# ---- block 1 ----
`src/rtl/uart_cmd_pkg.sv`:
```
// rtl/uart_cmd_pkg.sv - shared constants and state encoding for the UART command parser
package uart_cmd_pkg;

   localparam logic [7:0] SYNC_BYTE_DEF = 8'hA5;
   localparam int         FRAME_LEN     = 6;

   localparam logic [7:0] OP_WR = 8'h01;
   localparam logic [7:0] OP_RD = 8'h02;

   typedef enum logic [2:0] {
      S_HUNT = 3'd0,
      S_OP   = 3'd1,
      S_ADDR = 3'd2,
      S_DHI  = 3'd3,
      S_DLO  = 3'd4,
      S_CHK  = 3'd5
   } state_t;

endpackage

```
`src/rtl/sat_counter.sv`:
```
// rtl/sat_counter.sv - saturating up-counter, cleared only by reset
module sat_counter #(
   parameter int W = 8
) (
   input  logic         clk,
   input  logic         rst_n,
   input  logic         inc,
   output logic [W-1:0] cnt
);

   always_ff @(posedge clk or negedge rst_n) begin
      if (!rst_n) begin
         cnt <= '0;
      end else if (inc && (cnt != {W{1'b1}})) begin
         cnt <= cnt + 1'b1;
      end
   end

endmodule

```
`src/rtl/uart_cmd_parser.sv`:
```
// rtl/uart_cmd_parser.sv - 6-byte host command framer with XOR checksum and valid/ready output
// Optional inter-byte timeout with timeout_err port: define UART_CMD_PARSER_TIMEOUT_EN.
module uart_cmd_parser
   import uart_cmd_pkg::*;
#(
   parameter logic [7:0] SYNC_BYTE   = SYNC_BYTE_DEF,
   parameter int         CNT_W       = 8,
   parameter int         TIMEOUT_CYC = 10_000
) (
   input  logic             clk,
   input  logic             rst_n,
   input  logic [7:0]       rx_byte,
   input  logic             rx_vld,
   output logic             cmd_vld,
   input  logic             cmd_rdy,
   output logic [7:0]       cmd_op,
   output logic [7:0]       cmd_addr,
   output logic [15:0]      cmd_data,
   output logic             chk_err,
   output logic [CNT_W-1:0] err_cnt,
   output logic [CNT_W-1:0] ovf_cnt
`ifdef UART_CMD_PARSER_TIMEOUT_EN
   ,
   output logic             timeout_err
`endif
);

   if (TIMEOUT_CYC < 2) begin : g_bad_timeout
      $error("TIMEOUT_CYC must be at least 2");
   end

   state_t     state, state_nxt;
   logic [7:0] op_q, addr_q, dhi_q, dlo_q, chk_acc;
   logic       frm_load, frm_drop, frm_bad, abort;

   always_comb begin
      state_nxt = state;
      frm_load  = 1'b0;
      frm_drop  = 1'b0;
      frm_bad   = 1'b0;
      if (rx_vld) begin
         case (state)
            S_HUNT: if (rx_byte == SYNC_BYTE) state_nxt = S_OP;
            S_OP:   state_nxt = S_ADDR;
            S_ADDR: state_nxt = S_DHI;
            S_DHI:  state_nxt = S_DLO;
            S_DLO:  state_nxt = S_CHK;
            S_CHK: begin
               state_nxt = S_HUNT;
               if (rx_byte != chk_acc)     frm_bad  = 1'b1;
               else if (!cmd_vld || cmd_rdy) frm_load = 1'b1;
               else                          frm_drop = 1'b1;
            end
            default: state_nxt = S_HUNT;
         endcase
      end else if (abort) begin
         state_nxt = S_HUNT;
      end
   end

   always_ff @(posedge clk or negedge rst_n) begin
      if (!rst_n) state <= S_HUNT;
      else        state <= state_nxt;
   end

   // SYNC itself is excluded from the checksum; only OP..DLO are folded in.
   always_ff @(posedge clk or negedge rst_n) begin
      if (!rst_n) begin
         op_q     <= '0;
         addr_q   <= '0;
         dhi_q    <= '0;
         dlo_q    <= '0;
         chk_acc  <= '0;
         cmd_vld  <= 1'b0;
         cmd_op   <= '0;
         cmd_addr <= '0;
         cmd_data <= '0;
         chk_err  <= 1'b0;
      end else begin
         chk_err <= frm_bad;
         if (rx_vld) begin
            case (state)
               S_HUNT: chk_acc <= '0;
               S_OP:   begin op_q   <= rx_byte; chk_acc <= chk_acc ^ rx_byte; end
               S_ADDR: begin addr_q <= rx_byte; chk_acc <= chk_acc ^ rx_byte; end
               S_DHI:  begin dhi_q  <= rx_byte; chk_acc <= chk_acc ^ rx_byte; end
               S_DLO:  begin dlo_q  <= rx_byte; chk_acc <= chk_acc ^ rx_byte; end
               default: ;
            endcase
         end
         if (frm_load) begin
            cmd_vld  <= 1'b1;
            cmd_op   <= op_q;
            cmd_addr <= addr_q;
            cmd_data <= {dhi_q, dlo_q};
         end else if (cmd_rdy) begin
            cmd_vld  <= 1'b0;
         end
      end
   end

`ifdef UART_CMD_PARSER_TIMEOUT_EN
   localparam int TMR_W = $clog2(TIMEOUT_CYC + 1);
   logic [TMR_W-1:0] tmr;

   assign abort = (state != S_HUNT) && !rx_vld && (tmr == TMR_W'(TIMEOUT_CYC - 1));

   always_ff @(posedge clk or negedge rst_n) begin
      if (!rst_n) begin
         tmr         <= '0;
         timeout_err <= 1'b0;
      end else begin
         timeout_err <= abort;
         if (state == S_HUNT || rx_vld || abort) tmr <= '0;
         else                                    tmr <= tmr + 1'b1;
      end
   end
`else
   assign abort = 1'b0;
`endif

   sat_counter #(.W(CNT_W)) u_err_cnt (
      .clk   (clk),
      .rst_n (rst_n),
      .inc   (frm_bad),
      .cnt   (err_cnt)
   );

   sat_counter #(.W(CNT_W)) u_ovf_cnt (
      .clk   (clk),
      .rst_n (rst_n),
      .inc   (frm_drop),
      .cnt   (ovf_cnt)
   );

endmodule

```
`config.mk`:
```
export PLATFORM = sky130hd
export DESIGN_NAME = uart_cmd_parser
export DESIGN_NICKNAME = d
export VERILOG_FILES = /design/src/rtl/uart_cmd_pkg.sv /design/src/rtl/sat_counter.sv /design/src/rtl/uart_cmd_parser.sv
export SDC_FILE = /design/constraint.sdc
export NUM_CORES = 1
export LEC_CHECK = 0
export ABC_AREA = 1
export CELL_PAD_IN_SITES_DETAIL_PLACEMENT = 0
export CELL_PAD_IN_SITES_GLOBAL_PLACEMENT = 1
export CORE_ASPECT_RATIO = 0.5
export CORE_MARGIN = 5
export CORE_UTILIZATION = 41
export CTS_CLUSTER_DIAMETER = 200
export CTS_CLUSTER_SIZE = 30
export DETAILED_ROUTE_END_ITERATION = 10
export PLACE_DENSITY = 0.87
export SYNTH_ARGS = -nofsm -noshare
export SYNTH_HDL_FRONTEND = slang
export SYNTH_SLANG_ARGS = --single-unit
```
`constraint.sdc`:
```
create_clock -name clk -period 2.09 [get_ports clk]
set_input_delay 0.418 -clock clk [delete_from_list [all_inputs] [get_ports clk]]
set_output_delay 0.418 -clock clk [all_outputs]
set_load 0.005 [all_outputs]
```
# ---- block 2 ----
## src/rtl/kds_ctrl.sv

```systemverilog
// Load controller for a NB_GROUPS x 3-FIFO shifter: walks a one-hot group enable per accepted triplet, then offers a window.
// in_ready/window flags are registered and move one cycle after each decision. Triplets stall while the consumer holds window_ready low.
module kds_ctrl #(
  parameter  int NB_GROUPS = 12,
  parameter  int CNT_WIDTH = 16,
  localparam int PTR_W     = (NB_GROUPS > 1) ? $clog2(NB_GROUPS) : 1
) (
  input  logic                 clk,
  input  logic                 arst_n_in,
  input  logic                 start,
  input  logic [CNT_WIDTH-1:0] nb_loads,
  input  logic                 abort,
  input  logic                 in_valid,
  output logic                 in_ready,
  output logic [NB_GROUPS-1:0] le_select,
  output logic [PTR_W-1:0]     group_ptr,
  output logic                 window_valid,
  output logic                 window_last,
  input  logic                 window_ready,
  output logic                 busy,
  output logic                 done
);

  typedef enum logic [1:0] {
    S_IDLE,
    S_LOAD,
    S_WAIT_CONS,
    S_FINISH
  } state_t;

  state_t               r_state;
  state_t               w_state_nxt;
  logic [CNT_WIDTH-1:0] r_nb_loads;
  logic [CNT_WIDTH-1:0] w_nb_loads_nxt;
  logic [CNT_WIDTH-1:0] r_load_cnt;
  logic [CNT_WIDTH-1:0] w_load_cnt_nxt;
  logic [CNT_WIDTH-1:0] w_cnt_inc;
  logic [PTR_W-1:0]     r_group_ptr;
  logic [PTR_W-1:0]     w_group_ptr_nxt;
  logic                 r_in_ready;
  logic                 r_window_valid;
  logic                 w_window_valid_nxt;
  logic                 r_window_last;
  logic                 w_window_last_nxt;
  logic                 r_busy;
  logic                 r_done;
  logic                 w_accept;
  logic                 w_ptr_wrap;
  logic                 w_cnt_hit;

  // Abort and an exhausted count both veto the accept, so le_select can never fire in those cycles.
  assign w_accept   = in_valid && r_in_ready && !abort && (r_load_cnt != r_nb_loads);
  assign w_cnt_inc  = r_load_cnt + CNT_WIDTH'(1);
  assign w_ptr_wrap = (r_group_ptr == PTR_W'(NB_GROUPS - 1));
  assign w_cnt_hit  = (w_cnt_inc == r_nb_loads);

  assign le_select    = w_accept ? (NB_GROUPS'(1) << r_group_ptr) : '0;
  assign in_ready     = r_in_ready;
  assign group_ptr    = r_group_ptr;
  assign window_valid = r_window_valid;
  assign window_last  = r_window_last;
  assign busy         = r_busy;
  assign done         = r_done;

  always_comb begin
    w_state_nxt        = r_state;
    w_nb_loads_nxt     = r_nb_loads;
    w_load_cnt_nxt     = r_load_cnt;
    w_group_ptr_nxt    = r_group_ptr;
    w_window_valid_nxt = r_window_valid;
    w_window_last_nxt  = r_window_last;

    unique case (r_state)
      S_IDLE: begin
        if (start) begin
          w_nb_loads_nxt  = nb_loads;
          w_load_cnt_nxt  = '0;
          w_group_ptr_nxt = '0;
          w_state_nxt     = (nb_loads != '0) ? S_LOAD : S_FINISH;
        end
      end
      S_LOAD: begin
        if (w_accept) begin
          w_load_cnt_nxt  = w_cnt_inc;
          // The last triplet of a partial group still advances the pointer; it then stays put.
          w_group_ptr_nxt = w_ptr_wrap ? '0 : r_group_ptr + PTR_W'(1);
          if (w_ptr_wrap || w_cnt_hit) begin
            w_state_nxt        = S_WAIT_CONS;
            w_window_valid_nxt = 1'b1;
            w_window_last_nxt  = w_cnt_hit;
          end
        end
      end
      S_WAIT_CONS: begin
        if (window_ready) begin
          w_state_nxt        = r_window_last ? S_FINISH : S_LOAD;
          w_window_valid_nxt = 1'b0;
          w_window_last_nxt  = 1'b0;
        end
      end
      S_FINISH: begin
        w_state_nxt = S_IDLE;
      end
      default: begin
        w_state_nxt = S_IDLE;
      end
    endcase

    if (abort) begin
      w_state_nxt        = S_IDLE;
      w_load_cnt_nxt     = '0;
      w_group_ptr_nxt    = '0;
      w_window_valid_nxt = 1'b0;
      w_window_last_nxt  = 1'b0;
    end
  end

  always_ff @(posedge clk or negedge arst_n_in) begin
    if (!arst_n_in) begin
      r_state        <= S_IDLE;
      r_nb_loads     <= '0;
      r_load_cnt     <= '0;
      r_group_ptr    <= '0;
      r_in_ready     <= 1'b0;
      r_window_valid <= 1'b0;
      r_window_last  <= 1'b0;
      r_busy         <= 1'b0;
      r_done         <= 1'b0;
    end else begin
      r_state        <= w_state_nxt;
      r_nb_loads     <= w_nb_loads_nxt;
      r_load_cnt     <= w_load_cnt_nxt;
      r_group_ptr    <= w_group_ptr_nxt;
      r_in_ready     <= (w_state_nxt == S_LOAD);
      r_window_valid <= w_window_valid_nxt;
      r_window_last  <= w_window_last_nxt;
      r_busy         <= (w_state_nxt != S_IDLE);
      r_done         <= (w_state_nxt == S_FINISH);
    end
  end

endmodule

```

## config.mk

```make
export PLATFORM = sky130hd
export DESIGN_NAME = kds_ctrl
export DESIGN_NICKNAME = d
export VERILOG_FILES = /design/src/rtl/kds_ctrl.sv
export SDC_FILE = /design/constraint.sdc
export NUM_CORES = 1
export LEC_CHECK = 0
export CORE_ASPECT_RATIO = 1.4
export CORE_MARGIN = 5
export CORE_UTILIZATION = 35
export DETAILED_ROUTE_END_ITERATION = 8
export HOLD_SLACK_MARGIN = 0.12
export PLACE_DENSITY = 0.58
export SLEW_MARGIN = 30
export SYNTH_ARGS = -nofsm -noshare
export SYNTH_HDL_FRONTEND = slang
export SYNTH_SLANG_ARGS = --single-unit
```

## constraint.sdc

```tcl
create_clock -name clk -period 7.12 [get_ports clk]
set_input_delay 1.424 -clock clk [delete_from_list [all_inputs] [get_ports clk]]
set_output_delay 1.424 -clock clk [all_outputs]
set_load 0.005 [all_outputs]
```

# ---- block 3 ----
<file path="config.mk">
export PLATFORM = sky130hd
export DESIGN_NAME = ps2_tx
export DESIGN_NICKNAME = d
export VERILOG_FILES = /design/src/rtl/ps2_tx.sv
export SDC_FILE = /design/constraint.sdc
export NUM_CORES = 1
export LEC_CHECK = 0
export CAP_MARGIN = 15
export CORE_UTILIZATION = 37
export DETAILED_ROUTE_END_ITERATION = 7
export GPL_TIMING_DRIVEN = 0
export MAX_ROUTING_LAYER = met4
export SLEW_MARGIN = 20
export SYNTH_ARGS = -nofsm -noshare
export SYNTH_HDL_FRONTEND = slang
export SYNTH_SLANG_ARGS = --single-unit
</file>
<file path="constraint.sdc">
create_clock -name clock -period 2.8 [get_ports clock]
set_input_delay 0.7 -clock clock [delete_from_list [all_inputs] [get_ports clock]]
set_output_delay 0.7 -clock clock [all_outputs]
set_load 0.01 [all_outputs]
</file>
<file path="src/rtl/ps2_tx.sv">
// PS/2 host-to-device command transmitter (open-drain lines driven via output enables).
// Optional single automatic retry on failure when PS2_TX_RETRY_EN is defined.
module ps2_tx #(
    parameter int INHIBIT_CYCLES = 5000,
    parameter int TIMEOUT_CYCLES = 750000
) (
    input  logic       clock,
    input  logic       reset,
    input  logic [7:0] tx_data,
    input  logic       tx_start,
    input  logic       ps2_clk_i,
    input  logic       ps2_dat_i,
    output logic       ps2_clk_oe,
    output logic       ps2_dat_oe,
    output logic       busy,
    output logic       done,
    output logic       error
);

    localparam int IW = $clog2(INHIBIT_CYCLES + 1);
    localparam int WW = $clog2(TIMEOUT_CYCLES + 1);

    localparam logic [IW-1:0] INH_LAST  = IW'(INHIBIT_CYCLES - 1);
    localparam logic [IW-1:0] INH_START = IW'(INHIBIT_CYCLES - 2);
    localparam logic [IW-1:0] INH_ONE   = IW'(1);
    localparam logic [WW-1:0] WD_LAST   = WW'(TIMEOUT_CYCLES - 1);
    localparam logic [WW-1:0] WD_ONE    = WW'(1);

    localparam logic [2:0] S_IDLE    = 3'd0;
    localparam logic [2:0] S_INHIBIT = 3'd1;
    localparam logic [2:0] S_START   = 3'd2;
    localparam logic [2:0] S_SHIFT   = 3'd3;
    localparam logic [2:0] S_ACK     = 3'd4;
    localparam logic [2:0] S_RELEASE = 3'd5;
    localparam logic [2:0] S_FAIL    = 3'd6;

    logic [2:0]    r_state;
    logic          r_clk_meta;
    logic          r_clk_sync;
    logic          r_clk_prev;
    logic          r_dat_meta;
    logic          r_dat_sync;
    logic [7:0]    r_data;
    logic [9:0]    r_shift;
    logic [3:0]    r_bitcnt;
    logic [IW-1:0] r_inh;
    logic [WW-1:0] r_wd;
    logic          r_clk_oe;
    logic          r_dat_oe;
    logic          r_busy;
    logic          r_done;
    logic          r_error;

    logic w_fall;
    logic w_wd_active;
    logic w_timeout;
    logic w_nack;
    logic w_retry;

    always_ff @(posedge clock or posedge reset) begin
        if (reset) begin
            r_clk_meta <= 1'b1;
            r_clk_sync <= 1'b1;
            r_clk_prev <= 1'b1;
            r_dat_meta <= 1'b1;
            r_dat_sync <= 1'b1;
        end else begin
            r_clk_meta <= ps2_clk_i;
            r_clk_sync <= r_clk_meta;
            r_clk_prev <= r_clk_sync;
            r_dat_meta <= ps2_dat_i;
            r_dat_sync <= r_dat_meta;
        end
    end

    assign w_fall      = r_clk_prev & ~r_clk_sync;
    assign w_wd_active = (r_state == S_START) || (r_state == S_SHIFT) ||
                         (r_state == S_ACK)   || (r_state == S_RELEASE);
    assign w_timeout   = w_wd_active & ~w_fall & (r_wd == WD_LAST);
    assign w_nack      = (r_state == S_ACK) & w_fall & r_dat_sync;

`ifdef PS2_TX_RETRY_EN
    logic r_retried;

    always_ff @(posedge clock or posedge reset) begin
        if (reset) begin
            r_retried <= 1'b0;
        end else if (r_state == S_IDLE) begin
            r_retried <= 1'b0;
        end else if (r_state == S_FAIL) begin
            r_retried <= 1'b1;
        end
    end

    assign w_retry = ~r_retried;
`else
    assign w_retry = 1'b0;
`endif

    always_ff @(posedge clock or posedge reset) begin
        if (reset) begin
            r_state  <= S_IDLE;
            r_data   <= '0;
            r_shift  <= '0;
            r_bitcnt <= '0;
            r_inh    <= '0;
            r_wd     <= '0;
            r_clk_oe <= 1'b0;
            r_dat_oe <= 1'b0;
            r_busy   <= 1'b0;
            r_done   <= 1'b0;
            r_error  <= 1'b0;
        end else begin
            r_done  <= 1'b0;
            r_error <= 1'b0;
            if (w_wd_active) begin
                r_wd <= w_fall ? '0 : r_wd + WD_ONE;
            end
            case (r_state)
                S_IDLE: begin
                    // busy lingers through the done cycle so a coincident start is dropped
                    if (r_busy) begin
                        r_busy <= 1'b0;
                    end else if (tx_start) begin
                        r_data   <= tx_data;
                        r_busy   <= 1'b1;
                        r_clk_oe <= 1'b1;
                        r_inh    <= '0;
                        r_state  <= S_INHIBIT;
                    end
                end
                S_INHIBIT: begin
                    r_inh <= r_inh + INH_ONE;
                    if (r_inh == INH_START) begin
                        r_dat_oe <= 1'b1;
                    end
                    if (r_inh == INH_LAST) begin
                        r_clk_oe <= 1'b0;
                        r_dat_oe <= 1'b1;
                        r_shift  <= {1'b1, ~^r_data, r_data};
                        r_wd     <= '0;
                        r_state  <= S_START;
                    end
                end
                S_START: begin
                    if (w_fall) begin
                        r_dat_oe <= ~r_shift[0];
                        r_shift  <= r_shift >> 1;
                        r_bitcnt <= 4'd1;
                        r_state  <= S_SHIFT;
                    end
                end
                S_SHIFT: begin
                    if (w_fall) begin
                        r_dat_oe <= ~r_shift[0];
                        r_shift  <= r_shift >> 1;
                        r_bitcnt <= r_bitcnt + 4'd1;
                        if (r_bitcnt == 4'd9) begin
                            r_state <= S_ACK;
                        end
                    end
                end
                S_ACK: begin
                    if (w_fall && !r_dat_sync) begin
                        r_state <= S_RELEASE;
                    end
                end
                S_RELEASE: begin
                    if (r_clk_sync && r_dat_sync) begin
                        r_done  <= 1'b1;
                        r_state <= S_IDLE;
                    end
                end
                S_FAIL: begin
                    r_dat_oe <= 1'b0;
                    if (w_retry) begin
                        r_clk_oe <= 1'b1;
                        r_inh    <= '0;
                        r_state  <= S_INHIBIT;
                    end else begin
                        r_clk_oe <= 1'b0;
                        r_busy   <= 1'b0;
                        r_state  <= S_IDLE;
                    end
                end
                default: begin
                    r_state <= S_IDLE;
                end
            endcase
            // failure overrides any same-cycle completion
            if (w_nack || w_timeout) begin
                r_state  <= S_FAIL;
                r_clk_oe <= 1'b0;
                r_dat_oe <= 1'b0;
                r_done   <= 1'b0;
                r_error  <= ~w_retry;
            end
        end
    end

    assign ps2_clk_oe = r_clk_oe;
    assign ps2_dat_oe = r_dat_oe;
    assign busy       = r_busy;
    assign done       = r_done;
    assign error      = r_error;

endmodule

</file>
Block 1, placed cells, one colour a class:
The bar under the picture is 50 um long.
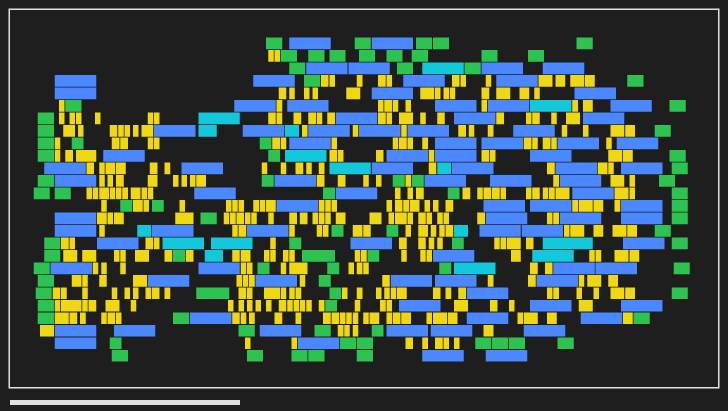
remaining buffers and delay cells -> green  # cells 87, share of their area 16%
registers -> blue  # cells 93, share of their area 44%
remaining logic cells -> yellow  # cells 383, share of their area 35%
clock drivers and dummy loads -> cyan  # cells 16, share of their area 5.9%
Rows: 26
final core utilization: 0.538

Block 1, clock wires, drivers and flops:
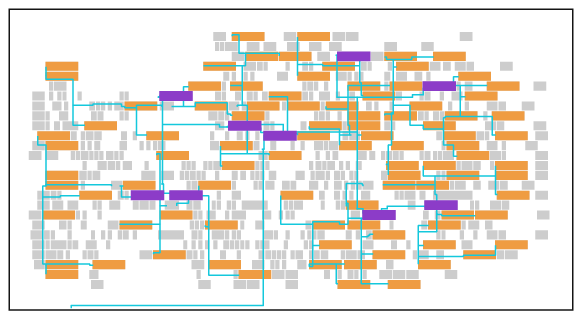
clock-net drivers -> purple  # count 9
flip-flops -> orange  # count 93
clock wires -> cyan  # length 1130 um
routed clock nets = 10
power share of the clock group: 0.320
final setup skew: 0.00739 ns
worst skew pair latency: 0.34 ns
clock-net power: 1.70 mW

==> impl_metrics.py, block 1 <==
# Physical implementation metrics
metrics = {
    "power_and_ir_drop": {
        "powerDensity_nw_per_um2": 968,
        "p_leak_nw": 2.60,
    },
    "die": {
        "die_area_um2": 12700,
        "die_w_um": 154,
    },
    "route": {
        "dr_wl_met3_um": 376,
        "drtIter0Drc": 192,
    },
    "synth": {
        "async_flop_share": 1.00,
        "common_cells": "142 x nand2_1, 93 x dfrtp_1, 67 x inv_1, 49 x o21ai_0, 23 x o21ai_2",
    },
    "clock_network": {
        "postCtsHoldBufs": 1,
    },
    "final_timing": {
        "slew_violations": 0,
        "min_period_over_period": 0.866,
    },
    "grt": {
        "grt_overflow": 0,
    },
    "cells_and_area": {
        "ff_latch_area_um2": 2330,
        "largest_reg_flops": 16,
        "nMultiInputCombCells": 310,
    },
    "critical_path": {
        "required_ns": 2.32,
        "r2r_cells": 8,
    },
    "outcome": {
        "run_status": "complete, no violations",
    },
}
Block 2, sizing map:
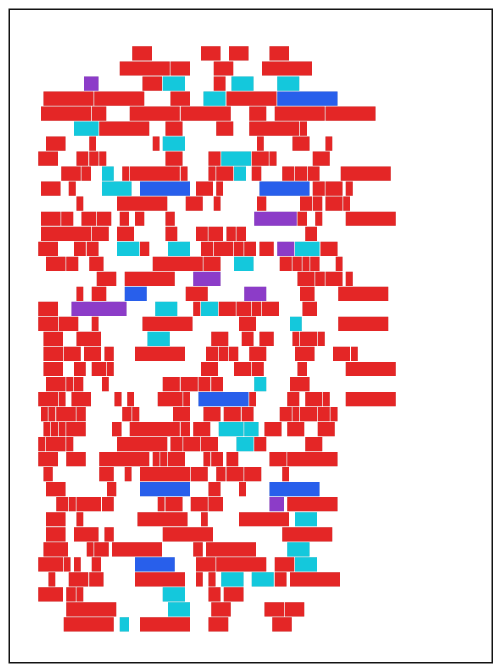
x3 and x4 -> purple  # cells 7
x1 and smaller -> red  # cells 294
x2 -> cyan  # cells 30
x6 and larger -> blue  # cells 8
post-route setup slack: 2.06 ns
number of signal-net buffers in the layout: 45
Final Cell Area: 3540 um2
Area growth syn-to-layout: 21.2%

==> impl_metrics.py, block 2 <==
# Physical implementation metrics
metrics = {
    "cells_and_area": {
        "layout.nonclk_buf_frac": 0.128,
        "sh_comb_area": 0.478,
    },
    "die": {
        "die_area_um2": 10300,
        "die_y_um": 118,
    },
    "hold_path": {
        "holdCritStartpoint": "window_valid",
        "holdPathEnd": "window_valid",
    },
    "clock_network": {
        "insertion_delay_ns": 0.29,
        "clock_sinks": 43,
    },
    "synth": {
        "synthCells": 305,
        "ys_cells": 305,
        "syn_nets": 334,
        "netlist.area_leader.share": 0.369,
    },
    "placed_design": {
        "routabilityCongestion": 0.871,
    },
    "critical_path": {
        "worstSetupEndpointType": "output pin",
        "path_cells": "clkdlybuf4s50_1 > a211oi_1 > nand2_1 > nor3_1 > clkdlybuf4s50_1",
        "cp_top_family": "buffers and inverters",
    },
    "power_and_ir_drop": {
        "power_frac_clock": 0.358,
    },
    "grt": {
        "grt_overflow": 0,
        "grt_busiest_layer": "met2",
        "use_met1": 0.171,
    },
    "final_timing": {
        "worstMarginPinSlew_ns": 0.824,
        "finalSetupViolCount": 0,
    },
    "route": {
        "drt-met1-wl_mm": 2.93,
    },
    "outcome": {
        "run_status": "complete, no violations",
    },
}
Block 3, placed cells, one colour a class:
The bar under the picture is 20 um long.
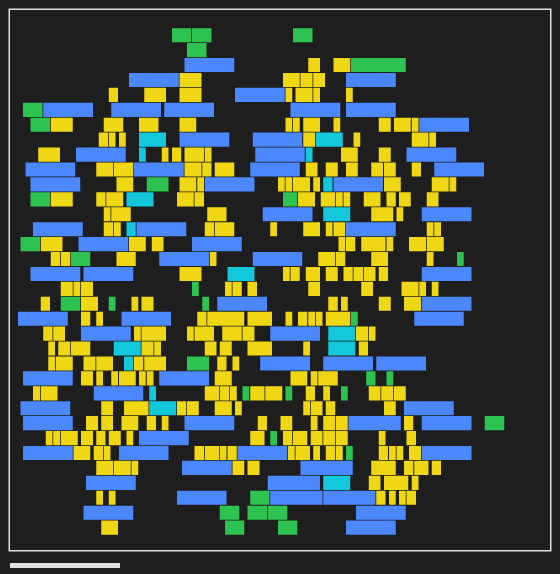
clock drivers and dummy loads -> cyan  # cells 16, share of their area 4.3%
registers -> blue  # cells 68, share of their area 45%
remaining buffers and delay cells -> green  # cells 33, share of their area 7.2%
remaining logic cells -> yellow  # cells 263, share of their area 44%
Placeable Area: 8850 um2
Rows: 34

==> impl_metrics.py, block 3 <==
# Physical implementation metrics
metrics = {
    "grt": {
        "grt_max_degree": 51,
    },
    "critical_path": {
        "endpoint": "r_wd[19]",
        "cp.depth": 7,
        "cp_top_family": "simple AND/OR/NAND/NOR gates",
    },
    "final_timing": {
        "slew_headroom": 0.346,
    },
    "outcome": {
        "run_status": "complete, no violations",
    },
    "placed_design": {
        "post-dp-hpwl_mm": 4.64,
        "routabilityCongestion": 0.815,
    },
    "synth": {
        "synth.area.mux_share": 0.0611,
        "netlist.area_leader.share": 0.458,
        "topCombFamilyByArea": "simple AND/OR/NAND/NOR gates",
        "ff_type": "dfrtp_1",
        "ys_sh_aoi": 0.0913,
        "ys_types": 49,
    },
    "cells_and_area": {
        "fin_util": 0.446,
        "clock_area_frac": 0.0415,
        "ff_latch_area_um2": 1710,
        "lay_top_count": "dfrtp_1",
        "drive_above_1_share": 0.103,
    },
    "power_and_ir_drop": {
        "pwr-share-seq": 0.385,
        "p_leak_nw": 1.62,
    },
    "job": {
        "warnings": 28,
    },
    "clock_network": {
        "cts.clk_slew.worst_paths_ns": 0.07,
    },
    "route": {
        "routed_wl_mm": 6.61,
    },
}

==> notes/layouts.md <==
Pictures saved along the way, in no particular order.

The metal 1 layer.
Supply wires on this layer in grey. Cells faint in the background.
image #1
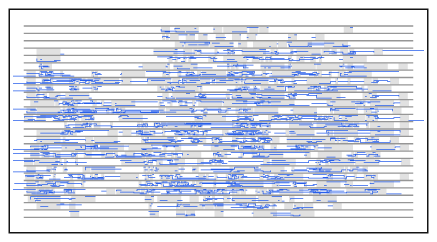
image #2
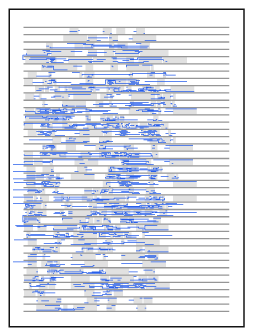
image #3
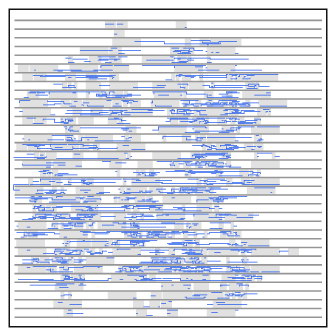
For block 1, see image #1.
For block 2, see image #2.
For block 3, see image #3.


# ---- block 4 ----
Block 4, clock wires, drivers and flops:
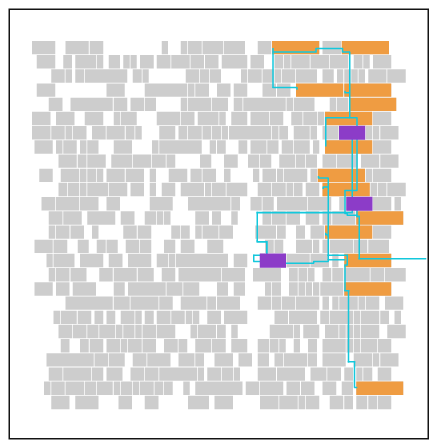

--- config.mk ---
export PLATFORM = sky130hd
export DESIGN_NAME = alu_ext
export DESIGN_NICKNAME = d
export VERILOG_FILES = /design/src/rtl/alu_pkg.sv /design/src/rtl/alu_mul_seq.sv /design/src/rtl/alu_ext.sv
export SDC_FILE = /design/constraint.sdc
export NUM_CORES = 1
export LEC_CHECK = 0
export CAP_MARGIN = 0
export CORE_AREA = 4 4 76 78
export CTS_CLUSTER_SIZE = 12
export DETAILED_ROUTE_END_ITERATION = 8
export DIE_AREA = 0 0 80 82
export MAX_ROUTING_LAYER = met4
export PLACE_DENSITY = 0.8
export SETUP_SLACK_MARGIN = 0.1
export SLEW_MARGIN = 30
export SYNTH_ARGS = -nofsm -noshare
export SYNTH_HDL_FRONTEND = slang
export SYNTH_SLANG_ARGS = --single-unit
--- constraint.sdc ---
create_clock -name clk -period 3.4 [get_ports clk]
set_clock_uncertainty 0.05 [all_clocks]
set_input_delay 0.85 -clock clk [delete_from_list [all_inputs] [get_ports clk]]
set_output_delay 0.85 -clock clk [all_outputs]
set_load 0.05 [all_outputs]
--- src/rtl/alu_pkg.sv ---
// Shared ALU definitions: opcode encoding, status flag bundle, default width.
// Used by alu_ext, alu_mul_seq and the controller decoder.
package alu_pkg;

    localparam int unsigned AluDefaultWidth = 8;

    typedef enum logic [3:0] {
        OpHlt = 4'h0,
        OpSkz = 4'h1,
        OpAdd = 4'h2,
        OpAnd = 4'h3,
        OpXor = 4'h4,
        OpLda = 4'h5,
        OpSto = 4'h6,
        OpJmp = 4'h7,
        OpSub = 4'h8,
        OpOr  = 4'h9,
        OpShl = 4'hA,
        OpShr = 4'hB,
        OpAsr = 4'hC,
        OpMul = 4'hD,
        OpAdc = 4'hE,
        OpRsv = 4'hF
    } alu_op_e;

    typedef struct packed {
        logic z;
        logic c;
        logic n;
        logic v;
    } alu_flags_t;

endpackage

--- src/rtl/alu_mul_seq.sv ---
// Sequential shift-add multiplier, one multiplier bit per step.
// start loads the operands; each step folds in one bit; done is asserted
// combinationally during the final step, with product carrying that step's sum.
module alu_mul_seq
    import alu_pkg::*;
#(
    parameter int unsigned W = AluDefaultWidth
) (
    input  logic         clk,
    input  logic         rst_n,
    input  logic         start,
    input  logic         step,
    input  logic         kill,
    input  logic [W-1:0] a,
    input  logic [W-1:0] b,
    output logic         done,
    output logic [W-1:0] product
);
    localparam int unsigned CW = $clog2(W);

    logic [CW-1:0] cnt_q;
    logic [W-1:0]  acc_q;
    logic [W-1:0]  mcand_q;
    logic [W-1:0]  mplier_q;
    logic [W-1:0]  acc_nxt;

    assign acc_nxt = mplier_q[0] ? (acc_q + mcand_q) : acc_q;
    assign done    = step && !kill && (cnt_q == CW'(W - 1));
    assign product = acc_nxt;

    // Operand load on start, one shift-add iteration per step.
    always_ff @(posedge clk or negedge rst_n) begin
        if (!rst_n) begin
            cnt_q    <= '0;
            acc_q    <= '0;
            mcand_q  <= '0;
            mplier_q <= '0;
        end else if (start) begin
            cnt_q    <= '0;
            acc_q    <= '0;
            mcand_q  <= a;
            mplier_q <= b;
        end else if (step) begin
            if (kill || done) begin
                cnt_q <= '0;
            end else begin
                cnt_q    <= cnt_q + 1'b1;
                acc_q    <= acc_nxt;
                mcand_q  <= mcand_q << 1;
                mplier_q <= mplier_q >> 1;
            end
        end
    end

endmodule

--- src/rtl/alu_ext.sv ---
// Handshaked W-bit ALU with registered result and status flags.
// Optional multi-cycle multiplier (op D) compiled in when ALU_MUL_EN is defined;
// otherwise op D is treated as a reserved opcode.
module alu_ext
    import alu_pkg::*;
#(
    parameter int unsigned W = AluDefaultWidth
) (
    input  logic         clk,
    input  logic         rst_n,
    input  logic         in_valid,
    output logic         in_ready,
    input  logic [3:0]   op,
    input  logic [W-1:0] accum,
    input  logic [W-1:0] data,
    input  logic         kill,
    output logic         acc_zero,
    output logic [W-1:0] result,
    output logic         out_valid,
    output logic         flag_z,
    output logic         flag_c,
    output logic         flag_n,
    output logic         flag_v,
    output logic         illegal
);
    localparam int unsigned LW = $clog2(W);

    alu_op_e    op_e;
    logic       accept;
    logic       mul_issue;
    logic       mul_done;
    logic [W-1:0] mul_product;

    logic [W-1:0] result_q, result_d;
    alu_flags_t   flags_q, flags_d;
    logic         out_valid_q, out_valid_d;
    logic         illegal_q, illegal_d;

    logic [W-1:0]  sc_res;
    alu_flags_t    sc_flags;
    logic          sc_illegal;
    logic [LW-1:0] shamt;
    logic [W:0]    sum;
    logic [W:0]    diff;
    logic [W:0]    shl_ext;
    logic [W:0]    shr_ext;
    logic [W:0]    asr_ext;

    assign acc_zero = (accum == '0);
    assign op_e     = alu_op_e'(op);
    assign shamt    = data[LW-1:0];
    assign accept   = in_valid && in_ready && !kill;

    // Single-cycle datapath; the extra bit of each *_ext holds the carry/last bit out.
    always_comb begin
        sum     = {1'b0, accum} + {1'b0, data} +
                  ((op_e == OpAdc) ? {{W{1'b0}}, flags_q.c} : '0);
        diff    = {1'b0, accum} - {1'b0, data};
        shl_ext = {1'b0, accum} << shamt;
        shr_ext = {accum, 1'b0} >> shamt;
        asr_ext = $unsigned($signed({accum, 1'b0}) >>> shamt);

        sc_res     = accum;
        sc_flags   = flags_q;
        sc_flags.v = 1'b0;
        sc_illegal = 1'b0;
        case (op_e)
            OpAdd, OpAdc: begin
                sc_res     = sum[W-1:0];
                sc_flags.c = sum[W];
                sc_flags.v = (accum[W-1] == data[W-1]) && (sum[W-1] != accum[W-1]);
            end
            OpSub: begin
                sc_res     = diff[W-1:0];
                sc_flags.c = diff[W];
                sc_flags.v = (accum[W-1] != data[W-1]) && (diff[W-1] != accum[W-1]);
            end
            OpAnd: sc_res = accum & data;
            OpXor: sc_res = accum ^ data;
            OpOr:  sc_res = accum | data;
            OpLda: sc_res = data;
            OpShl: begin
                sc_res = shl_ext[W-1:0];
                if (shamt != '0) sc_flags.c = shl_ext[W];
            end
            OpShr: begin
                sc_res = shr_ext[W:1];
                if (shamt != '0) sc_flags.c = shr_ext[0];
            end
            OpAsr: begin
                sc_res = asr_ext[W:1];
                if (shamt != '0) sc_flags.c = asr_ext[0];
            end
`ifndef ALU_MUL_EN
            OpMul: sc_illegal = 1'b1;
`endif
            OpRsv: sc_illegal = 1'b1;
            default: sc_res = accum;
        endcase

        if (sc_illegal) begin
            sc_flags = flags_q;
        end else begin
            sc_flags.z = (sc_res == '0);
            sc_flags.n = sc_res[W-1];
        end
    end

`ifdef ALU_MUL_EN
    typedef enum logic [0:0] {StIdle, StMul} state_e;
    state_e state_q, state_d;

    assign mul_issue = (op_e == OpMul);

    alu_mul_seq #(
        .W(W)
    ) u_mul (
        .clk     (clk),
        .rst_n   (rst_n),
        .start   (accept && mul_issue),
        .step    (state_q == StMul),
        .kill    (kill),
        .a       (accum),
        .b       (data),
        .done    (mul_done),
        .product (mul_product)
    );

    // FSM state register.
    always_ff @(posedge clk or negedge rst_n) begin
        if (!rst_n) state_q <= StIdle;
        else        state_q <= state_d;
    end

    // Next-state and handshake: busy for the whole multiply, kill aborts it.
    always_comb begin
        state_d  = state_q;
        in_ready = 1'b0;
        case (state_q)
            StIdle: begin
                in_ready = 1'b1;
                if (accept && mul_issue) state_d = StMul;
            end
            StMul: begin
                if (kill || mul_done) state_d = StIdle;
            end
            default: state_d = StIdle;
        endcase
    end
`else
    assign mul_issue   = 1'b0;
    assign mul_done    = 1'b0;
    assign mul_product = '0;
    assign in_ready    = 1'b1;
`endif

    // Completion selection: single-cycle accept or multiplier finish (never both).
    always_comb begin
        result_d    = result_q;
        flags_d     = flags_q;
        out_valid_d = 1'b0;
        illegal_d   = 1'b0;
        if (accept && !mul_issue) begin
            result_d    = sc_res;
            flags_d     = sc_flags;
            out_valid_d = 1'b1;
            illegal_d   = sc_illegal;
        end else if (mul_done) begin
            result_d    = mul_product;
            flags_d.z   = (mul_product == '0);
            flags_d.n   = mul_product[W-1];
            flags_d.v   = 1'b0;
            out_valid_d = 1'b1;
        end
    end

    // Output and flag registers.
    always_ff @(posedge clk or negedge rst_n) begin
        if (!rst_n) begin
            result_q    <= '0;
            flags_q     <= '0;
            out_valid_q <= 1'b0;
            illegal_q   <= 1'b0;
        end else begin
            result_q    <= result_d;
            flags_q     <= flags_d;
            out_valid_q <= out_valid_d;
            illegal_q   <= illegal_d;
        end
    end

    assign result    = result_q;
    assign out_valid = out_valid_q;
    assign illegal   = illegal_q;
    assign flag_z    = flags_q.z;
    assign flag_c    = flags_q.c;
    assign flag_n    = flags_q.n;
    assign flag_v    = flags_q.v;

endmodule
# ---- block 5 ----
--- src/rtl/nibble_serial_add_ctrl.sv ---
// rtl/nibble_serial_add_ctrl.sv - wide add/sub sequenced one nibble per cycle through a shared 4-bit adder slice
module nibble_serial_add_ctrl #(
  parameter int NIBBLES = 4
) (
  input  logic                   clk,
  input  logic                   rst,
  input  logic                   in_valid,
  output logic                   in_ready,
  input  logic [4*NIBBLES-1:0]   a,
  input  logic [4*NIBBLES-1:0]   b,
  input  logic                   cin,
  input  logic                   sub,
  output logic                   out_valid,
  input  logic                   out_ready,
  output logic [4*NIBBLES-1:0]   sum,
  output logic                   cout,
  output logic                   overflow,
  output logic                   busy,
  output logic [3:0]             adder_a,
  output logic [3:0]             adder_b,
  output logic                   adder_cin,
  input  logic [3:0]             adder_s,
  input  logic                   adder_co
);

  localparam int W  = 4 * NIBBLES;
  localparam int IW = $clog2(NIBBLES);
  localparam logic [IW-1:0] LAST = IW'(NIBBLES - 1);
  localparam logic [IW-1:0] ONE  = IW'(1);

  typedef enum logic [1:0] {
    S_IDLE = 2'd0,
    S_RUN  = 2'd1,
    S_DONE = 2'd2
  } state_t;

  state_t         state;
  state_t         state_nxt;
  logic [IW-1:0]  idx;
  logic           carry;
  logic [W-1:0]   a_reg;
  logic [W-1:0]   b_reg;
  logic [W-1:0]   sum_r;
  logic           cout_r;
  logic           ovf_r;
  logic [W-1:0]   a_shift;
  logic [W-1:0]   b_shift;
  logic           accept;
  logic           in_run;
  logic           last_pass;

  assign accept    = (state == S_IDLE) && in_valid;
  assign in_run    = (state == S_RUN);
  assign last_pass = in_run && (idx == LAST);

  // Select the current nibble of each operand by shifting it down to bit 0
  assign a_shift = a_reg >> {idx, 2'b00};
  assign b_shift = b_reg >> {idx, 2'b00};

  // State register; reset abandons any in-flight operation
  always_ff @(posedge clk) begin
    if (rst) begin
      state <= S_IDLE;
    end else begin
      state <= state_nxt;
    end
  end

  // Next-state: accept in IDLE, leave RUN after the last nibble, leave DONE on consumer take
  always_comb begin
    state_nxt = state;
    case (state)
      S_IDLE:  if (in_valid)  state_nxt = S_RUN;
      S_RUN:   if (last_pass) state_nxt = S_DONE;
      S_DONE:  if (out_ready) state_nxt = S_IDLE;
      default: state_nxt = S_IDLE;
    endcase
  end

  // Outputs: handshake flags from state, slice inputs only driven while running
  always_comb begin
    in_ready  = (state == S_IDLE);
    out_valid = (state == S_DONE);
    busy      = (state != S_IDLE);
    adder_a   = 4'd0;
    adder_b   = 4'd0;
    adder_cin = 1'b0;
    if (in_run) begin
      adder_a   = a_shift[3:0];
      adder_b   = b_shift[3:0];
      adder_cin = carry;
    end
  end

  // Datapath: capture operands (B pre-inverted for subtract), then collect one nibble per pass
  always_ff @(posedge clk) begin
    if (rst) begin
      idx    <= '0;
      carry  <= 1'b0;
      a_reg  <= '0;
      b_reg  <= '0;
      sum_r  <= '0;
      cout_r <= 1'b0;
      ovf_r  <= 1'b0;
    end else if (accept) begin
      a_reg <= a;
      b_reg <= sub ? ~b : b;
      carry <= sub | cin;
      idx   <= '0;
    end else if (in_run) begin
      for (int i = 0; i < NIBBLES; i++) begin
        if (int'(idx) == i) begin
          sum_r[4*i +: 4] <= adder_s;
        end
      end
      carry <= adder_co;
      if (idx == LAST) begin
        cout_r <= adder_co;
        ovf_r  <= a_reg[W-1] ^ b_reg[W-1] ^ adder_s[3] ^ adder_co;
      end else begin
        idx <= idx + ONE;
      end
    end
  end

  assign sum      = sum_r;
  assign cout     = cout_r;
  assign overflow = ovf_r;

endmodule

--- config.mk ---
export PLATFORM = sky130hd
export DESIGN_NAME = nibble_serial_add_ctrl
export DESIGN_NICKNAME = d
export VERILOG_FILES = /design/src/rtl/nibble_serial_add_ctrl.sv
export SDC_FILE = /design/constraint.sdc
export NUM_CORES = 1
export LEC_CHECK = 0
export ABC_AREA = 1
export CAP_MARGIN = 20
export CORE_MARGIN = 5
export CORE_UTILIZATION = 40
export CTS_BUF_LIST = sky130_fd_sc_hd__clkbuf_8
export CTS_CLUSTER_DIAMETER = 40
export DETAILED_ROUTE_END_ITERATION = 8
export PLACE_DENSITY_LB_ADDON = 0.1
export SYNTH_ARGS = -nofsm -noshare
export SYNTH_HDL_FRONTEND = slang
export SYNTH_SLANG_ARGS = --single-unit
--- constraint.sdc ---
create_clock -name clk -period 3.95 [get_ports clk]
set_clock_uncertainty 0.15 [all_clocks]
set_input_delay 1.185 -clock clk [delete_from_list [all_inputs] [get_ports clk]]
set_output_delay 1.185 -clock clk [all_outputs]
set_load 0.01 [all_outputs]
# ---- block 6 ----
## src/rtl/button_pulse_gen.sv

```systemverilog
// button_pulse_gen: synchronizes and debounces raw pushbuttons, then emits one
// {1'b1, index} code per accepted press, lowest index first.
module button_pulse_gen #(
    parameter int N_BUTTONS       = 4,
    parameter int DEBOUNCE_CYCLES = 50000,
    parameter bit ACTIVE_LOW      = 1'b1
) (
    input  logic                 clk,
    input  logic                 rst,
    input  logic [N_BUTTONS-1:0] buttons,
    output logic [4:0]           buttonPulse,
    output logic                 busy
);
    localparam int CW = $clog2(DEBOUNCE_CYCLES);
    localparam logic [CW-1:0] CNT_MAX = CW'(DEBOUNCE_CYCLES - 1);
    localparam logic [CW-1:0] CNT_ONE = CW'(1);

    logic [N_BUTTONS-1:0]          sync1_q, sync2_q, acc_q, acc_d, pend_q, pend_d, grant, rise;
    logic [N_BUTTONS-1:0][CW-1:0]  cnt_q, cnt_d;
    logic [3:0]                    idx;
    logic [4:0]                    pulse_d;

    always_comb begin
        acc_d = acc_q;
        cnt_d = cnt_q;
        for (int i = 0; i < N_BUTTONS; i++) begin
            cnt_d[i] = (sync2_q[i] == acc_q[i] || cnt_q[i] == CNT_MAX) ? '0 : cnt_q[i] + CNT_ONE;
            acc_d[i] = (sync2_q[i] != acc_q[i] && cnt_q[i] == CNT_MAX) ? sync2_q[i] : acc_q[i];
        end
        rise = acc_d & ~acc_q;
        idx = '0;
        for (int i = N_BUTTONS - 1; i >= 0; i--)
            if (pend_q[i]) idx = 4'(i);
        // Isolate the lowest set pending bit; a fresh rise on that bit re-arms it.
        grant   = pend_q & (~pend_q + N_BUTTONS'(1));
        pend_d  = (pend_q & ~grant) | rise;
        pulse_d = (|pend_q) ? {1'b1, idx} : 5'b00000;
    end

    always_ff @(posedge clk or posedge rst) begin
        if (rst) begin
            sync1_q     <= '0;
            sync2_q     <= '0;
            acc_q       <= '0;
            cnt_q       <= '0;
            pend_q      <= '0;
            buttonPulse <= 5'b00000;
            busy        <= 1'b0;
        end else begin
            sync1_q     <= buttons ^ {N_BUTTONS{ACTIVE_LOW}};
            sync2_q     <= sync1_q;
            acc_q       <= acc_d;
            cnt_q       <= cnt_d;
            pend_q      <= pend_d;
            buttonPulse <= pulse_d;
            busy        <= |pend_d;
        end
    end
endmodule

```

## config.mk

```make
export PLATFORM = sky130hd
export DESIGN_NAME = button_pulse_gen
export DESIGN_NICKNAME = d
export VERILOG_FILES = /design/src/rtl/button_pulse_gen.sv
export SDC_FILE = /design/constraint.sdc
export NUM_CORES = 1
export LEC_CHECK = 0
export CORE_ASPECT_RATIO = 0.9
export CORE_MARGIN = 2
export CORE_UTILIZATION = 55
export DETAILED_ROUTE_END_ITERATION = 6
export PLACE_DENSITY = 0.75
export SLEW_MARGIN = 0
export SYNTH_ARGS = -nofsm -noshare
export SYNTH_HDL_FRONTEND = slang
export SYNTH_SLANG_ARGS = --single-unit
```

## constraint.sdc

```tcl
create_clock -name clk -period 2.6 [get_ports clk]
set_input_delay 0.52 -clock clk [delete_from_list [all_inputs] [get_ports clk]]
set_output_delay 0.52 -clock clk [all_outputs]
set_load 0.05 [all_outputs]
```

Block 6, placed cells, one colour a class:
The bar under the picture is 20 um long.
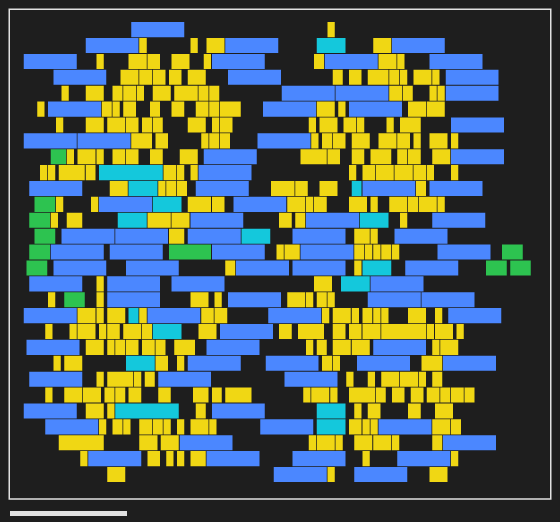
remaining buffers and delay cells -> green  # cells 11, share of their area 2.8%
clock drivers and dummy loads -> cyan  # cells 16, share of their area 5.6%
registers -> blue  # cells 84, share of their area 50%
remaining logic cells -> yellow  # cells 281, share of their area 42%
final core utilization: 0.622
Placeable Area: 6930 um2
Final Cell Area: 4310 um2
Rows: 29
Seq/total area: 0.487

==> impl_metrics.py, block 6 <==
# Physical implementation metrics
metrics = {
    "outcome": {
        "run_status": "complete, no violations",
    },
    "synth": {
        "netlist.area_leader.share": 0.543,
        "common_cells": "84 x dfrtp_1, 63 x nor2_1, 33 x xnor2_1, 22 x nand3_1, 21 x nand2_1",
        "synthAdderAreaFrac": 0.0129,
        "ys_ff": 84,
        "xor_share": 0.120,
    },
    "grt": {
        "grt_use_met2": 0.259,
        "antenna_found_initial": 0,
    },
    "placed_design": {
        "io_buffers": 9,
    },
    "die": {
        "die_w_um": 92.5,
    },
    "critical_path": {
        "endpoint": "busy",
        "start_kind": "flop",
        "cp.depth": 1,
    },
    "final_timing": {
        "finalHoldViolCount": 0,
        "slew_headroom": 0.664,
        "fmax_mhz": 484,
    },
    "route": {
        "via_count": 2625,
    },
    "clock_network": {
        "root_buffer": "clkbuf_8",
    },
}
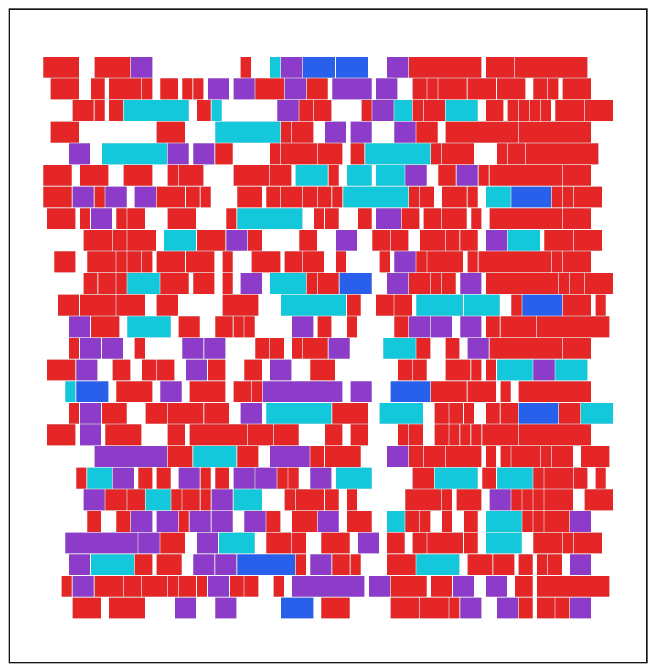
Block 4: sizing map
x2 -> cyan  # cells 42
x3 and x4 -> purple  # cells 89
x1 and smaller -> red  # cells 329
x6 and larger -> blue  # cells 10
Final Cell Area: 3990 um2
post-route setup slack: 0.113 ns
Area growth syn-to-layout: 41.7%
number of signal-net buffers in the layout: 121

## Picture notes: 'clock wires, drivers and flops' of block 4
clock wires -> cyan  # length 222 um
flip-flops -> orange  # count 14
clock-net drivers -> purple  # count 3
routed clock nets = 4
worst skew pair latency: 0.25 ns
power share of the clock group: 0.158
clock-net power: 171 uW

==> impl_metrics.py, block 4 <==
# Physical implementation metrics
metrics = {
    "outcome": {
        "run_status": "complete, no violations",
    },
    "grt": {
        "grt_max_degree": 29,
    },
    "synth": {
        "yosys.area_share.simple": 0.236,
        "synth.area.mux_share": 0.144,
        "ys_area_um2": 2820,
        "ys_types": 71,
    },
    "power_and_ir_drop": {
        "powerComb_uw": 696,
        "p_total_mw": 1.08,
        "p_leak_nw": 1.79,
        "p_sw_frac": 0.450,
    },
    "route": {
        "viasPerCell": 6.58,
    },
    "critical_path": {
        "crit_path_start": "op[2]",
        "required_ns": 3.52,
        "critPathMostFrequentCell": "fa_2",
        "r2r_start": "flag_c",
    },
    "final_timing": {
        "finalHoldViolCount": 0,
        "slew_violations": 0,
        "worstMarginPinSlew_ns": 0.646,
    },
    "die": {
        "core_um2": 5070,
        "die_y_um": 82,
        "n_tap_cell": 70,
    },
    "placed_design": {
        "io_buffers": 38,
        "routabilityCongestion": 1.02,
    },
    "cells_and_area": {
        "layout.nonclk_buf_frac": 0.257,
        "lay_top_count": "buf_4",
        "antennaDiodeCount": 0,
        "ff_latch_area_um2": 350,
    },
}
Block 5, clock nets:
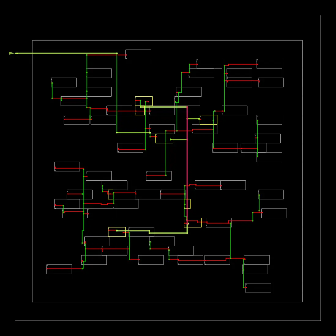
total CTS buffers: 5
clock buffers: 5
clk sink count: 55
worst skew pair latency: 0.31 ns

Block 5, sizing map:
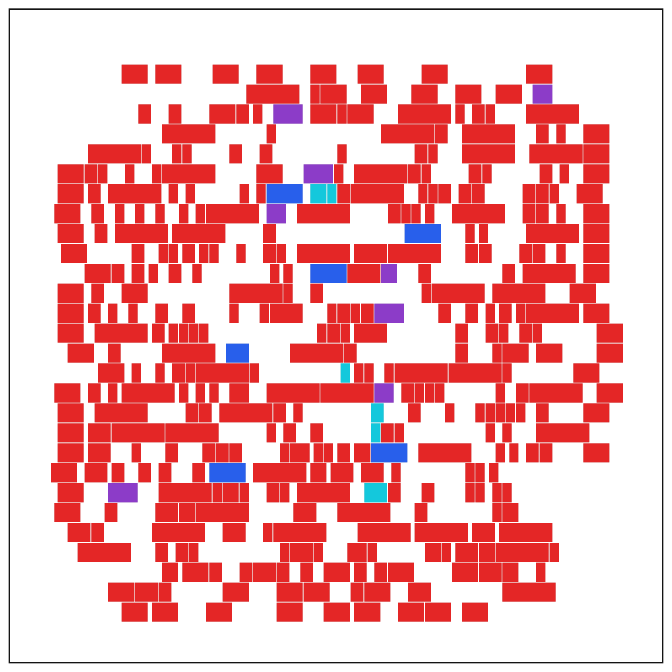
x6 and larger -> blue  # cells 6
x3 and x4 -> purple  # cells 8
x1 and smaller -> red  # cells 374
x2 -> cyan  # cells 6
post-route setup slack: 0.230 ns
Final Cell Area: 3290 um2
Area growth syn-to-layout: 31.9%
number of signal-net buffers in the layout: 74

==> impl_metrics.py, block 5 <==
# Physical implementation metrics
metrics = {
    "placed_design": {
        "routabilityCongestion": 0.790,
    },
    "synth": {
        "ys_warn_count": 0,
        "ys_area_um2": 2500,
        "ys_types": 27,
        "netlist.area_leader.share": 0.441,
    },
    "critical_path": {
        "r2r_start": "idx[1]",
        "cpPeakStageDelay_ns": 0.63,
        "critPathMostFrequentCell": "a21oi_1",
    },
    "grt": {
        "grt_pass1_wl_mm": 9.95,
    },
    "route": {
        "top_layer": "met4",
        "dr_wl_met3_um": 384,
        "drtIter0Drc": 119,
        "drtAntennaViolNets": 0,
    },
    "final_timing": {
        "min_period_over_period": 0.942,
    },
    "clock_network": {
        "cts_setup_buffers": 0,
    },
    "cells_and_area": {
        "layout.nonclk_buf_frac": 0.223,
        "lay_top_count": "clkdlybuf4s50_1",
    },
    "job": {
        "warnings": 29,
    },
    "outcome": {
        "run_status": "complete, no violations",
    },
    "die": {
        "n_tap_cell": 75,
    },
}

# ---- block 7 ----
Block 7, clock nets:
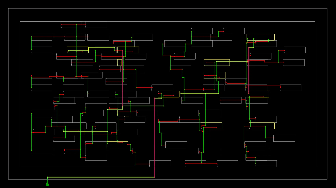

File: src/rtl/conv_code_pkg.sv
// Shared constants, FSM state type and tap helper for the K=7 rate-1/3 convolutional code.
package conv_code_pkg;

  localparam int unsigned K               = 7;
  localparam int unsigned SR_W            = K - 1;
  localparam int unsigned BYTE_W          = 8;
  localparam int unsigned BIT_CNT_W       = 3;
  localparam int unsigned ERR_W           = 16;
  localparam int unsigned ERR_SUM_W       = ERR_W + 1;
  localparam int unsigned LEN_SMALL_BYTES = 132;
  localparam int unsigned LEN_LARGE_BYTES = 768;
  localparam int unsigned CNT_W           = $clog2(LEN_LARGE_BYTES);

  localparam logic [K-1:0] G0 = 7'o133;
  localparam logic [K-1:0] G1 = 7'o171;
  localparam logic [K-1:0] G2 = 7'o165;

  typedef enum logic [2:0] {
    ST_IDLE,
    ST_FETCH,
    ST_WAIT,
    ST_DECODE,
    ST_WRITE,
    ST_DONE
  } dec_state_e;

  // Parity of generator taps over {current bit, s0..s5}; g[K-1] taps the current bit.
  function automatic logic tap_parity(input logic [K-1:0] g,
                                      input logic cur,
                                      input logic [SR_W-1:0] s);
    logic [K-1:0] r;
    r[K-1] = cur;
    for (int i = 0; i < int'(SR_W); i++) begin
      r[SR_W-1-i] = s[i];
    end
    return ^(g & r);
  endfunction

endpackage

File: src/rtl/conv_decoder_bs_if.sv
// Subblock-FIFO read side, output-FIFO write side and control/status of the decoder.
interface conv_decoder_bs_if;
  import conv_code_pkg::*;

  logic              start;
  logic              code_block_length;
  logic [SR_W-1:0]   init_state;
  logic              empty;
  logic [BYTE_W-1:0] q0;
  logic [BYTE_W-1:0] q1;
  logic [BYTE_W-1:0] q2;
  logic              rdreq_subblock;
  logic              out_full;
  logic              out_wrreq;
  logic [BYTE_W-1:0] out_data;
  logic              busy;
  logic              done;
  logic [ERR_W-1:0]  err_count;

  modport slave (
    input  start, code_block_length, init_state, empty, q0, q1, q2, out_full,
    output rdreq_subblock, out_wrreq, out_data, busy, done, err_count
  );

  modport master (
    output start, code_block_length, init_state, empty, q0, q1, q2, out_full,
    input  rdreq_subblock, out_wrreq, out_data, busy, done, err_count
  );

endinterface

File: src/rtl/conv_bit_inverter.sv
// One-bit inverse of the encoder: recovers the info bit from the g0 stream and
// counts how many of the re-encoded g1/g2 bits disagree with the received ones.
module conv_bit_inverter
  import conv_code_pkg::*;
(
  input  logic            d0_i,
  input  logic            d1_i,
  input  logic            d2_i,
  input  logic [SR_W-1:0] s_i,
  output logic            bit_c,
  output logic [1:0]      mis_cnt_c
);

  logic e1;
  logic e2;

  // g0 taps the current bit, so XOR-ing out the state taps yields it exactly.
  assign bit_c     = d0_i ^ tap_parity(G0, 1'b0, s_i);
  assign e1        = tap_parity(G1, bit_c, s_i);
  assign e2        = tap_parity(G2, bit_c, s_i);
  assign mis_cnt_c = 2'(e1 != d1_i) + 2'(e2 != d2_i);

endmodule

File: src/rtl/conv_decoder_bs.sv
// Byte-stream decoder for the rate-1/3 K=7 encoder: pulls one byte per subblock,
// inverts the g0 stream bit-serially, writes info bytes out and tallies g1/g2 mismatches.
module conv_decoder_bs
  import conv_code_pkg::*;
(
  input  logic             clk,
  input  logic             reset,
  conv_decoder_bs_if.slave bus
);

  dec_state_e            state_q, state_d;
  logic                  len_large_q, len_large_d;
  logic [SR_W-1:0]       s_q, s_d;
  logic [CNT_W-1:0]      byte_cnt_q, byte_cnt_d;
  logic [BIT_CNT_W-1:0]  bit_cnt_q, bit_cnt_d;
  logic [BYTE_W-1:0]     d0_sr_q, d0_sr_d;
  logic [BYTE_W-1:0]     d1_sr_q, d1_sr_d;
  logic [BYTE_W-1:0]     d2_sr_q, d2_sr_d;
  logic [BYTE_W-2:0]     out_sr_q, out_sr_d;
  logic [BYTE_W-1:0]     out_data_q, out_data_d;
  logic [ERR_W-1:0]      err_q, err_d;
  logic                  busy_q, busy_d;
  logic                  done_q, done_d;

  logic                  bit_c;
  logic [1:0]            mis_cnt_c;
  logic [CNT_W-1:0]      last_idx_c;
  logic [ERR_SUM_W-1:0]  err_sum_c;
  logic [ERR_W-1:0]      err_sat_c;

  conv_bit_inverter u_inv (
    .d0_i      (d0_sr_q[BYTE_W-1]),
    .d1_i      (d1_sr_q[BYTE_W-1]),
    .d2_i      (d2_sr_q[BYTE_W-1]),
    .s_i       (s_q),
    .bit_c     (bit_c),
    .mis_cnt_c (mis_cnt_c)
  );

  assign last_idx_c = len_large_q ? CNT_W'(LEN_LARGE_BYTES - 1) : CNT_W'(LEN_SMALL_BYTES - 1);
  assign err_sum_c  = {1'b0, err_q} + ERR_SUM_W'(mis_cnt_c);
  assign err_sat_c  = err_sum_c[ERR_W] ? '1 : err_sum_c[ERR_W-1:0];

  // Next-state and datapath updates.
  always_comb begin
    state_d     = state_q;
    len_large_d = len_large_q;
    s_d         = s_q;
    byte_cnt_d  = byte_cnt_q;
    bit_cnt_d   = bit_cnt_q;
    d0_sr_d     = d0_sr_q;
    d1_sr_d     = d1_sr_q;
    d2_sr_d     = d2_sr_q;
    out_sr_d    = out_sr_q;
    out_data_d  = out_data_q;
    err_d       = err_q;
    busy_d      = busy_q;
    done_d      = 1'b0;

    case (state_q)
      ST_IDLE: begin
        if (bus.start) begin
          len_large_d = bus.code_block_length;
          s_d         = bus.init_state;
          err_d       = '0;
          byte_cnt_d  = '0;
          busy_d      = 1'b1;
          state_d     = ST_FETCH;
        end
      end
      ST_FETCH: begin
        if (!bus.empty) state_d = ST_WAIT;
      end
      ST_WAIT: begin
        d0_sr_d   = bus.q0;
        d1_sr_d   = bus.q1;
        d2_sr_d   = bus.q2;
        bit_cnt_d = '0;
        state_d   = ST_DECODE;
      end
      ST_DECODE: begin
        s_d       = {s_q[SR_W-2:0], bit_c};
        out_sr_d  = {out_sr_q[BYTE_W-3:0], bit_c};
        d0_sr_d   = {d0_sr_q[BYTE_W-2:0], 1'b0};
        d1_sr_d   = {d1_sr_q[BYTE_W-2:0], 1'b0};
        d2_sr_d   = {d2_sr_q[BYTE_W-2:0], 1'b0};
        err_d     = err_sat_c;
        bit_cnt_d = bit_cnt_q + BIT_CNT_W'(1);
        // out_data only moves once a whole byte is ready, so it is stable through WRITE.
        if (bit_cnt_q == BIT_CNT_W'(BYTE_W - 1)) begin
          out_data_d = {out_sr_q, bit_c};
          state_d    = ST_WRITE;
        end
      end
      ST_WRITE: begin
        if (!bus.out_full) begin
          byte_cnt_d = byte_cnt_q + CNT_W'(1);
          if (byte_cnt_q == last_idx_c) begin
            done_d  = 1'b1;
            state_d = ST_DONE;
          end else begin
            state_d = ST_FETCH;
          end
        end
      end
      ST_DONE: begin
        busy_d  = 1'b0;
        state_d = ST_IDLE;
      end
      default: state_d = ST_IDLE;
    endcase
  end

  always_ff @(posedge clk or negedge reset) begin
    if (!reset) begin
      state_q     <= ST_IDLE;
      len_large_q <= 1'b0;
      s_q         <= '0;
      byte_cnt_q  <= '0;
      bit_cnt_q   <= '0;
      d0_sr_q     <= '0;
      d1_sr_q     <= '0;
      d2_sr_q     <= '0;
      out_sr_q    <= '0;
      out_data_q  <= '0;
      err_q       <= '0;
      busy_q      <= 1'b0;
      done_q      <= 1'b0;
    end else begin
      state_q     <= state_d;
      len_large_q <= len_large_d;
      s_q         <= s_d;
      byte_cnt_q  <= byte_cnt_d;
      bit_cnt_q   <= bit_cnt_d;
      d0_sr_q     <= d0_sr_d;
      d1_sr_q     <= d1_sr_d;
      d2_sr_q     <= d2_sr_d;
      out_sr_q    <= out_sr_d;
      out_data_q  <= out_data_d;
      err_q       <= err_d;
      busy_q      <= busy_d;
      done_q      <= done_d;
    end
  end

  // FIFO strobes must act on the full/empty flags of the same cycle, hence decoded from state.
  assign bus.rdreq_subblock = (state_q == ST_FETCH) && !bus.empty;
  assign bus.out_wrreq      = (state_q == ST_WRITE) && !bus.out_full;
  assign bus.out_data       = out_data_q;
  assign bus.busy           = busy_q;
  assign bus.done           = done_q;
  assign bus.err_count      = err_q;

endmodule
File: src/flat_wrapper.sv
// flat-port wrapper written by rule: the top's interface ports become plain ports
module conv_decoder_bs_flat import conv_code_pkg::*;
  (clk, reset, bus_start, bus_code_block_length, bus_init_state, bus_empty, bus_q0, bus_q1, bus_q2, bus_out_full, bus_rdreq_subblock, bus_out_wrreq, bus_out_data, bus_busy, bus_done, bus_err_count);
  conv_decoder_bs_if bus_i ();
  input  logic clk;
  input  logic reset;
  input wire logic [$bits(bus_i.start)-1:0] bus_start;
  input wire logic [$bits(bus_i.code_block_length)-1:0] bus_code_block_length;
  input wire logic [$bits(bus_i.init_state)-1:0] bus_init_state;
  input wire logic [$bits(bus_i.empty)-1:0] bus_empty;
  input wire logic [$bits(bus_i.q0)-1:0] bus_q0;
  input wire logic [$bits(bus_i.q1)-1:0] bus_q1;
  input wire logic [$bits(bus_i.q2)-1:0] bus_q2;
  input wire logic [$bits(bus_i.out_full)-1:0] bus_out_full;
  output wire logic [$bits(bus_i.rdreq_subblock)-1:0] bus_rdreq_subblock;
  output wire logic [$bits(bus_i.out_wrreq)-1:0] bus_out_wrreq;
  output wire logic [$bits(bus_i.out_data)-1:0] bus_out_data;
  output wire logic [$bits(bus_i.busy)-1:0] bus_busy;
  output wire logic [$bits(bus_i.done)-1:0] bus_done;
  output wire logic [$bits(bus_i.err_count)-1:0] bus_err_count;
  assign bus_i.start = bus_start;
  assign bus_i.code_block_length = bus_code_block_length;
  assign bus_i.init_state = bus_init_state;
  assign bus_i.empty = bus_empty;
  assign bus_i.q0 = bus_q0;
  assign bus_i.q1 = bus_q1;
  assign bus_i.q2 = bus_q2;
  assign bus_i.out_full = bus_out_full;
  assign bus_rdreq_subblock = bus_i.rdreq_subblock;
  assign bus_out_wrreq = bus_i.out_wrreq;
  assign bus_out_data = bus_i.out_data;
  assign bus_busy = bus_i.busy;
  assign bus_done = bus_i.done;
  assign bus_err_count = bus_i.err_count;
  conv_decoder_bs u_core (.clk(clk), .reset(reset), .bus(bus_i));
endmodule
File: config.mk
export PLATFORM = sky130hd
export DESIGN_NAME = conv_decoder_bs_flat
export DESIGN_NICKNAME = d
export VERILOG_FILES = /design/src/rtl/conv_code_pkg.sv /design/src/rtl/conv_decoder_bs_if.sv /design/src/rtl/conv_bit_inverter.sv /design/src/rtl/conv_decoder_bs.sv /design/src/flat_wrapper.sv
export SDC_FILE = /design/constraint.sdc
export NUM_CORES = 1
export LEC_CHECK = 0
export CORE_ASPECT_RATIO = 0.5
export CORE_MARGIN = 5
export CORE_UTILIZATION = 50
export CTS_CLUSTER_SIZE = 40
export DETAILED_ROUTE_END_ITERATION = 6
export GPL_ROUTABILITY_DRIVEN = 0
export GPL_TIMING_DRIVEN = 0
export PLACE_DENSITY_LB_ADDON = 0.25
export SYNTH_ARGS = -nofsm -noshare
export SYNTH_HDL_FRONTEND = slang
export SYNTH_SLANG_ARGS = --single-unit
export TNS_END_PERCENT = 1
File: constraint.sdc
create_clock -name clk -period 3.05 [get_ports clk]
set_input_delay 0.7625 -clock clk [delete_from_list [all_inputs] [get_ports clk]]
set_output_delay 0.7625 -clock clk [all_outputs]
set_load 0.02 [all_outputs]
# ---- block 8 ----
File: config.mk
export PLATFORM = sky130hd
export DESIGN_NAME = nr_divider_seq
export DESIGN_NICKNAME = d
export VERILOG_FILES = /design/src/rtl/nr_divider_seq.sv
export SDC_FILE = /design/constraint.sdc
export NUM_CORES = 1
export LEC_CHECK = 0
export ABC_CLOCK_PERIOD_IN_PS = 4890
export CAP_MARGIN = 20
export CORE_MARGIN = 5
export CORE_UTILIZATION = 55
export DETAILED_ROUTE_END_ITERATION = 7
export GPL_TIMING_DRIVEN = 0
export PLACE_DENSITY = 0.8
export SYNTH_ARGS = -nofsm -noshare
export SYNTH_HDL_FRONTEND = slang
export SYNTH_SLANG_ARGS = --single-unit
File: constraint.sdc
create_clock -name clk -period 4.89 [get_ports clk]
set_clock_uncertainty 0.05 [all_clocks]
set_input_delay 1.467 -clock clk [delete_from_list [all_inputs] [get_ports clk]]
set_output_delay 1.467 -clock clk [all_outputs]
set_load 0.005 [all_outputs]
File: src/rtl/nr_divider_seq.sv
// Sequential radix-2 non-restoring unsigned divider, one quotient bit per cycle.
// Valid/ready handshake on both the operand side and the result side.
module nr_divider_seq #(
  parameter int N = 24
) (
  input  logic         clk,
  input  logic         rst_n,
  input  logic         in_valid,
  output logic         in_ready,
  input  logic [N-1:0] dividend,
  input  logic [N-1:0] divisor,
  output logic         out_valid,
  input  logic         out_ready,
  output logic [N-1:0] quotient,
  output logic [N-1:0] remainder,
  output logic         div_zero
);

  localparam int CW = $clog2(N + 1);

  typedef enum logic [1:0] {
    S_IDLE = 2'd0,
    S_RUN  = 2'd1,
    S_FIX  = 2'd2,
    S_DONE = 2'd3
  } state_e;

  state_e         state_q, state_d;
  logic [N:0]     r_q, r_d;
  logic [N-1:0]   q_q, q_d;
  logic [N-1:0]   d_q, d_d;
  logic [CW-1:0]  cnt_q, cnt_d;
  logic           dz_q, dz_d;
  logic [N-1:0]   quot_q, quot_d;
  logic [N-1:0]   rem_q, rem_d;
  logic           dzo_q, dzo_d;

  logic [N:0]     r_shift;
  logic [N:0]     alu_a;
  logic [N:0]     alu_b;
  logic           alu_sub;
  logic [N:0]     alu_sum;

  // One shared (N+1)-bit adder-subtractor: RUN uses the shifted remainder,
  // FIX reuses it unshifted for the final restore (always an add).
  always_comb begin
    r_shift = {r_q[N-1:0], q_q[N-1]};
    alu_a   = (state_q == S_FIX) ? r_q : r_shift;
    alu_sub = (state_q == S_RUN) && !r_q[N];
    alu_b   = alu_sub ? ~{1'b0, d_q} : {1'b0, d_q};
    alu_sum = alu_a + alu_b + {{N{1'b0}}, alu_sub};
  end

  // NOTE: every variable gets a default first so no path leaves it unassigned,
  // which would otherwise infer a latch.
  always_comb begin
    state_d = state_q;
    r_d     = r_q;
    q_d     = q_q;
    d_d     = d_q;
    cnt_d   = cnt_q;
    dz_d    = dz_q;
    quot_d  = quot_q;
    rem_d   = rem_q;
    dzo_d   = dzo_q;

    unique case (state_q)
      S_IDLE: begin
        if (in_valid) begin
          r_d     = '0;
          q_d     = dividend;
          d_d     = divisor;
          dz_d    = (divisor == '0);
          cnt_d   = CW'(N - 1);
          state_d = S_RUN;
        end
      end
      S_RUN: begin
        r_d = alu_sum;
        q_d = {q_q[N-2:0], ~alu_sum[N]};
        if (cnt_q == '0) begin
          state_d = S_FIX;
        end else begin
          cnt_d = cnt_q - 1'b1;
        end
      end
      S_FIX: begin
        r_d     = r_q[N] ? alu_sum : r_q;
        quot_d  = q_q;
        rem_d   = r_q[N] ? alu_sum[N-1:0] : r_q[N-1:0];
        dzo_d   = dz_q;
        state_d = S_DONE;
      end
      S_DONE: begin
        if (out_ready) state_d = S_IDLE;
      end
      default: state_d = S_IDLE;
    endcase
  end

  // NOTE: sequential state uses non-blocking assignments so every register
  // samples the pre-edge values regardless of statement order.
  always_ff @(posedge clk or negedge rst_n) begin
    if (!rst_n) begin
      state_q <= S_IDLE;
      r_q     <= '0;
      q_q     <= '0;
      d_q     <= '0;
      cnt_q   <= '0;
      dz_q    <= 1'b0;
      quot_q  <= '0;
      rem_q   <= '0;
      dzo_q   <= 1'b0;
    end else begin
      state_q <= state_d;
      r_q     <= r_d;
      q_q     <= q_d;
      d_q     <= d_d;
      cnt_q   <= cnt_d;
      dz_q    <= dz_d;
      quot_q  <= quot_d;
      rem_q   <= rem_d;
      dzo_q   <= dzo_d;
    end
  end

  assign in_ready  = (state_q == S_IDLE);
  assign out_valid = (state_q == S_DONE);
  assign quotient  = quot_q;
  assign remainder = rem_q;
  assign div_zero  = dzo_q;

endmodule

# ---- block 9 ----
### config.mk
export PLATFORM = sky130hd
export DESIGN_NAME = cla_pipe_addsub
export DESIGN_NICKNAME = d
export VERILOG_FILES = /design/src/rtl/cla_pkg.sv /design/src/rtl/cla_group.sv /design/src/rtl/cla_pipe_addsub.sv
export SDC_FILE = /design/constraint.sdc
export NUM_CORES = 1
export LEC_CHECK = 0
export ABC_AREA = 1
export CAP_MARGIN = 20
export CORE_ASPECT_RATIO = 0.9
export CORE_MARGIN = 2
export CORE_UTILIZATION = 50
export CTS_BUF_LIST = sky130_fd_sc_hd__clkbuf_16
export DETAILED_ROUTE_END_ITERATION = 16
export HOLD_SLACK_MARGIN = 0.06
export MAX_ROUTING_LAYER = met4
export PLACE_DENSITY = 0.88
export SYNTH_ARGS = -nofsm -noshare
export SYNTH_HDL_FRONTEND = slang
export SYNTH_SLANG_ARGS = --single-unit
### constraint.sdc
create_clock -name clk -period 8.8 [get_ports clk]
set_input_delay 1.76 -clock clk [delete_from_list [all_inputs] [get_ports clk]]
set_output_delay 1.76 -clock clk [all_outputs]
set_load 0.05 [all_outputs]
### src/rtl/cla_pkg.sv
// Shared types and elaboration helpers for the pipelined CLA adder/subtractor.
// When CLA_SAT_EN is defined, the per-stage control payload also carries the saturation flag.
package cla_pkg;

  function automatic int unsigned clog2(input int unsigned value);
    int unsigned r;
    r = 0;
    while ((32'd1 << r) < value) r++;
    return r;
  endfunction

  // Legal shape: N splits evenly into STAGES slices of whole groups; each level of lookahead fits 32 bits.
  function automatic bit cla_cfg_ok(input int unsigned n, input int unsigned group,
                                    input int unsigned stages);
    if (group == 0 || stages == 0 || group > 32) return 1'b0;
    if ((n % (stages * group)) != 0) return 1'b0;
    return (n / (stages * group)) <= 32;
  endfunction

  // Carry into position j of a generate/propagate vector, in flattened lookahead form.
  function automatic logic la_carry(input logic [31:0] gv, input logic [31:0] pv,
                                    input logic c0, input int unsigned j);
    logic acc;
    logic term;
    acc = c0;
    for (int unsigned i = 0; i < j; i++) acc = acc & pv[i];
    for (int unsigned i = 0; i < j; i++) begin
      term = gv[i];
      for (int unsigned m = i + 1; m < j; m++) term = term & pv[m];
      acc = acc | term;
    end
    return acc;
  endfunction

  typedef struct packed {
    logic valid;
    logic carry;
`ifdef CLA_SAT_EN
    logic sat;
`endif
  } cla_ctrl_t;

endpackage

### src/rtl/cla_group.sv
// Combinational GROUP-bit carry-lookahead block: sum plus group generate/propagate.
module cla_group
  import cla_pkg::*;
#(
  parameter int unsigned GROUP = 4
) (
  input  logic [GROUP-1:0] a,
  input  logic [GROUP-1:0] b,
  input  logic             ci,
  output logic [GROUP-1:0] s,
  output logic             g,
  output logic             p
);
  logic [GROUP-1:0] gen;
  logic [GROUP-1:0] prop;
  logic [GROUP-1:0] c;

  assign gen  = a & b;
  assign prop = a ^ b;
  // g/p are kept apart from the ci-dependent logic so the upper lookahead sees no false loop.
  assign g    = la_carry(32'(gen), 32'(prop), 1'b0, GROUP);
  assign p    = &prop;

  always_comb begin
    c = '0;
    for (int unsigned i = 0; i < GROUP; i++) c[i] = la_carry(32'(gen), 32'(prop), ci, i);
  end

  assign s = prop ^ c;

endmodule

### src/rtl/cla_pipe_addsub.sv
// Pipelined carry-lookahead adder/subtractor; stage k resolves bits [k*W +: W], W = N/STAGES.
// Define CLA_SAT_EN to add the sat input (signed saturation on overflow).
module cla_pipe_addsub
  import cla_pkg::*;
#(
  parameter int unsigned N      = 16,
  parameter int unsigned GROUP  = 4,
  parameter int unsigned STAGES = 2
) (
  input  logic         clk,
  input  logic         reset,
  input  logic         in_valid,
  output logic         in_ready,
  input  logic [N-1:0] a,
  input  logic [N-1:0] b,
  input  logic         sub,
  input  logic         cin,
`ifdef CLA_SAT_EN
  input  logic         sat,
`endif
  output logic         out_valid,
  input  logic         out_ready,
  output logic [N-1:0] sum,
  output logic         cout,
  output logic         ovf
);
  localparam int unsigned W   = N / STAGES;
  localparam int unsigned GPS = W / GROUP;
  localparam int unsigned NG  = N / GROUP;

  if (!cla_cfg_ok(N, GROUP, STAGES)) begin : g_bad_cfg
    $error("cla_pipe_addsub: N must be a multiple of STAGES*GROUP");
  end

  cla_ctrl_t      ctrl_v [STAGES];
  cla_ctrl_t      ctrl_d [STAGES];
  cla_ctrl_t      ctrl_q [STAGES];
  logic [N-1:0]   a_v    [STAGES];
  logic [N-1:0]   be_v   [STAGES];
  logic [N-1:0]   s_v    [STAGES];
  logic [N-1:0]   a_d    [STAGES];
  logic [N-1:0]   be_d   [STAGES];
  logic [N-1:0]   s_d    [STAGES];
  logic [N-1:0]   a_q    [STAGES];
  logic [N-1:0]   be_q   [STAGES];
  logic [N-1:0]   s_q    [STAGES];
  logic           gg     [NG];
  logic           gp     [NG];
  logic           gc     [NG];
  logic [GROUP-1:0] gs   [NG];
  logic           cs     [STAGES];
  logic [GPS-1:0] gvec;
  logic [GPS-1:0] pvec;
  logic           ovf_d;
  logic           ovf_q;
  logic           advance;

  // Stage inputs: stage 0 sees the ports, later stages see the previous register.
  // B is inverted once at entry, so no later stage needs to know the mode.
  always_comb begin
    ctrl_v[0]       = '0;
    ctrl_v[0].valid = in_valid;
    ctrl_v[0].carry = sub | cin;
`ifdef CLA_SAT_EN
    ctrl_v[0].sat   = sat;
`endif
    a_v[0]  = a;
    be_v[0] = b ^ {N{sub}};
    s_v[0]  = '0;
    for (int unsigned k = 1; k < STAGES; k++) begin
      ctrl_v[k] = ctrl_q[k-1];
      a_v[k]    = a_q[k-1];
      be_v[k]   = be_q[k-1];
      s_v[k]    = s_q[k-1];
    end
  end

  for (genvar gi = 0; gi < NG; gi++) begin : g_grp
    localparam int unsigned STG = gi / GPS;
    cla_group #(.GROUP(GROUP)) u_grp (
      .a  (a_v[STG][gi*GROUP +: GROUP]),
      .b  (be_v[STG][gi*GROUP +: GROUP]),
      .ci (gc[gi]),
      .s  (gs[gi]),
      .g  (gg[gi]),
      .p  (gp[gi])
    );
  end

  // Group-level lookahead inside each slice, seeded by that slice's incoming carry.
  always_comb begin
    gvec = '0;
    pvec = '0;
    for (int unsigned i = 0; i < NG; i++) gc[i] = 1'b0;
    for (int unsigned k = 0; k < STAGES; k++) cs[k] = 1'b0;
    for (int unsigned k = 0; k < STAGES; k++) begin
      for (int unsigned j = 0; j < GPS; j++) begin
        gvec[j] = gg[k*GPS + j];
        pvec[j] = gp[k*GPS + j];
      end
      for (int unsigned j = 0; j < GPS; j++)
        gc[k*GPS + j] = la_carry(32'(gvec), 32'(pvec), ctrl_v[k].carry, j);
      cs[k] = la_carry(32'(gvec), 32'(pvec), ctrl_v[k].carry, GPS);
    end
  end

  always_comb begin
    for (int unsigned k = 0; k < STAGES; k++) begin
      ctrl_d[k]       = ctrl_v[k];
      ctrl_d[k].carry = cs[k];
      a_d[k]          = a_v[k];
      be_d[k]         = be_v[k];
      s_d[k]          = s_v[k];
      for (int unsigned j = 0; j < GPS; j++)
        s_d[k][(k*GPS + j)*GROUP +: GROUP] = gs[k*GPS + j];
    end
    ovf_d = (a_v[STAGES-1][N-1] == be_v[STAGES-1][N-1]) &&
            (s_d[STAGES-1][N-1] != a_v[STAGES-1][N-1]);
`ifdef CLA_SAT_EN
    if (ctrl_v[STAGES-1].sat && ovf_d)
      s_d[STAGES-1] = a_v[STAGES-1][N-1] ? {1'b1, {(N-1){1'b0}}} : {1'b0, {(N-1){1'b1}}};
`endif
  end

  assign out_valid = ctrl_q[STAGES-1].valid;
  assign sum       = s_q[STAGES-1];
  assign cout      = ctrl_q[STAGES-1].carry;
  assign ovf       = ovf_q;
  assign advance   = !out_valid || out_ready;
  assign in_ready  = reset && advance;

  // Payload only loads with a valid token, so outputs keep their last value across bubbles.
  always_ff @(posedge clk) begin
    if (!reset) begin
      for (int unsigned k = 0; k < STAGES; k++) begin
        ctrl_q[k] <= '0;
        a_q[k]    <= '0;
        be_q[k]   <= '0;
        s_q[k]    <= '0;
      end
      ovf_q <= 1'b0;
    end else if (advance) begin
      for (int unsigned k = 0; k < STAGES; k++) begin
        ctrl_q[k].valid <= ctrl_d[k].valid;
        if (ctrl_d[k].valid) begin
          ctrl_q[k] <= ctrl_d[k];
          a_q[k]    <= a_d[k];
          be_q[k]   <= be_d[k];
          s_q[k]    <= s_d[k];
        end
      end
      if (ctrl_d[STAGES-1].valid) ovf_q <= ovf_d;
    end
  end

endmodule


==> screenshots <==
Placed cells, one colour a class.
shot_01.png
The bar under the picture is 50 um long.
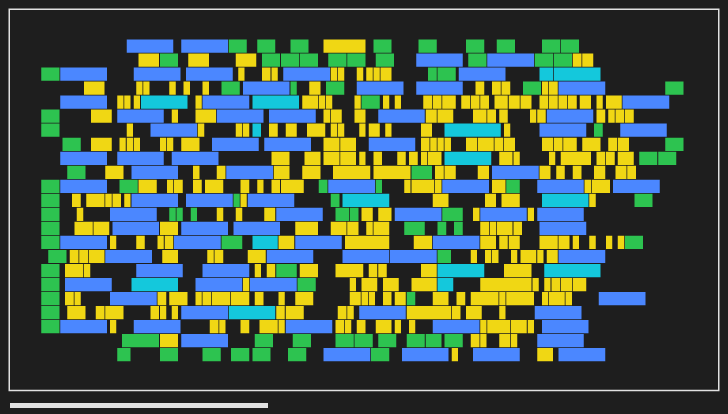
shot_02.png
The bar under the picture is 20 um long.
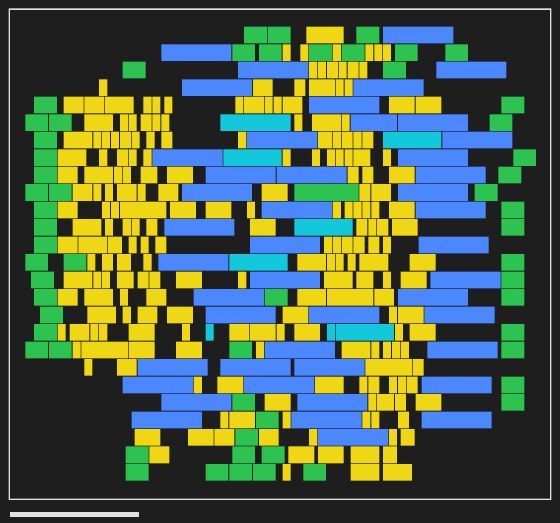
shot_03.png
The bar under the picture is 50 um long.
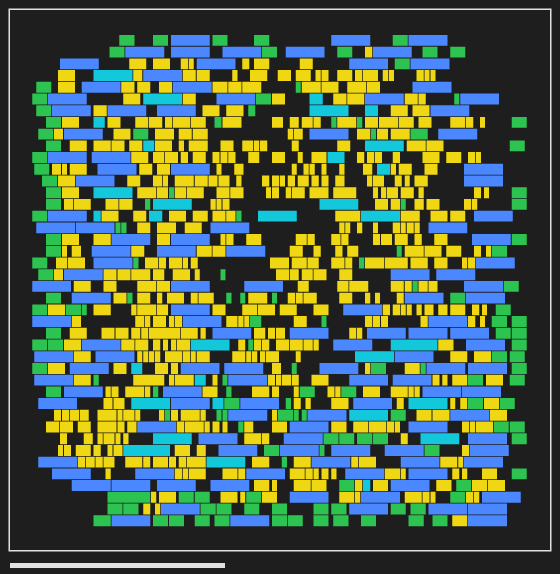
shot_01.png -> block 7
shot_02.png -> block 9
shot_03.png -> block 8
- smallest die: shot_02.png
- most sequential cells: shot_03.png

Key to shot_03.png:
remaining buffers and delay cells -> green  # cells 145, share of their area 14%
remaining logic cells -> yellow  # cells 526, share of their area 44%
clock drivers and dummy loads -> cyan  # cells 31, share of their area 6.5%
registers -> blue  # cells 130, share of their area 36%

Block 7, sizing map:
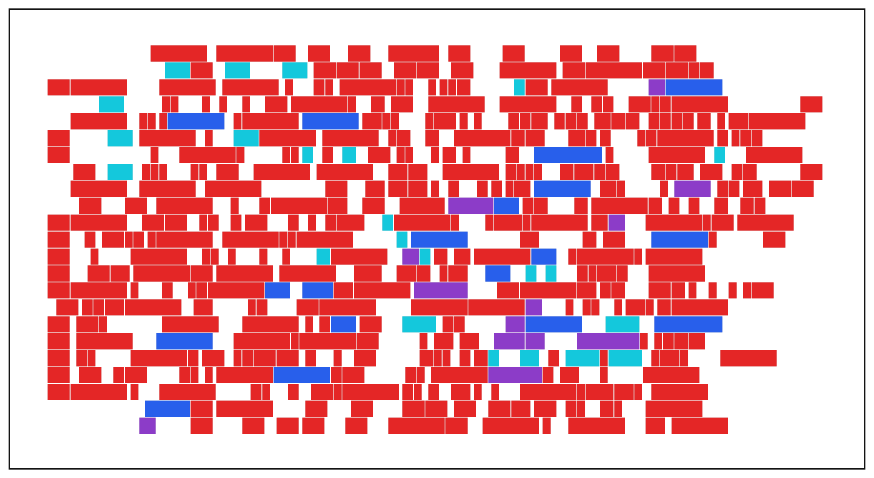
x2 -> cyan  # cells 23
x6 and larger -> blue  # cells 18
x1 and smaller -> red  # cells 424
x3 and x4 -> purple  # cells 13
number of signal-net buffers in the layout: 86
Final Cell Area: 5160 um2
Area growth syn-to-layout: 27.3%
post-route setup slack: 0.248 ns

About 'clock nets' of block 7:
total CTS buffers: 9
clk sink count: 80

==> impl_metrics.py, block 7 <==
# Physical implementation metrics
metrics = {
    "cells_and_area": {
        "antennaDiodeCount": 0,
        "clkbuf_count": 10,
        "fin_util": 0.649,
        "lay_top_count": "dfrtp_1",
    },
    "synth": {
        "synth.area.mux_share": 0.0813,
        "yosys.area_share.simple": 0.196,
        "ys_area_um2": 4050,
        "synthAdderAreaFrac": 0.0173,
    },
    "grt": {
        "grt_use_total": 0.192,
        "use_met3": 0.0486,
    },
    "placed_design": {
        "io_buffers": 63,
    },
    "route": {
        "dr_wl_met3_um": 400,
        "drtAntennaViolNets": 0,
    },
    "final_timing": {
        "min_period_over_period": 0.919,
        "min_period_ns": 2.80,
    },
    "critical_path": {
        "arrival_ns": 3.05,
        "worstSetupPathType": "flop to flop",
        "crit_path_start": "u_core.s_q[4]",
        "critical_path.slowest_cell": "fa_1",
    },
    "outcome": {
        "run_status": "complete, no violations",
    },
    "power_and_ir_drop": {
        "clock_net_power_mw": 1.16,
        "p_total_mw": 4.47,
    },
    "clock_network": {
        "h-tree-depth": 3,
    },
}
Block 9, the metal 1 layer:
Supply wires on this layer in grey. Cells faint in the background.
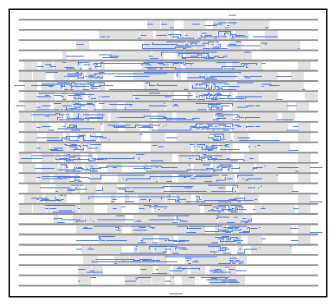
nets with wire on the layer = 340
share of all routed wire = 40%
wire length on this layer = 2020 um
drt total wl: 5.02 mm
Vias: 1976
routing usage on met1: 0.201

Block 9, sizing map:
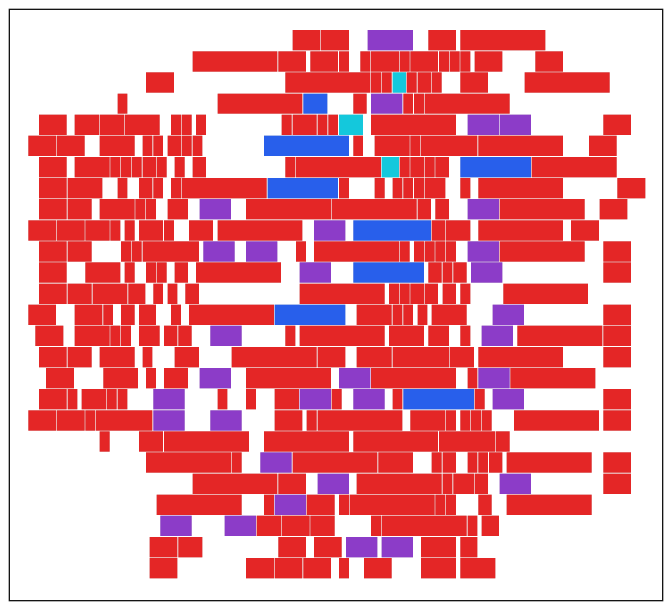
x2 -> cyan  # cells 3
x1 and smaller -> red  # cells 284
x3 and x4 -> purple  # cells 32
x6 and larger -> blue  # cells 8
Area growth syn-to-layout: 27.2%
Final Cell Area: 3660 um2
number of signal-net buffers in the layout: 58
post-route setup slack: 3.61 ns

==> impl_metrics.py, block 9 <==
# Physical implementation metrics
metrics = {
    "cells_and_area": {
        "ff_latch_area_um2": 1340,
        "largest_cell_class": "sequential cells",
        "antennaDiodeCount": 0,
        "top_register": "s_q",
        "layout.nonclk_buf_frac": 0.163,
    },
    "grt": {
        "grt_pass1_wl_mm": 8.56,
        "grt_max_degree": 34,
    },
    "synth": {
        "ys_ff": 45,
        "netlist.area_leader.share": 0.459,
        "yosys.area_share.simple": 0.236,
        "ys_cells": 266,
        "ys_warn_count": 0,
        "ys_area_um2": 2880,
    },
    "route": {
        "drc": 0,
        "drt-met1-wl_mm": 2.02,
    },
    "final_timing": {
        "clock_skew_ns": 0.00352,
    },
    "outcome": {
        "run_status": "complete, no violations",
    },
    "clock_network": {
        "numCtsBuffers": 5,
        "postCtsHoldBufs": 0,
    },
    "critical_path": {
        "cp_top_family": "buffers and inverters",
        "worstSetupEndpointType": "output pin",
        "worstPathMaxFanout": 8,
    },
    "placed_design": {
        "placed_area_um2": 3500,
    },
    "die": {
        "num_io_pins": 58,
    },
    "power_and_ir_drop": {
        "p_leak_nw": 1.55,
    },
}
Block 8, the metal 1 layer:
Supply wires on this layer in grey. Cells faint in the background.
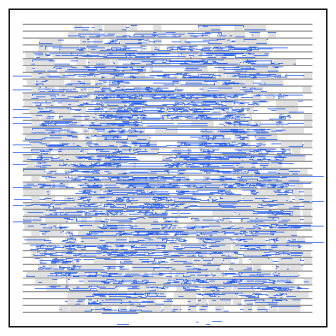
wire length on this layer = 8730 um
nets with wire on the layer = 821
longest straight run = 63.5 um
share of all routed wire = 46%
main direction = horizontal
routing usage on met1: 0.349
drt total wl: 19.1 mm

==> impl_metrics.py, block 8 <==
# Physical implementation metrics
metrics = {
    "power_and_ir_drop": {
        "powerDensity_nw_per_um2": 785,
        "p_comb_frac": 0.572,
    },
    "clock_network": {
        "cts.clk_slew.worst_paths_ns": 0.06,
        "cts_setup_buffers": 0,
    },
    "grt": {
        "antenna_found_initial": 0,
        "grt_max_degree": 72,
        "grt_pass1_wl_mm": 31.8,
        "grt_pass1_vias": 6104,
    },
    "outcome": {
        "run_status": "complete, no violations",
    },
    "cells_and_area": {
        "nMultiInputCombCells": 512,
        "mi_logic_area_um2": 3840,
    },
    "critical_path": {
        "worstSetupPathType": "flop to flop",
        "worstPathMaxFanout": 10,
    },
    "route": {
        "drc": 0,
        "first_pass_iters": 5,
        "wl_per_cell_um": 19.0,
    },
    "placed_design": {
        "io_buffers": 102,
        "dpl.cell_count": 977,
    },
    "synth": {
        "edf_count": 0,
        "xor_share": 0.0610,
        "syn_nets": 780,
        "synth.area.mux_share": 0.170,
    },
    "final_timing": {
        "rsz0062_at_grt": "false",
    },
    "die": {
        "fp_util": 0.557,
        "num_rows": 42,
    },
    "hold_path": {
        "holdPathEnd": "dz_q",
    },
}

# ---- block 10 ----
Block 10, clock nets:
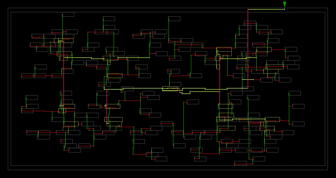

--- src/rtl/str_byte_streamer_if.sv ---
// Handshake bundle for str_byte_streamer: packed-word input side and byte-stream output side.
interface str_byte_streamer_if #(
  parameter int WIDTH = 128
);
  logic             in_valid;
  logic             in_ready;
  logic [WIDTH-1:0] in_data;
  logic             out_valid;
  logic             out_ready;
  logic [7:0]       out_char;
  logic             out_last;
  logic             out_empty;

  // Producer/consumer side that drives words in and accepts bytes out.
  modport master (
    output in_valid, in_data, out_ready,
    input  in_ready, out_valid, out_char, out_last, out_empty
  );

  // The streamer itself.
  modport slave (
    input  in_valid, in_data, out_ready,
    output in_ready, out_valid, out_char, out_last, out_empty
  );
endinterface

--- src/rtl/str_byte_streamer.sv ---
// Streams a packed ASCII word as bytes, MSB first, optionally dropping leading NULs
// so the text matches what %s would display.
module str_byte_streamer #(
  parameter int WIDTH            = 128,
  parameter bit SKIP_LEADING_NUL = 1'b1
) (
  input logic                clk,
  input logic                rst_n,
  str_byte_streamer_if.slave bus
);
  localparam int NBYTES = WIDTH / 8;
  localparam int IDX_W  = (NBYTES > 1) ? $clog2(NBYTES) : 1;

  typedef enum logic {IDLE, EMIT} state_t;

  state_t             state_reg, state_next;
  logic [WIDTH-1:0]   word_reg, word_next;
  logic [IDX_W-1:0]   idx_reg, idx_next;
  logic               out_valid_reg, out_valid_next;
  logic [7:0]         out_char_reg, out_char_next;
  logic               out_last_reg, out_last_next;
  logic               out_empty_reg, out_empty_next;

  logic [7:0]         in_bytes   [NBYTES];
  logic [7:0]         word_bytes [NBYTES];
  logic [IDX_W-1:0]   nz_start;
  logic               any_nz;
  logic [IDX_W-1:0]   start_idx;
  logic [IDX_W-1:0]   idx_dec;
  logic               in_ready_int;
  logic               accept;

  genvar gi;
  generate
    for (gi = 0; gi < NBYTES; gi++) begin : g_bytes
      assign in_bytes[gi]   = bus.in_data[gi*8 +: 8];
      assign word_bytes[gi] = word_reg[gi*8 +: 8];
    end
  endgenerate

  // Priority encoder: later (higher) non-zero bytes override earlier ones.
  always_comb begin
    nz_start = '0;
    any_nz   = 1'b0;
    for (int i = 0; i < NBYTES; i++) begin
      if (in_bytes[i] != 8'h00) begin
        nz_start = IDX_W'(i);
        any_nz   = 1'b1;
      end
    end
  end

  assign start_idx    = SKIP_LEADING_NUL ? nz_start : IDX_W'(NBYTES - 1);
  assign idx_dec      = idx_reg - IDX_W'(1);
  assign in_ready_int = rst_n && (state_reg == IDLE);
  assign accept       = bus.in_valid && in_ready_int;

  always_ff @(posedge clk) begin
    if (!rst_n) begin
      state_reg     <= IDLE;
      word_reg      <= '0;
      idx_reg       <= '0;
      out_valid_reg <= 1'b0;
      out_char_reg  <= 8'h00;
      out_last_reg  <= 1'b0;
      out_empty_reg <= 1'b0;
    end else begin
      state_reg     <= state_next;
      word_reg      <= word_next;
      idx_reg       <= idx_next;
      out_valid_reg <= out_valid_next;
      out_char_reg  <= out_char_next;
      out_last_reg  <= out_last_next;
      out_empty_reg <= out_empty_next;
    end
  end

  always_comb begin
    state_next     = state_reg;
    word_next      = word_reg;
    idx_next       = idx_reg;
    out_valid_next = out_valid_reg;
    out_char_next  = out_char_reg;
    out_last_next  = out_last_reg;
    out_empty_next = out_empty_reg;
    case (state_reg)
      IDLE: begin
        out_valid_next = 1'b0;
        if (accept) begin
          state_next     = EMIT;
          word_next      = bus.in_data;
          idx_next       = start_idx;
          out_valid_next = 1'b1;
          out_char_next  = in_bytes[start_idx];
          out_last_next  = (start_idx == '0);
          out_empty_next = SKIP_LEADING_NUL && !any_nz;
        end
      end
      EMIT: begin
        if (bus.out_ready) begin
          if (idx_reg == '0) begin
            state_next     = IDLE;
            out_valid_next = 1'b0;
            out_last_next  = 1'b0;
            out_empty_next = 1'b0;
          end else begin
            idx_next       = idx_dec;
            out_char_next  = word_bytes[idx_dec];
            out_last_next  = (idx_dec == '0);
            out_empty_next = 1'b0;
          end
        end
      end
      default: state_next = IDLE;
    endcase
  end

  assign bus.in_ready  = in_ready_int;
  assign bus.out_valid = out_valid_reg;
  assign bus.out_char  = out_char_reg;
  assign bus.out_last  = out_last_reg;
  assign bus.out_empty = out_empty_reg;
endmodule

--- src/flat_wrapper.sv ---
// flat-port wrapper written by rule: the top's interface ports become plain ports
module str_byte_streamer_flat 
#(
  parameter int WIDTH            = 128,
  parameter bit SKIP_LEADING_NUL = 1'b1
)
  (clk, rst_n, bus_in_valid, bus_in_data, bus_out_ready, bus_in_ready, bus_out_valid, bus_out_char, bus_out_last, bus_out_empty);
  str_byte_streamer_if #(.WIDTH(WIDTH)) bus_i ();
  input logic clk;
  input logic rst_n;
  input wire logic [$bits(bus_i.in_valid)-1:0] bus_in_valid;
  input wire logic [$bits(bus_i.in_data)-1:0] bus_in_data;
  input wire logic [$bits(bus_i.out_ready)-1:0] bus_out_ready;
  output wire logic [$bits(bus_i.in_ready)-1:0] bus_in_ready;
  output wire logic [$bits(bus_i.out_valid)-1:0] bus_out_valid;
  output wire logic [$bits(bus_i.out_char)-1:0] bus_out_char;
  output wire logic [$bits(bus_i.out_last)-1:0] bus_out_last;
  output wire logic [$bits(bus_i.out_empty)-1:0] bus_out_empty;
  assign bus_i.in_valid = bus_in_valid;
  assign bus_i.in_data = bus_in_data;
  assign bus_i.out_ready = bus_out_ready;
  assign bus_in_ready = bus_i.in_ready;
  assign bus_out_valid = bus_i.out_valid;
  assign bus_out_char = bus_i.out_char;
  assign bus_out_last = bus_i.out_last;
  assign bus_out_empty = bus_i.out_empty;
  str_byte_streamer #(.WIDTH(WIDTH), .SKIP_LEADING_NUL(SKIP_LEADING_NUL)) u_core (.clk(clk), .rst_n(rst_n), .bus(bus_i));
endmodule
--- config.mk ---
export PLATFORM = sky130hd
export DESIGN_NAME = str_byte_streamer_flat
export DESIGN_NICKNAME = d
export VERILOG_FILES = /design/src/rtl/str_byte_streamer_if.sv /design/src/rtl/str_byte_streamer.sv /design/src/flat_wrapper.sv
export SDC_FILE = /design/constraint.sdc
export NUM_CORES = 1
export LEC_CHECK = 0
export ABC_AREA = 0
export CORE_ASPECT_RATIO = 0.5
export CORE_MARGIN = 1.5
export CORE_UTILIZATION = 40
export DETAILED_ROUTE_END_ITERATION = 8
export GPL_ROUTABILITY_DRIVEN = 0
export PLACE_DENSITY = 0.62
export SETUP_SLACK_MARGIN = 0.05
export SYNTH_ARGS = -nofsm -noshare
export SYNTH_HDL_FRONTEND = slang
export SYNTH_SLANG_ARGS = --single-unit
--- constraint.sdc ---
create_clock -name clk -period 11.25 [get_ports clk]
set_clock_uncertainty 0.1 [all_clocks]
set_input_delay 1.6875 -clock clk [delete_from_list [all_inputs] [get_ports clk]]
set_output_delay 1.6875 -clock clk [all_outputs]
set_load 0.01 [all_outputs]
# ---- block 11 ----
File: src/rtl/ps2_scancode_rx.sv
// PS/2 device-to-host receiver: synchronises kclock/kdata, captures 11-bit frames,
// checks start/parity/stop and timeout, and folds E0/F0 prefixes into one event.
module ps2_scancode_rx #(
  parameter int unsigned TIMEOUT_CYCLES = 50000
) (
  input  logic       clk,
  input  logic       rst,
  input  logic       kclock,
  input  logic       kdata,
  output logic [7:0] code,
  output logic       code_valid,
  output logic       is_break,
  output logic       is_extended,
  output logic       err_parity,
  output logic       err_frame,
  output logic       busy
);

  typedef enum logic [1:0] {IDLE, DATA, PARITY, STOP} state_t;

  localparam logic [15:0] TO_LAST = 16'(TIMEOUT_CYCLES - 1);

  state_t      state;
  logic        ks1, ks2, ks3;
  logic        ds1, ds2;
  logic        fall;
  logic        timeout;
  logic [7:0]  sh;
  logic        p;
  logic [2:0]  bitcnt;
  logic [15:0] tcnt;
  logic        brk_pend, ext_pend;

  assign fall    = ks3 & ~ks2;
  assign timeout = (state != IDLE) && (tcnt == TO_LAST);

  always_ff @(posedge clk) begin
    if (!rst) begin
      state       <= IDLE;
      ks1         <= 1'b0;
      ks2         <= 1'b0;
      ks3         <= 1'b0;
      ds1         <= 1'b0;
      ds2         <= 1'b0;
      sh          <= '0;
      p           <= 1'b0;
      bitcnt      <= '0;
      tcnt        <= '0;
      brk_pend    <= 1'b0;
      ext_pend    <= 1'b0;
      code        <= '0;
      code_valid  <= 1'b0;
      is_break    <= 1'b0;
      is_extended <= 1'b0;
      err_parity  <= 1'b0;
      err_frame   <= 1'b0;
      busy        <= 1'b0;
    end else begin
      ks1 <= kclock;
      ks2 <= ks1;
      ks3 <= ks2;
      ds1 <= kdata;
      ds2 <= ds1;

      code_valid <= 1'b0;
      err_parity <= 1'b0;
      err_frame  <= 1'b0;

      if (state == IDLE || fall) tcnt <= '0;
      else                       tcnt <= tcnt + 16'd1;

      // Timeout has priority: a fall arriving in the same cycle is dropped.
      if (timeout) begin
        state     <= IDLE;
        busy      <= 1'b0;
        err_frame <= 1'b1;
        brk_pend  <= 1'b0;
        ext_pend  <= 1'b0;
      end else if (fall) begin
        case (state)
          IDLE: begin
            if (!ds2) begin
              state  <= DATA;
              bitcnt <= '0;
              busy   <= 1'b1;
            end else begin
              err_frame <= 1'b1;
              brk_pend  <= 1'b0;
              ext_pend  <= 1'b0;
            end
          end
          DATA: begin
            sh     <= {ds2, sh[7:1]};
            bitcnt <= bitcnt + 3'd1;
            if (bitcnt == 3'd7) state <= PARITY;
          end
          PARITY: begin
            p     <= ds2;
            state <= STOP;
          end
          STOP: begin
            state <= IDLE;
            busy  <= 1'b0;
            if (!ds2) begin
              err_frame <= 1'b1;
              brk_pend  <= 1'b0;
              ext_pend  <= 1'b0;
            end else if (^{sh, p} == 1'b0) begin
              err_parity <= 1'b1;
              brk_pend   <= 1'b0;
              ext_pend   <= 1'b0;
            end else if (sh == 8'hF0) begin
              brk_pend <= 1'b1;
            end else if (sh == 8'hE0) begin
              ext_pend <= 1'b1;
            end else begin
              code        <= sh;
              is_break    <= brk_pend;
              is_extended <= ext_pend;
              code_valid  <= 1'b1;
              brk_pend    <= 1'b0;
              ext_pend    <= 1'b0;
            end
          end
          default: state <= IDLE;
        endcase
      end
    end
  end

endmodule

File: config.mk
export PLATFORM = sky130hd
export DESIGN_NAME = ps2_scancode_rx
export DESIGN_NICKNAME = d
export VERILOG_FILES = /design/src/rtl/ps2_scancode_rx.sv
export SDC_FILE = /design/constraint.sdc
export NUM_CORES = 1
export LEC_CHECK = 0
export CAP_MARGIN = 15
export CORE_UTILIZATION = 49
export CTS_CLUSTER_DIAMETER = 200
export DETAILED_ROUTE_END_ITERATION = 8
export PLACE_DENSITY = 0.71
export SETUP_SLACK_MARGIN = 0.2
export SYNTH_ARGS = -nofsm -noshare
export SYNTH_HDL_FRONTEND = slang
export SYNTH_SLANG_ARGS = --single-unit
export TNS_END_PERCENT = 20
File: constraint.sdc
create_clock -name clk -period 2.3 [get_ports clk]
set_clock_uncertainty 0.15 [all_clocks]
set_input_delay 0.23 -clock clk [delete_from_list [all_inputs] [get_ports clk]]
set_output_delay 0.23 -clock clk [all_outputs]
set_load 0.02 [all_outputs]
# ---- block 12 ----
==> src/rtl/fetch_pkg.sv <==
// Shared types and constants for the instruction-fetch front end.
package fetch_pkg;

  typedef enum logic [1:0] {
    IDLE,
    REQ,
    WAIT,
    HOLD
  } fetch_state_t;

  localparam int INSTR_ALIGN    = 2;
  localparam int DEFAULT_DATA_W = 32;

endpackage

==> src/rtl/fetch_target_calc.sv <==
// Combinational redirect detection and branch/jump target generation.
module fetch_target_calc
  import fetch_pkg::*;
#(
  parameter int PC_W = 10
) (
  input  logic            branch,
  input  logic            zero,
  input  logic            jump,
  input  logic [31:0]     branch_imm,
  input  logic [25:0]     jump_index,
  input  logic [PC_W-1:0] redirect_base,
  output logic            redirect,
  output logic [PC_W-1:0] target
);

  localparam logic [PC_W-1:0] ALIGN_MASK = ~PC_W'((1 << INSTR_ALIGN) - 1);

  logic [31:0]     branch_off;
  logic [31:0]     base_ext;
  logic [31:0]     jump_full;
  logic [PC_W-1:0] branch_target;
  logic [PC_W-1:0] jump_target;
  logic            unused_bits;

  assign branch_off    = branch_imm << INSTR_ALIGN;
  assign base_ext      = 32'(redirect_base);
  // Jump keeps the region bits of the base only when the PC is wider than 28 bits.
  assign jump_full     = {base_ext[31:28], jump_index, 2'b00};
  assign branch_target = redirect_base + branch_off[PC_W-1:0];
  assign jump_target   = jump_full[PC_W-1:0];

  assign redirect    = jump | (branch & zero);
  assign target      = (jump ? jump_target : branch_target) & ALIGN_MASK;
  assign unused_bits = ^{branch_off, base_ext, jump_full};

endmodule

==> src/rtl/pc_fetch_unit.sv <==
// Instruction-fetch front end: owns the PC, issues one outstanding memory
// request at a time and hands fetched instructions to decode.
module pc_fetch_unit
  import fetch_pkg::*;
#(
  parameter int              PC_W     = 10,
  parameter int              DATA_W   = DEFAULT_DATA_W,
  parameter logic [PC_W-1:0] RESET_PC = '0
) (
  input  logic              clk,
  input  logic              reset,
  output logic              imem_req_valid,
  input  logic              imem_req_ready,
  output logic [PC_W-1:0]   imem_req_addr,
  input  logic              imem_rsp_valid,
  input  logic [DATA_W-1:0] imem_rsp_data,
  output logic              inst_valid,
  input  logic              inst_ready,
  output logic [DATA_W-1:0] inst_data,
  output logic [PC_W-1:0]   inst_pc,
  output logic [PC_W-1:0]   inst_pc_plus4,
  input  logic              branch,
  input  logic              zero,
  input  logic              jump,
  input  logic [31:0]       branch_imm,
  input  logic [25:0]       jump_index,
  input  logic [PC_W-1:0]   redirect_base
);

  localparam logic [PC_W-1:0] PC_STEP = PC_W'(1 << INSTR_ALIGN);

  fetch_state_t    state;
  logic [PC_W-1:0] pc;
  logic            discard;
  logic            redirect;
  logic [PC_W-1:0] target;

  fetch_target_calc #(
    .PC_W(PC_W)
  ) u_target (
    .branch       (branch),
    .zero         (zero),
    .jump         (jump),
    .branch_imm   (branch_imm),
    .jump_index   (jump_index),
    .redirect_base(redirect_base),
    .redirect     (redirect),
    .target       (target)
  );

  assign imem_req_addr = pc;

  // discard marks an in-flight response that belongs to a fetch made before a redirect.
  always_ff @(posedge clk or posedge reset) begin
    if (reset) begin
      state          <= IDLE;
      pc             <= RESET_PC;
      discard        <= 1'b0;
      imem_req_valid <= 1'b0;
      inst_valid     <= 1'b0;
      inst_data      <= '0;
      inst_pc        <= '0;
      inst_pc_plus4  <= PC_STEP;
    end else begin
      case (state)
        IDLE: begin
          state          <= REQ;
          imem_req_valid <= 1'b1;
        end
        REQ: begin
          if (redirect) pc <= target;
          if (imem_req_ready) begin
            state          <= WAIT;
            imem_req_valid <= 1'b0;
            if (redirect) discard <= 1'b1;
          end
        end
        WAIT: begin
          if (redirect) begin
            pc <= target;
            if (imem_rsp_valid) begin
              discard        <= 1'b0;
              state          <= REQ;
              imem_req_valid <= 1'b1;
            end else begin
              discard <= 1'b1;
            end
          end else if (imem_rsp_valid) begin
            if (discard) begin
              discard        <= 1'b0;
              state          <= REQ;
              imem_req_valid <= 1'b1;
            end else begin
              inst_data     <= imem_rsp_data;
              inst_pc       <= pc;
              inst_pc_plus4 <= pc + PC_STEP;
              pc            <= pc + PC_STEP;
              inst_valid    <= 1'b1;
              state         <= HOLD;
            end
          end
        end
        HOLD: begin
          // A redirect drops the held instruction even if decode takes it this cycle.
          if (redirect || inst_ready) begin
            if (redirect) pc <= target;
            inst_valid     <= 1'b0;
            imem_req_valid <= 1'b1;
            state          <= REQ;
          end
        end
        default: begin
          state          <= IDLE;
          imem_req_valid <= 1'b0;
          inst_valid     <= 1'b0;
        end
      endcase
    end
  end

endmodule

==> config.mk <==
export PLATFORM = sky130hd
export DESIGN_NAME = pc_fetch_unit
export DESIGN_NICKNAME = d
export VERILOG_FILES = /design/src/rtl/fetch_pkg.sv /design/src/rtl/fetch_target_calc.sv /design/src/rtl/pc_fetch_unit.sv
export SDC_FILE = /design/constraint.sdc
export NUM_CORES = 1
export LEC_CHECK = 0
export ABC_AREA = 1
export CELL_PAD_IN_SITES_DETAIL_PLACEMENT = 1
export CELL_PAD_IN_SITES_GLOBAL_PLACEMENT = 2
export CORE_UTILIZATION = 20
export CTS_CLUSTER_SIZE = 28
export DETAILED_ROUTE_END_ITERATION = 10
export HOLD_SLACK_MARGIN = 0.03
export PLACE_DENSITY_LB_ADDON = 0.1
export SLEW_MARGIN = 20
export SYNTH_ARGS = -nofsm -noshare
export SYNTH_HDL_FRONTEND = slang
export SYNTH_SLANG_ARGS = --single-unit
==> constraint.sdc <==
create_clock -name clk -period 2.2 [get_ports clk]
set_input_delay 0.22 -clock clk [delete_from_list [all_inputs] [get_ports clk]]
set_output_delay 0.22 -clock clk [all_outputs]
set_load 0.05 [all_outputs]
Block 10, placed cells, one colour a class:
The bar under the picture is 50 um long.
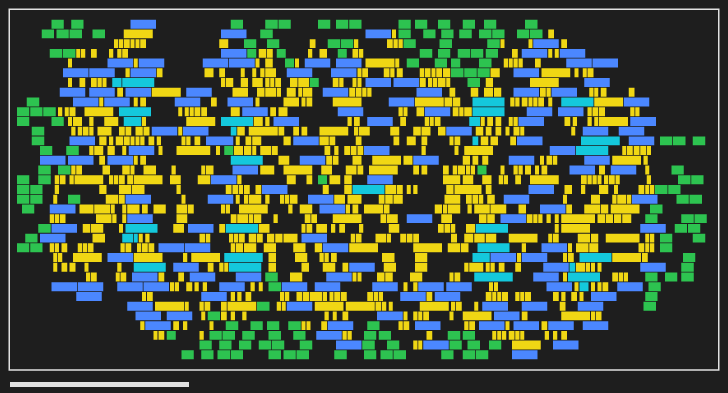
remaining buffers and delay cells -> green  # cells 152, share of their area 16%
registers -> blue  # cells 144, share of their area 31%
clock drivers and dummy loads -> cyan  # cells 30, share of their area 6.3%
remaining logic cells -> yellow  # cells 702, share of their area 47%
Rows: 35
final core utilization: 0.525
Final Cell Area: 9730 um2
Seq/total area: 0.297
Placeable Area: 18500 um2

Block 10, sizing map:
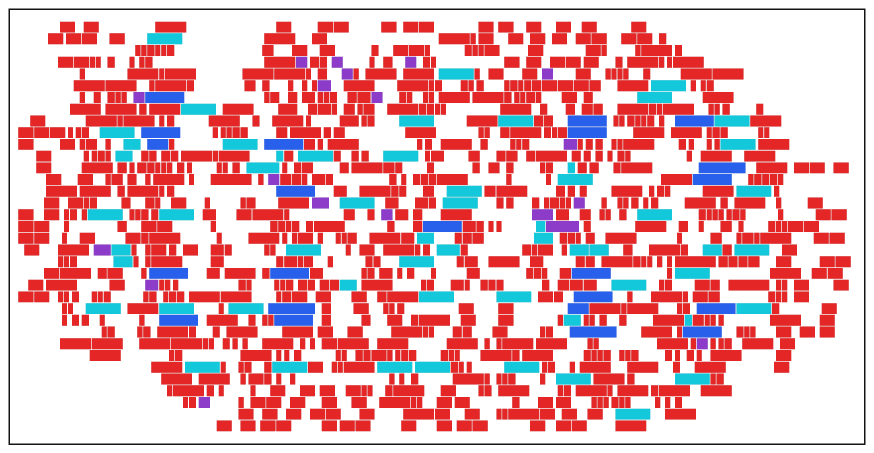
x3 and x4 -> purple  # cells 19
x2 -> cyan  # cells 57
x6 and larger -> blue  # cells 22
x1 and smaller -> red  # cells 930
Area growth syn-to-layout: 27.8%
post-route setup slack: 5.25 ns
number of signal-net buffers in the layout: 152

About 'clock nets' of block 10:
clock-net power: 581 uW
total CTS buffers: 17
flop count: 144
worst skew pair latency: 0.43 ns

==> impl_metrics.py, block 10 <==
# Physical implementation metrics
metrics = {
    "clock_network": {
        "cts_setup_buffers": 0,
    },
    "synth": {
        "edf_count": 0,
        "yosys.area_share.simple": 0.305,
        "topCellsByArea": "dfxtp_1 38%, nand2_1 15%, mux4_2 12%",
    },
    "outcome": {
        "run_status": "complete, no violations",
    },
    "grt": {
        "grt_pass1_wl_mm": 43.2,
        "antenna_found_initial": 1,
        "grt_pass1_vias": 7258,
        "grt_use_met2": 0.420,
        "grt_max_degree": 90,
    },
    "cells_and_area": {
        "layout_top_cells": "294 x nand2_1, 143 x dfxtp_1, 142 x clkdlybuf4s50_1",
        "nMultiInputCombCells": 697,
    },
    "route": {
        "met2WireLength_mm": 12.0,
    },
    "final_timing": {
        "worstMarginPinSlew_ns": 1.32,
    },
    "critical_path": {
        "path_cells": "clkdlybuf4s50_1 > nor4_1 > and4_1 > o221ai_2 > a211oi_2 > nand2b_4 > mux2i_1 > a211oi_1 > nor4_1 > o21ai_1",
    },
    "power_and_ir_drop": {
        "powerDensity_nw_per_um2": 150,
    },
}
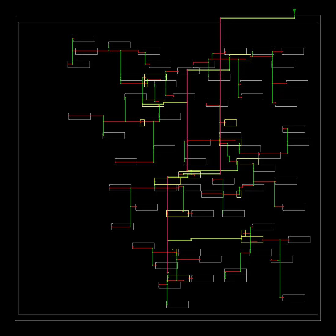
Block 12: clock nets
final setup skew: 0.00515 ns
flop count: 61
clock buffers: 11
clk sink count: 61

==> impl_metrics.py, block 12 <==
# Physical implementation metrics
metrics = {
    "outcome": {
        "run_status": "complete, no violations",
    },
    "grt": {
        "grt_max_degree": 44,
        "use_met1": 0.156,
    },
    "cells_and_area": {
        "lay_top_count": "nand2_1",
        "layout_top_cells": "204 x nand2_1, 121 x clkdlybuf4s50_1, 60 x dfrtp_1",
        "top_register": "inst_data",
        "largest_reg_flops": 32,
    },
    "synth": {
        "ys_sh_aoi": 0.0499,
        "ys_warn_count": 0,
    },
    "route": {
        "wl_per_cell_um": 12.8,
        "first_pass_iters": 4,
        "drt-met1-wl_mm": 4.50,
    },
    "critical_path": {
        "rrSetupSlack_ns": 0.31,
        "worst-path-buf-inv": 1,
    },
    "die": {
        "n_tap_cell": 211,
    },
}
Block 11, the metal 1 layer:
Supply wires on this layer in grey. Cells faint in the background.
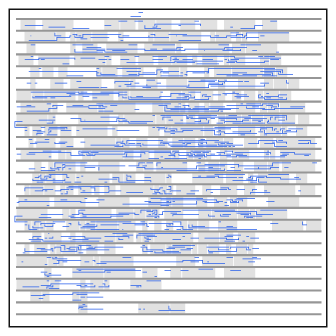
share of all routed wire = 46%
main direction = horizontal
longest straight run = 21.2 um
routing usage on met1: 0.267
Vias: 2021

==> impl_metrics.py, block 11 <==
# Physical implementation metrics
metrics = {
    "route": {
        "wl_per_cell_um": 13.4,
        "dr_wl_met3_um": 163,
    },
    "grt": {
        "use_met3": 0.0331,
        "grt_use_total": 0.216,
        "antenna_found_initial": 0,
    },
    "cells_and_area": {
        "largest_reg_flops": 16,
        "n_fill_cell": 410,
        "drive_above_1_share": 0.227,
        "layout.nonclk_buf_frac": 0.136,
        "lay_top_count": "dfxtp_1",
    },
    "power_and_ir_drop": {
        "p_comb_frac": 0.045,
        "p_leak_nw": 1.09,
        "pwr-share-seq": 0.595,
    },
    "critical_path": {
        "worstPathMaxFanout": 10,
    },
    "die": {
        "num_io_pins": 18,
        "die_w_um": 72.8,
        "die_y_um": 72.8,
    },
    "placed_design": {
        "io_buffers": 17,
    },
    "synth": {
        "common_cells": "51 x dfxtp_1, 48 x nand2_1, 24 x nor2_1, 13 x nand3_1",
        "xor_share": 0.0866,
        "top_area_cell": "dfxtp_1",
        "ys_sh_aoi": 0.102,
    },
    "outcome": {
        "run_status": "complete, no violations",
    },
    "final_timing": {
        "min_period_over_period": 0.984,
        "fmax_mhz": 442,
        "slew_headroom": 0.669,
    },
    "clock_network": {
        "root_buffer": "clkbuf_8",
    },
}


==> layout pictures side by side <==
Placed cells, one colour a class.
Plate I
The bar under the picture is 20 um long.
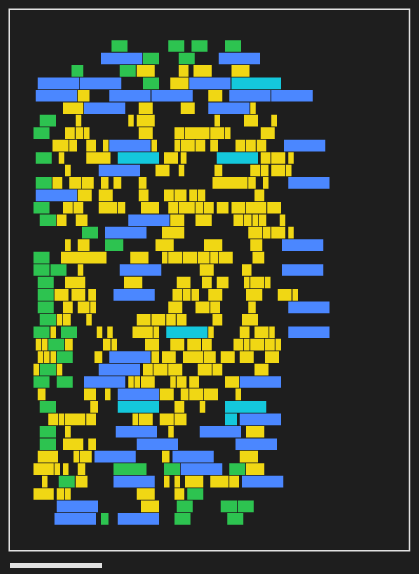
Plate II
The bar under the picture is 20 um long.
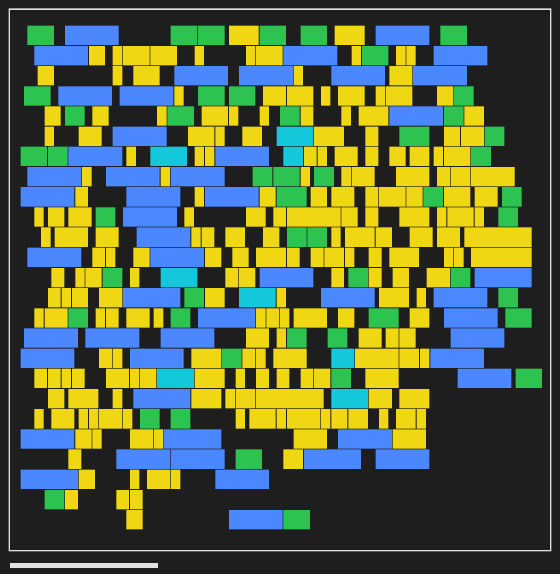
Plate III
The bar under the picture is 20 um long.
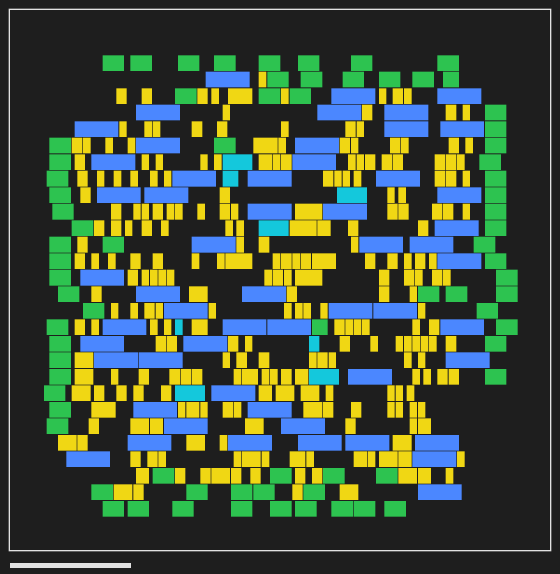
Plate IV
The bar under the picture is 50 um long.
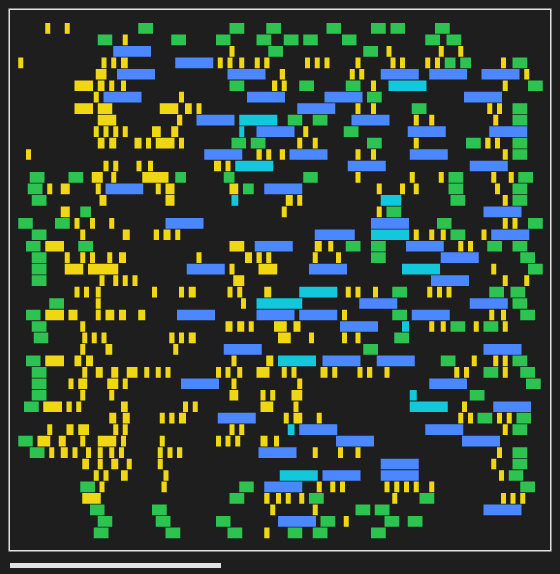
Plate V
The bar under the picture is 20 um long.
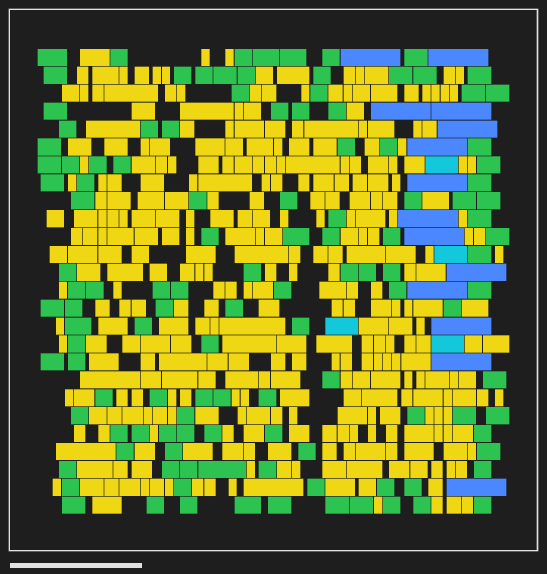
- highest utilization: Plate V
For block 2, see Plate I.
For block 4, see Plate V.
For block 11, see Plate II.
For block 5, see Plate III.
For block 12, see Plate IV.


==> gallery <==
Sizing map.
(a)
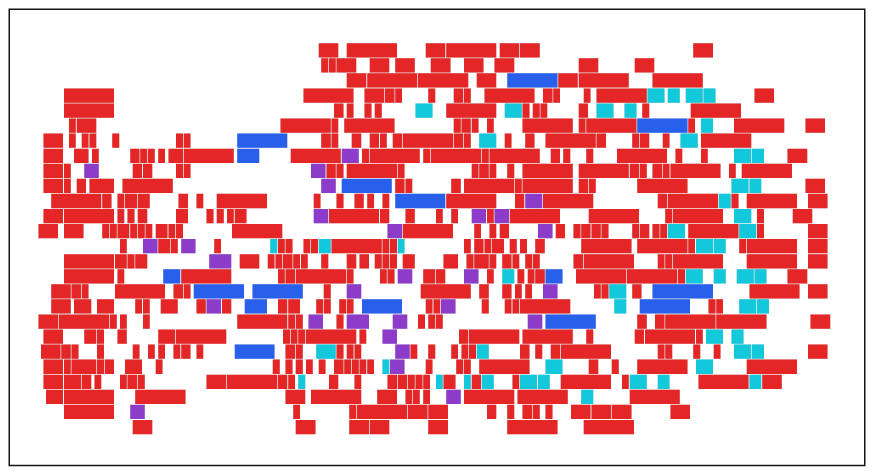
(b)
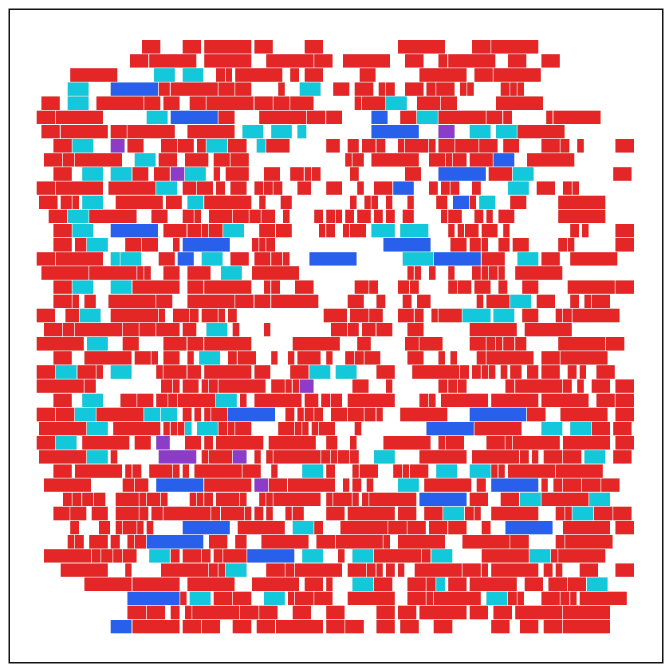
(c)
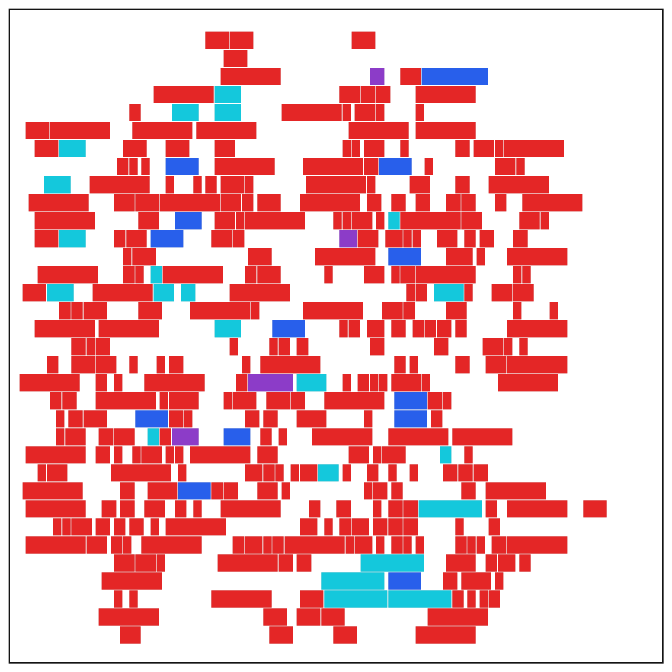
(d)
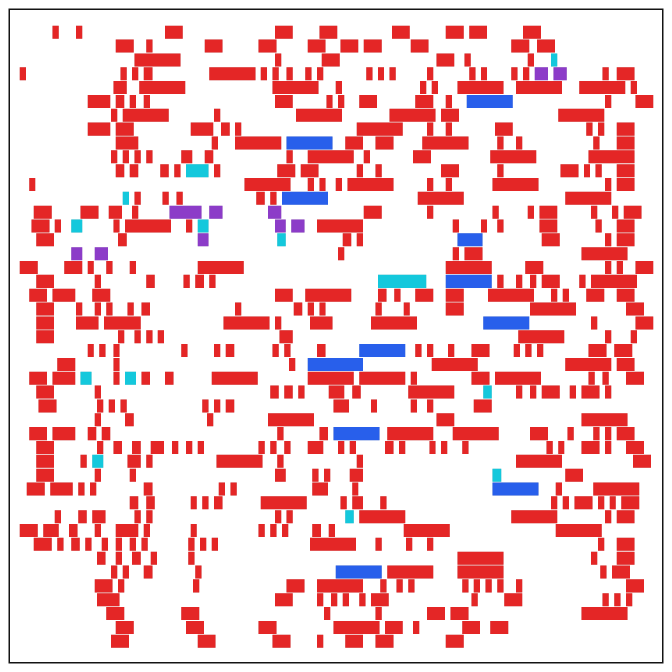
(e)
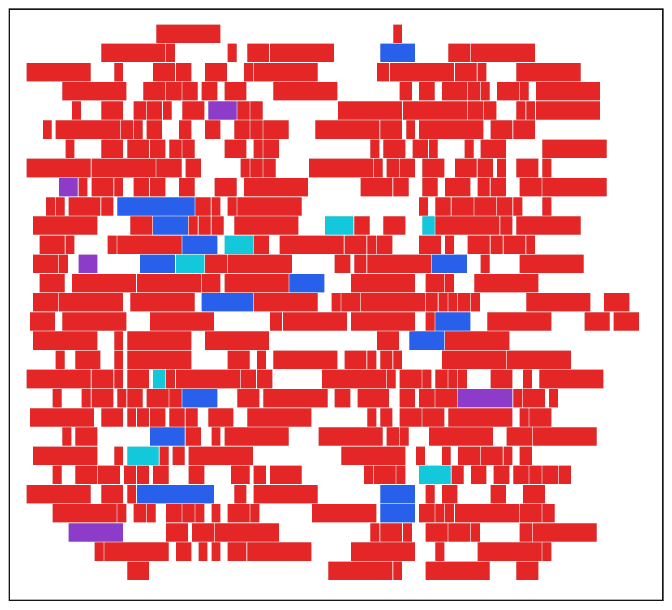
(f)
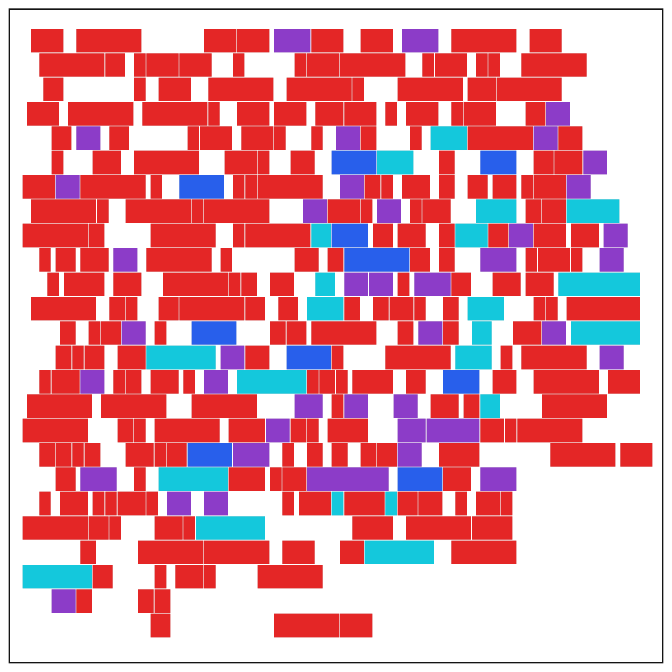
- (d) = block 12
- (c) = block 3
- (e) = block 6
- (b) = block 8
- (f) = block 11
- (a) = block 1

Key to (a):
x3 and x4 -> purple  # cells 28
x2 -> cyan  # cells 52
x6 and larger -> blue  # cells 16
x1 and smaller -> red  # cells 483

Power figures rest on the tool's default switching activity, not on a simulated workload.
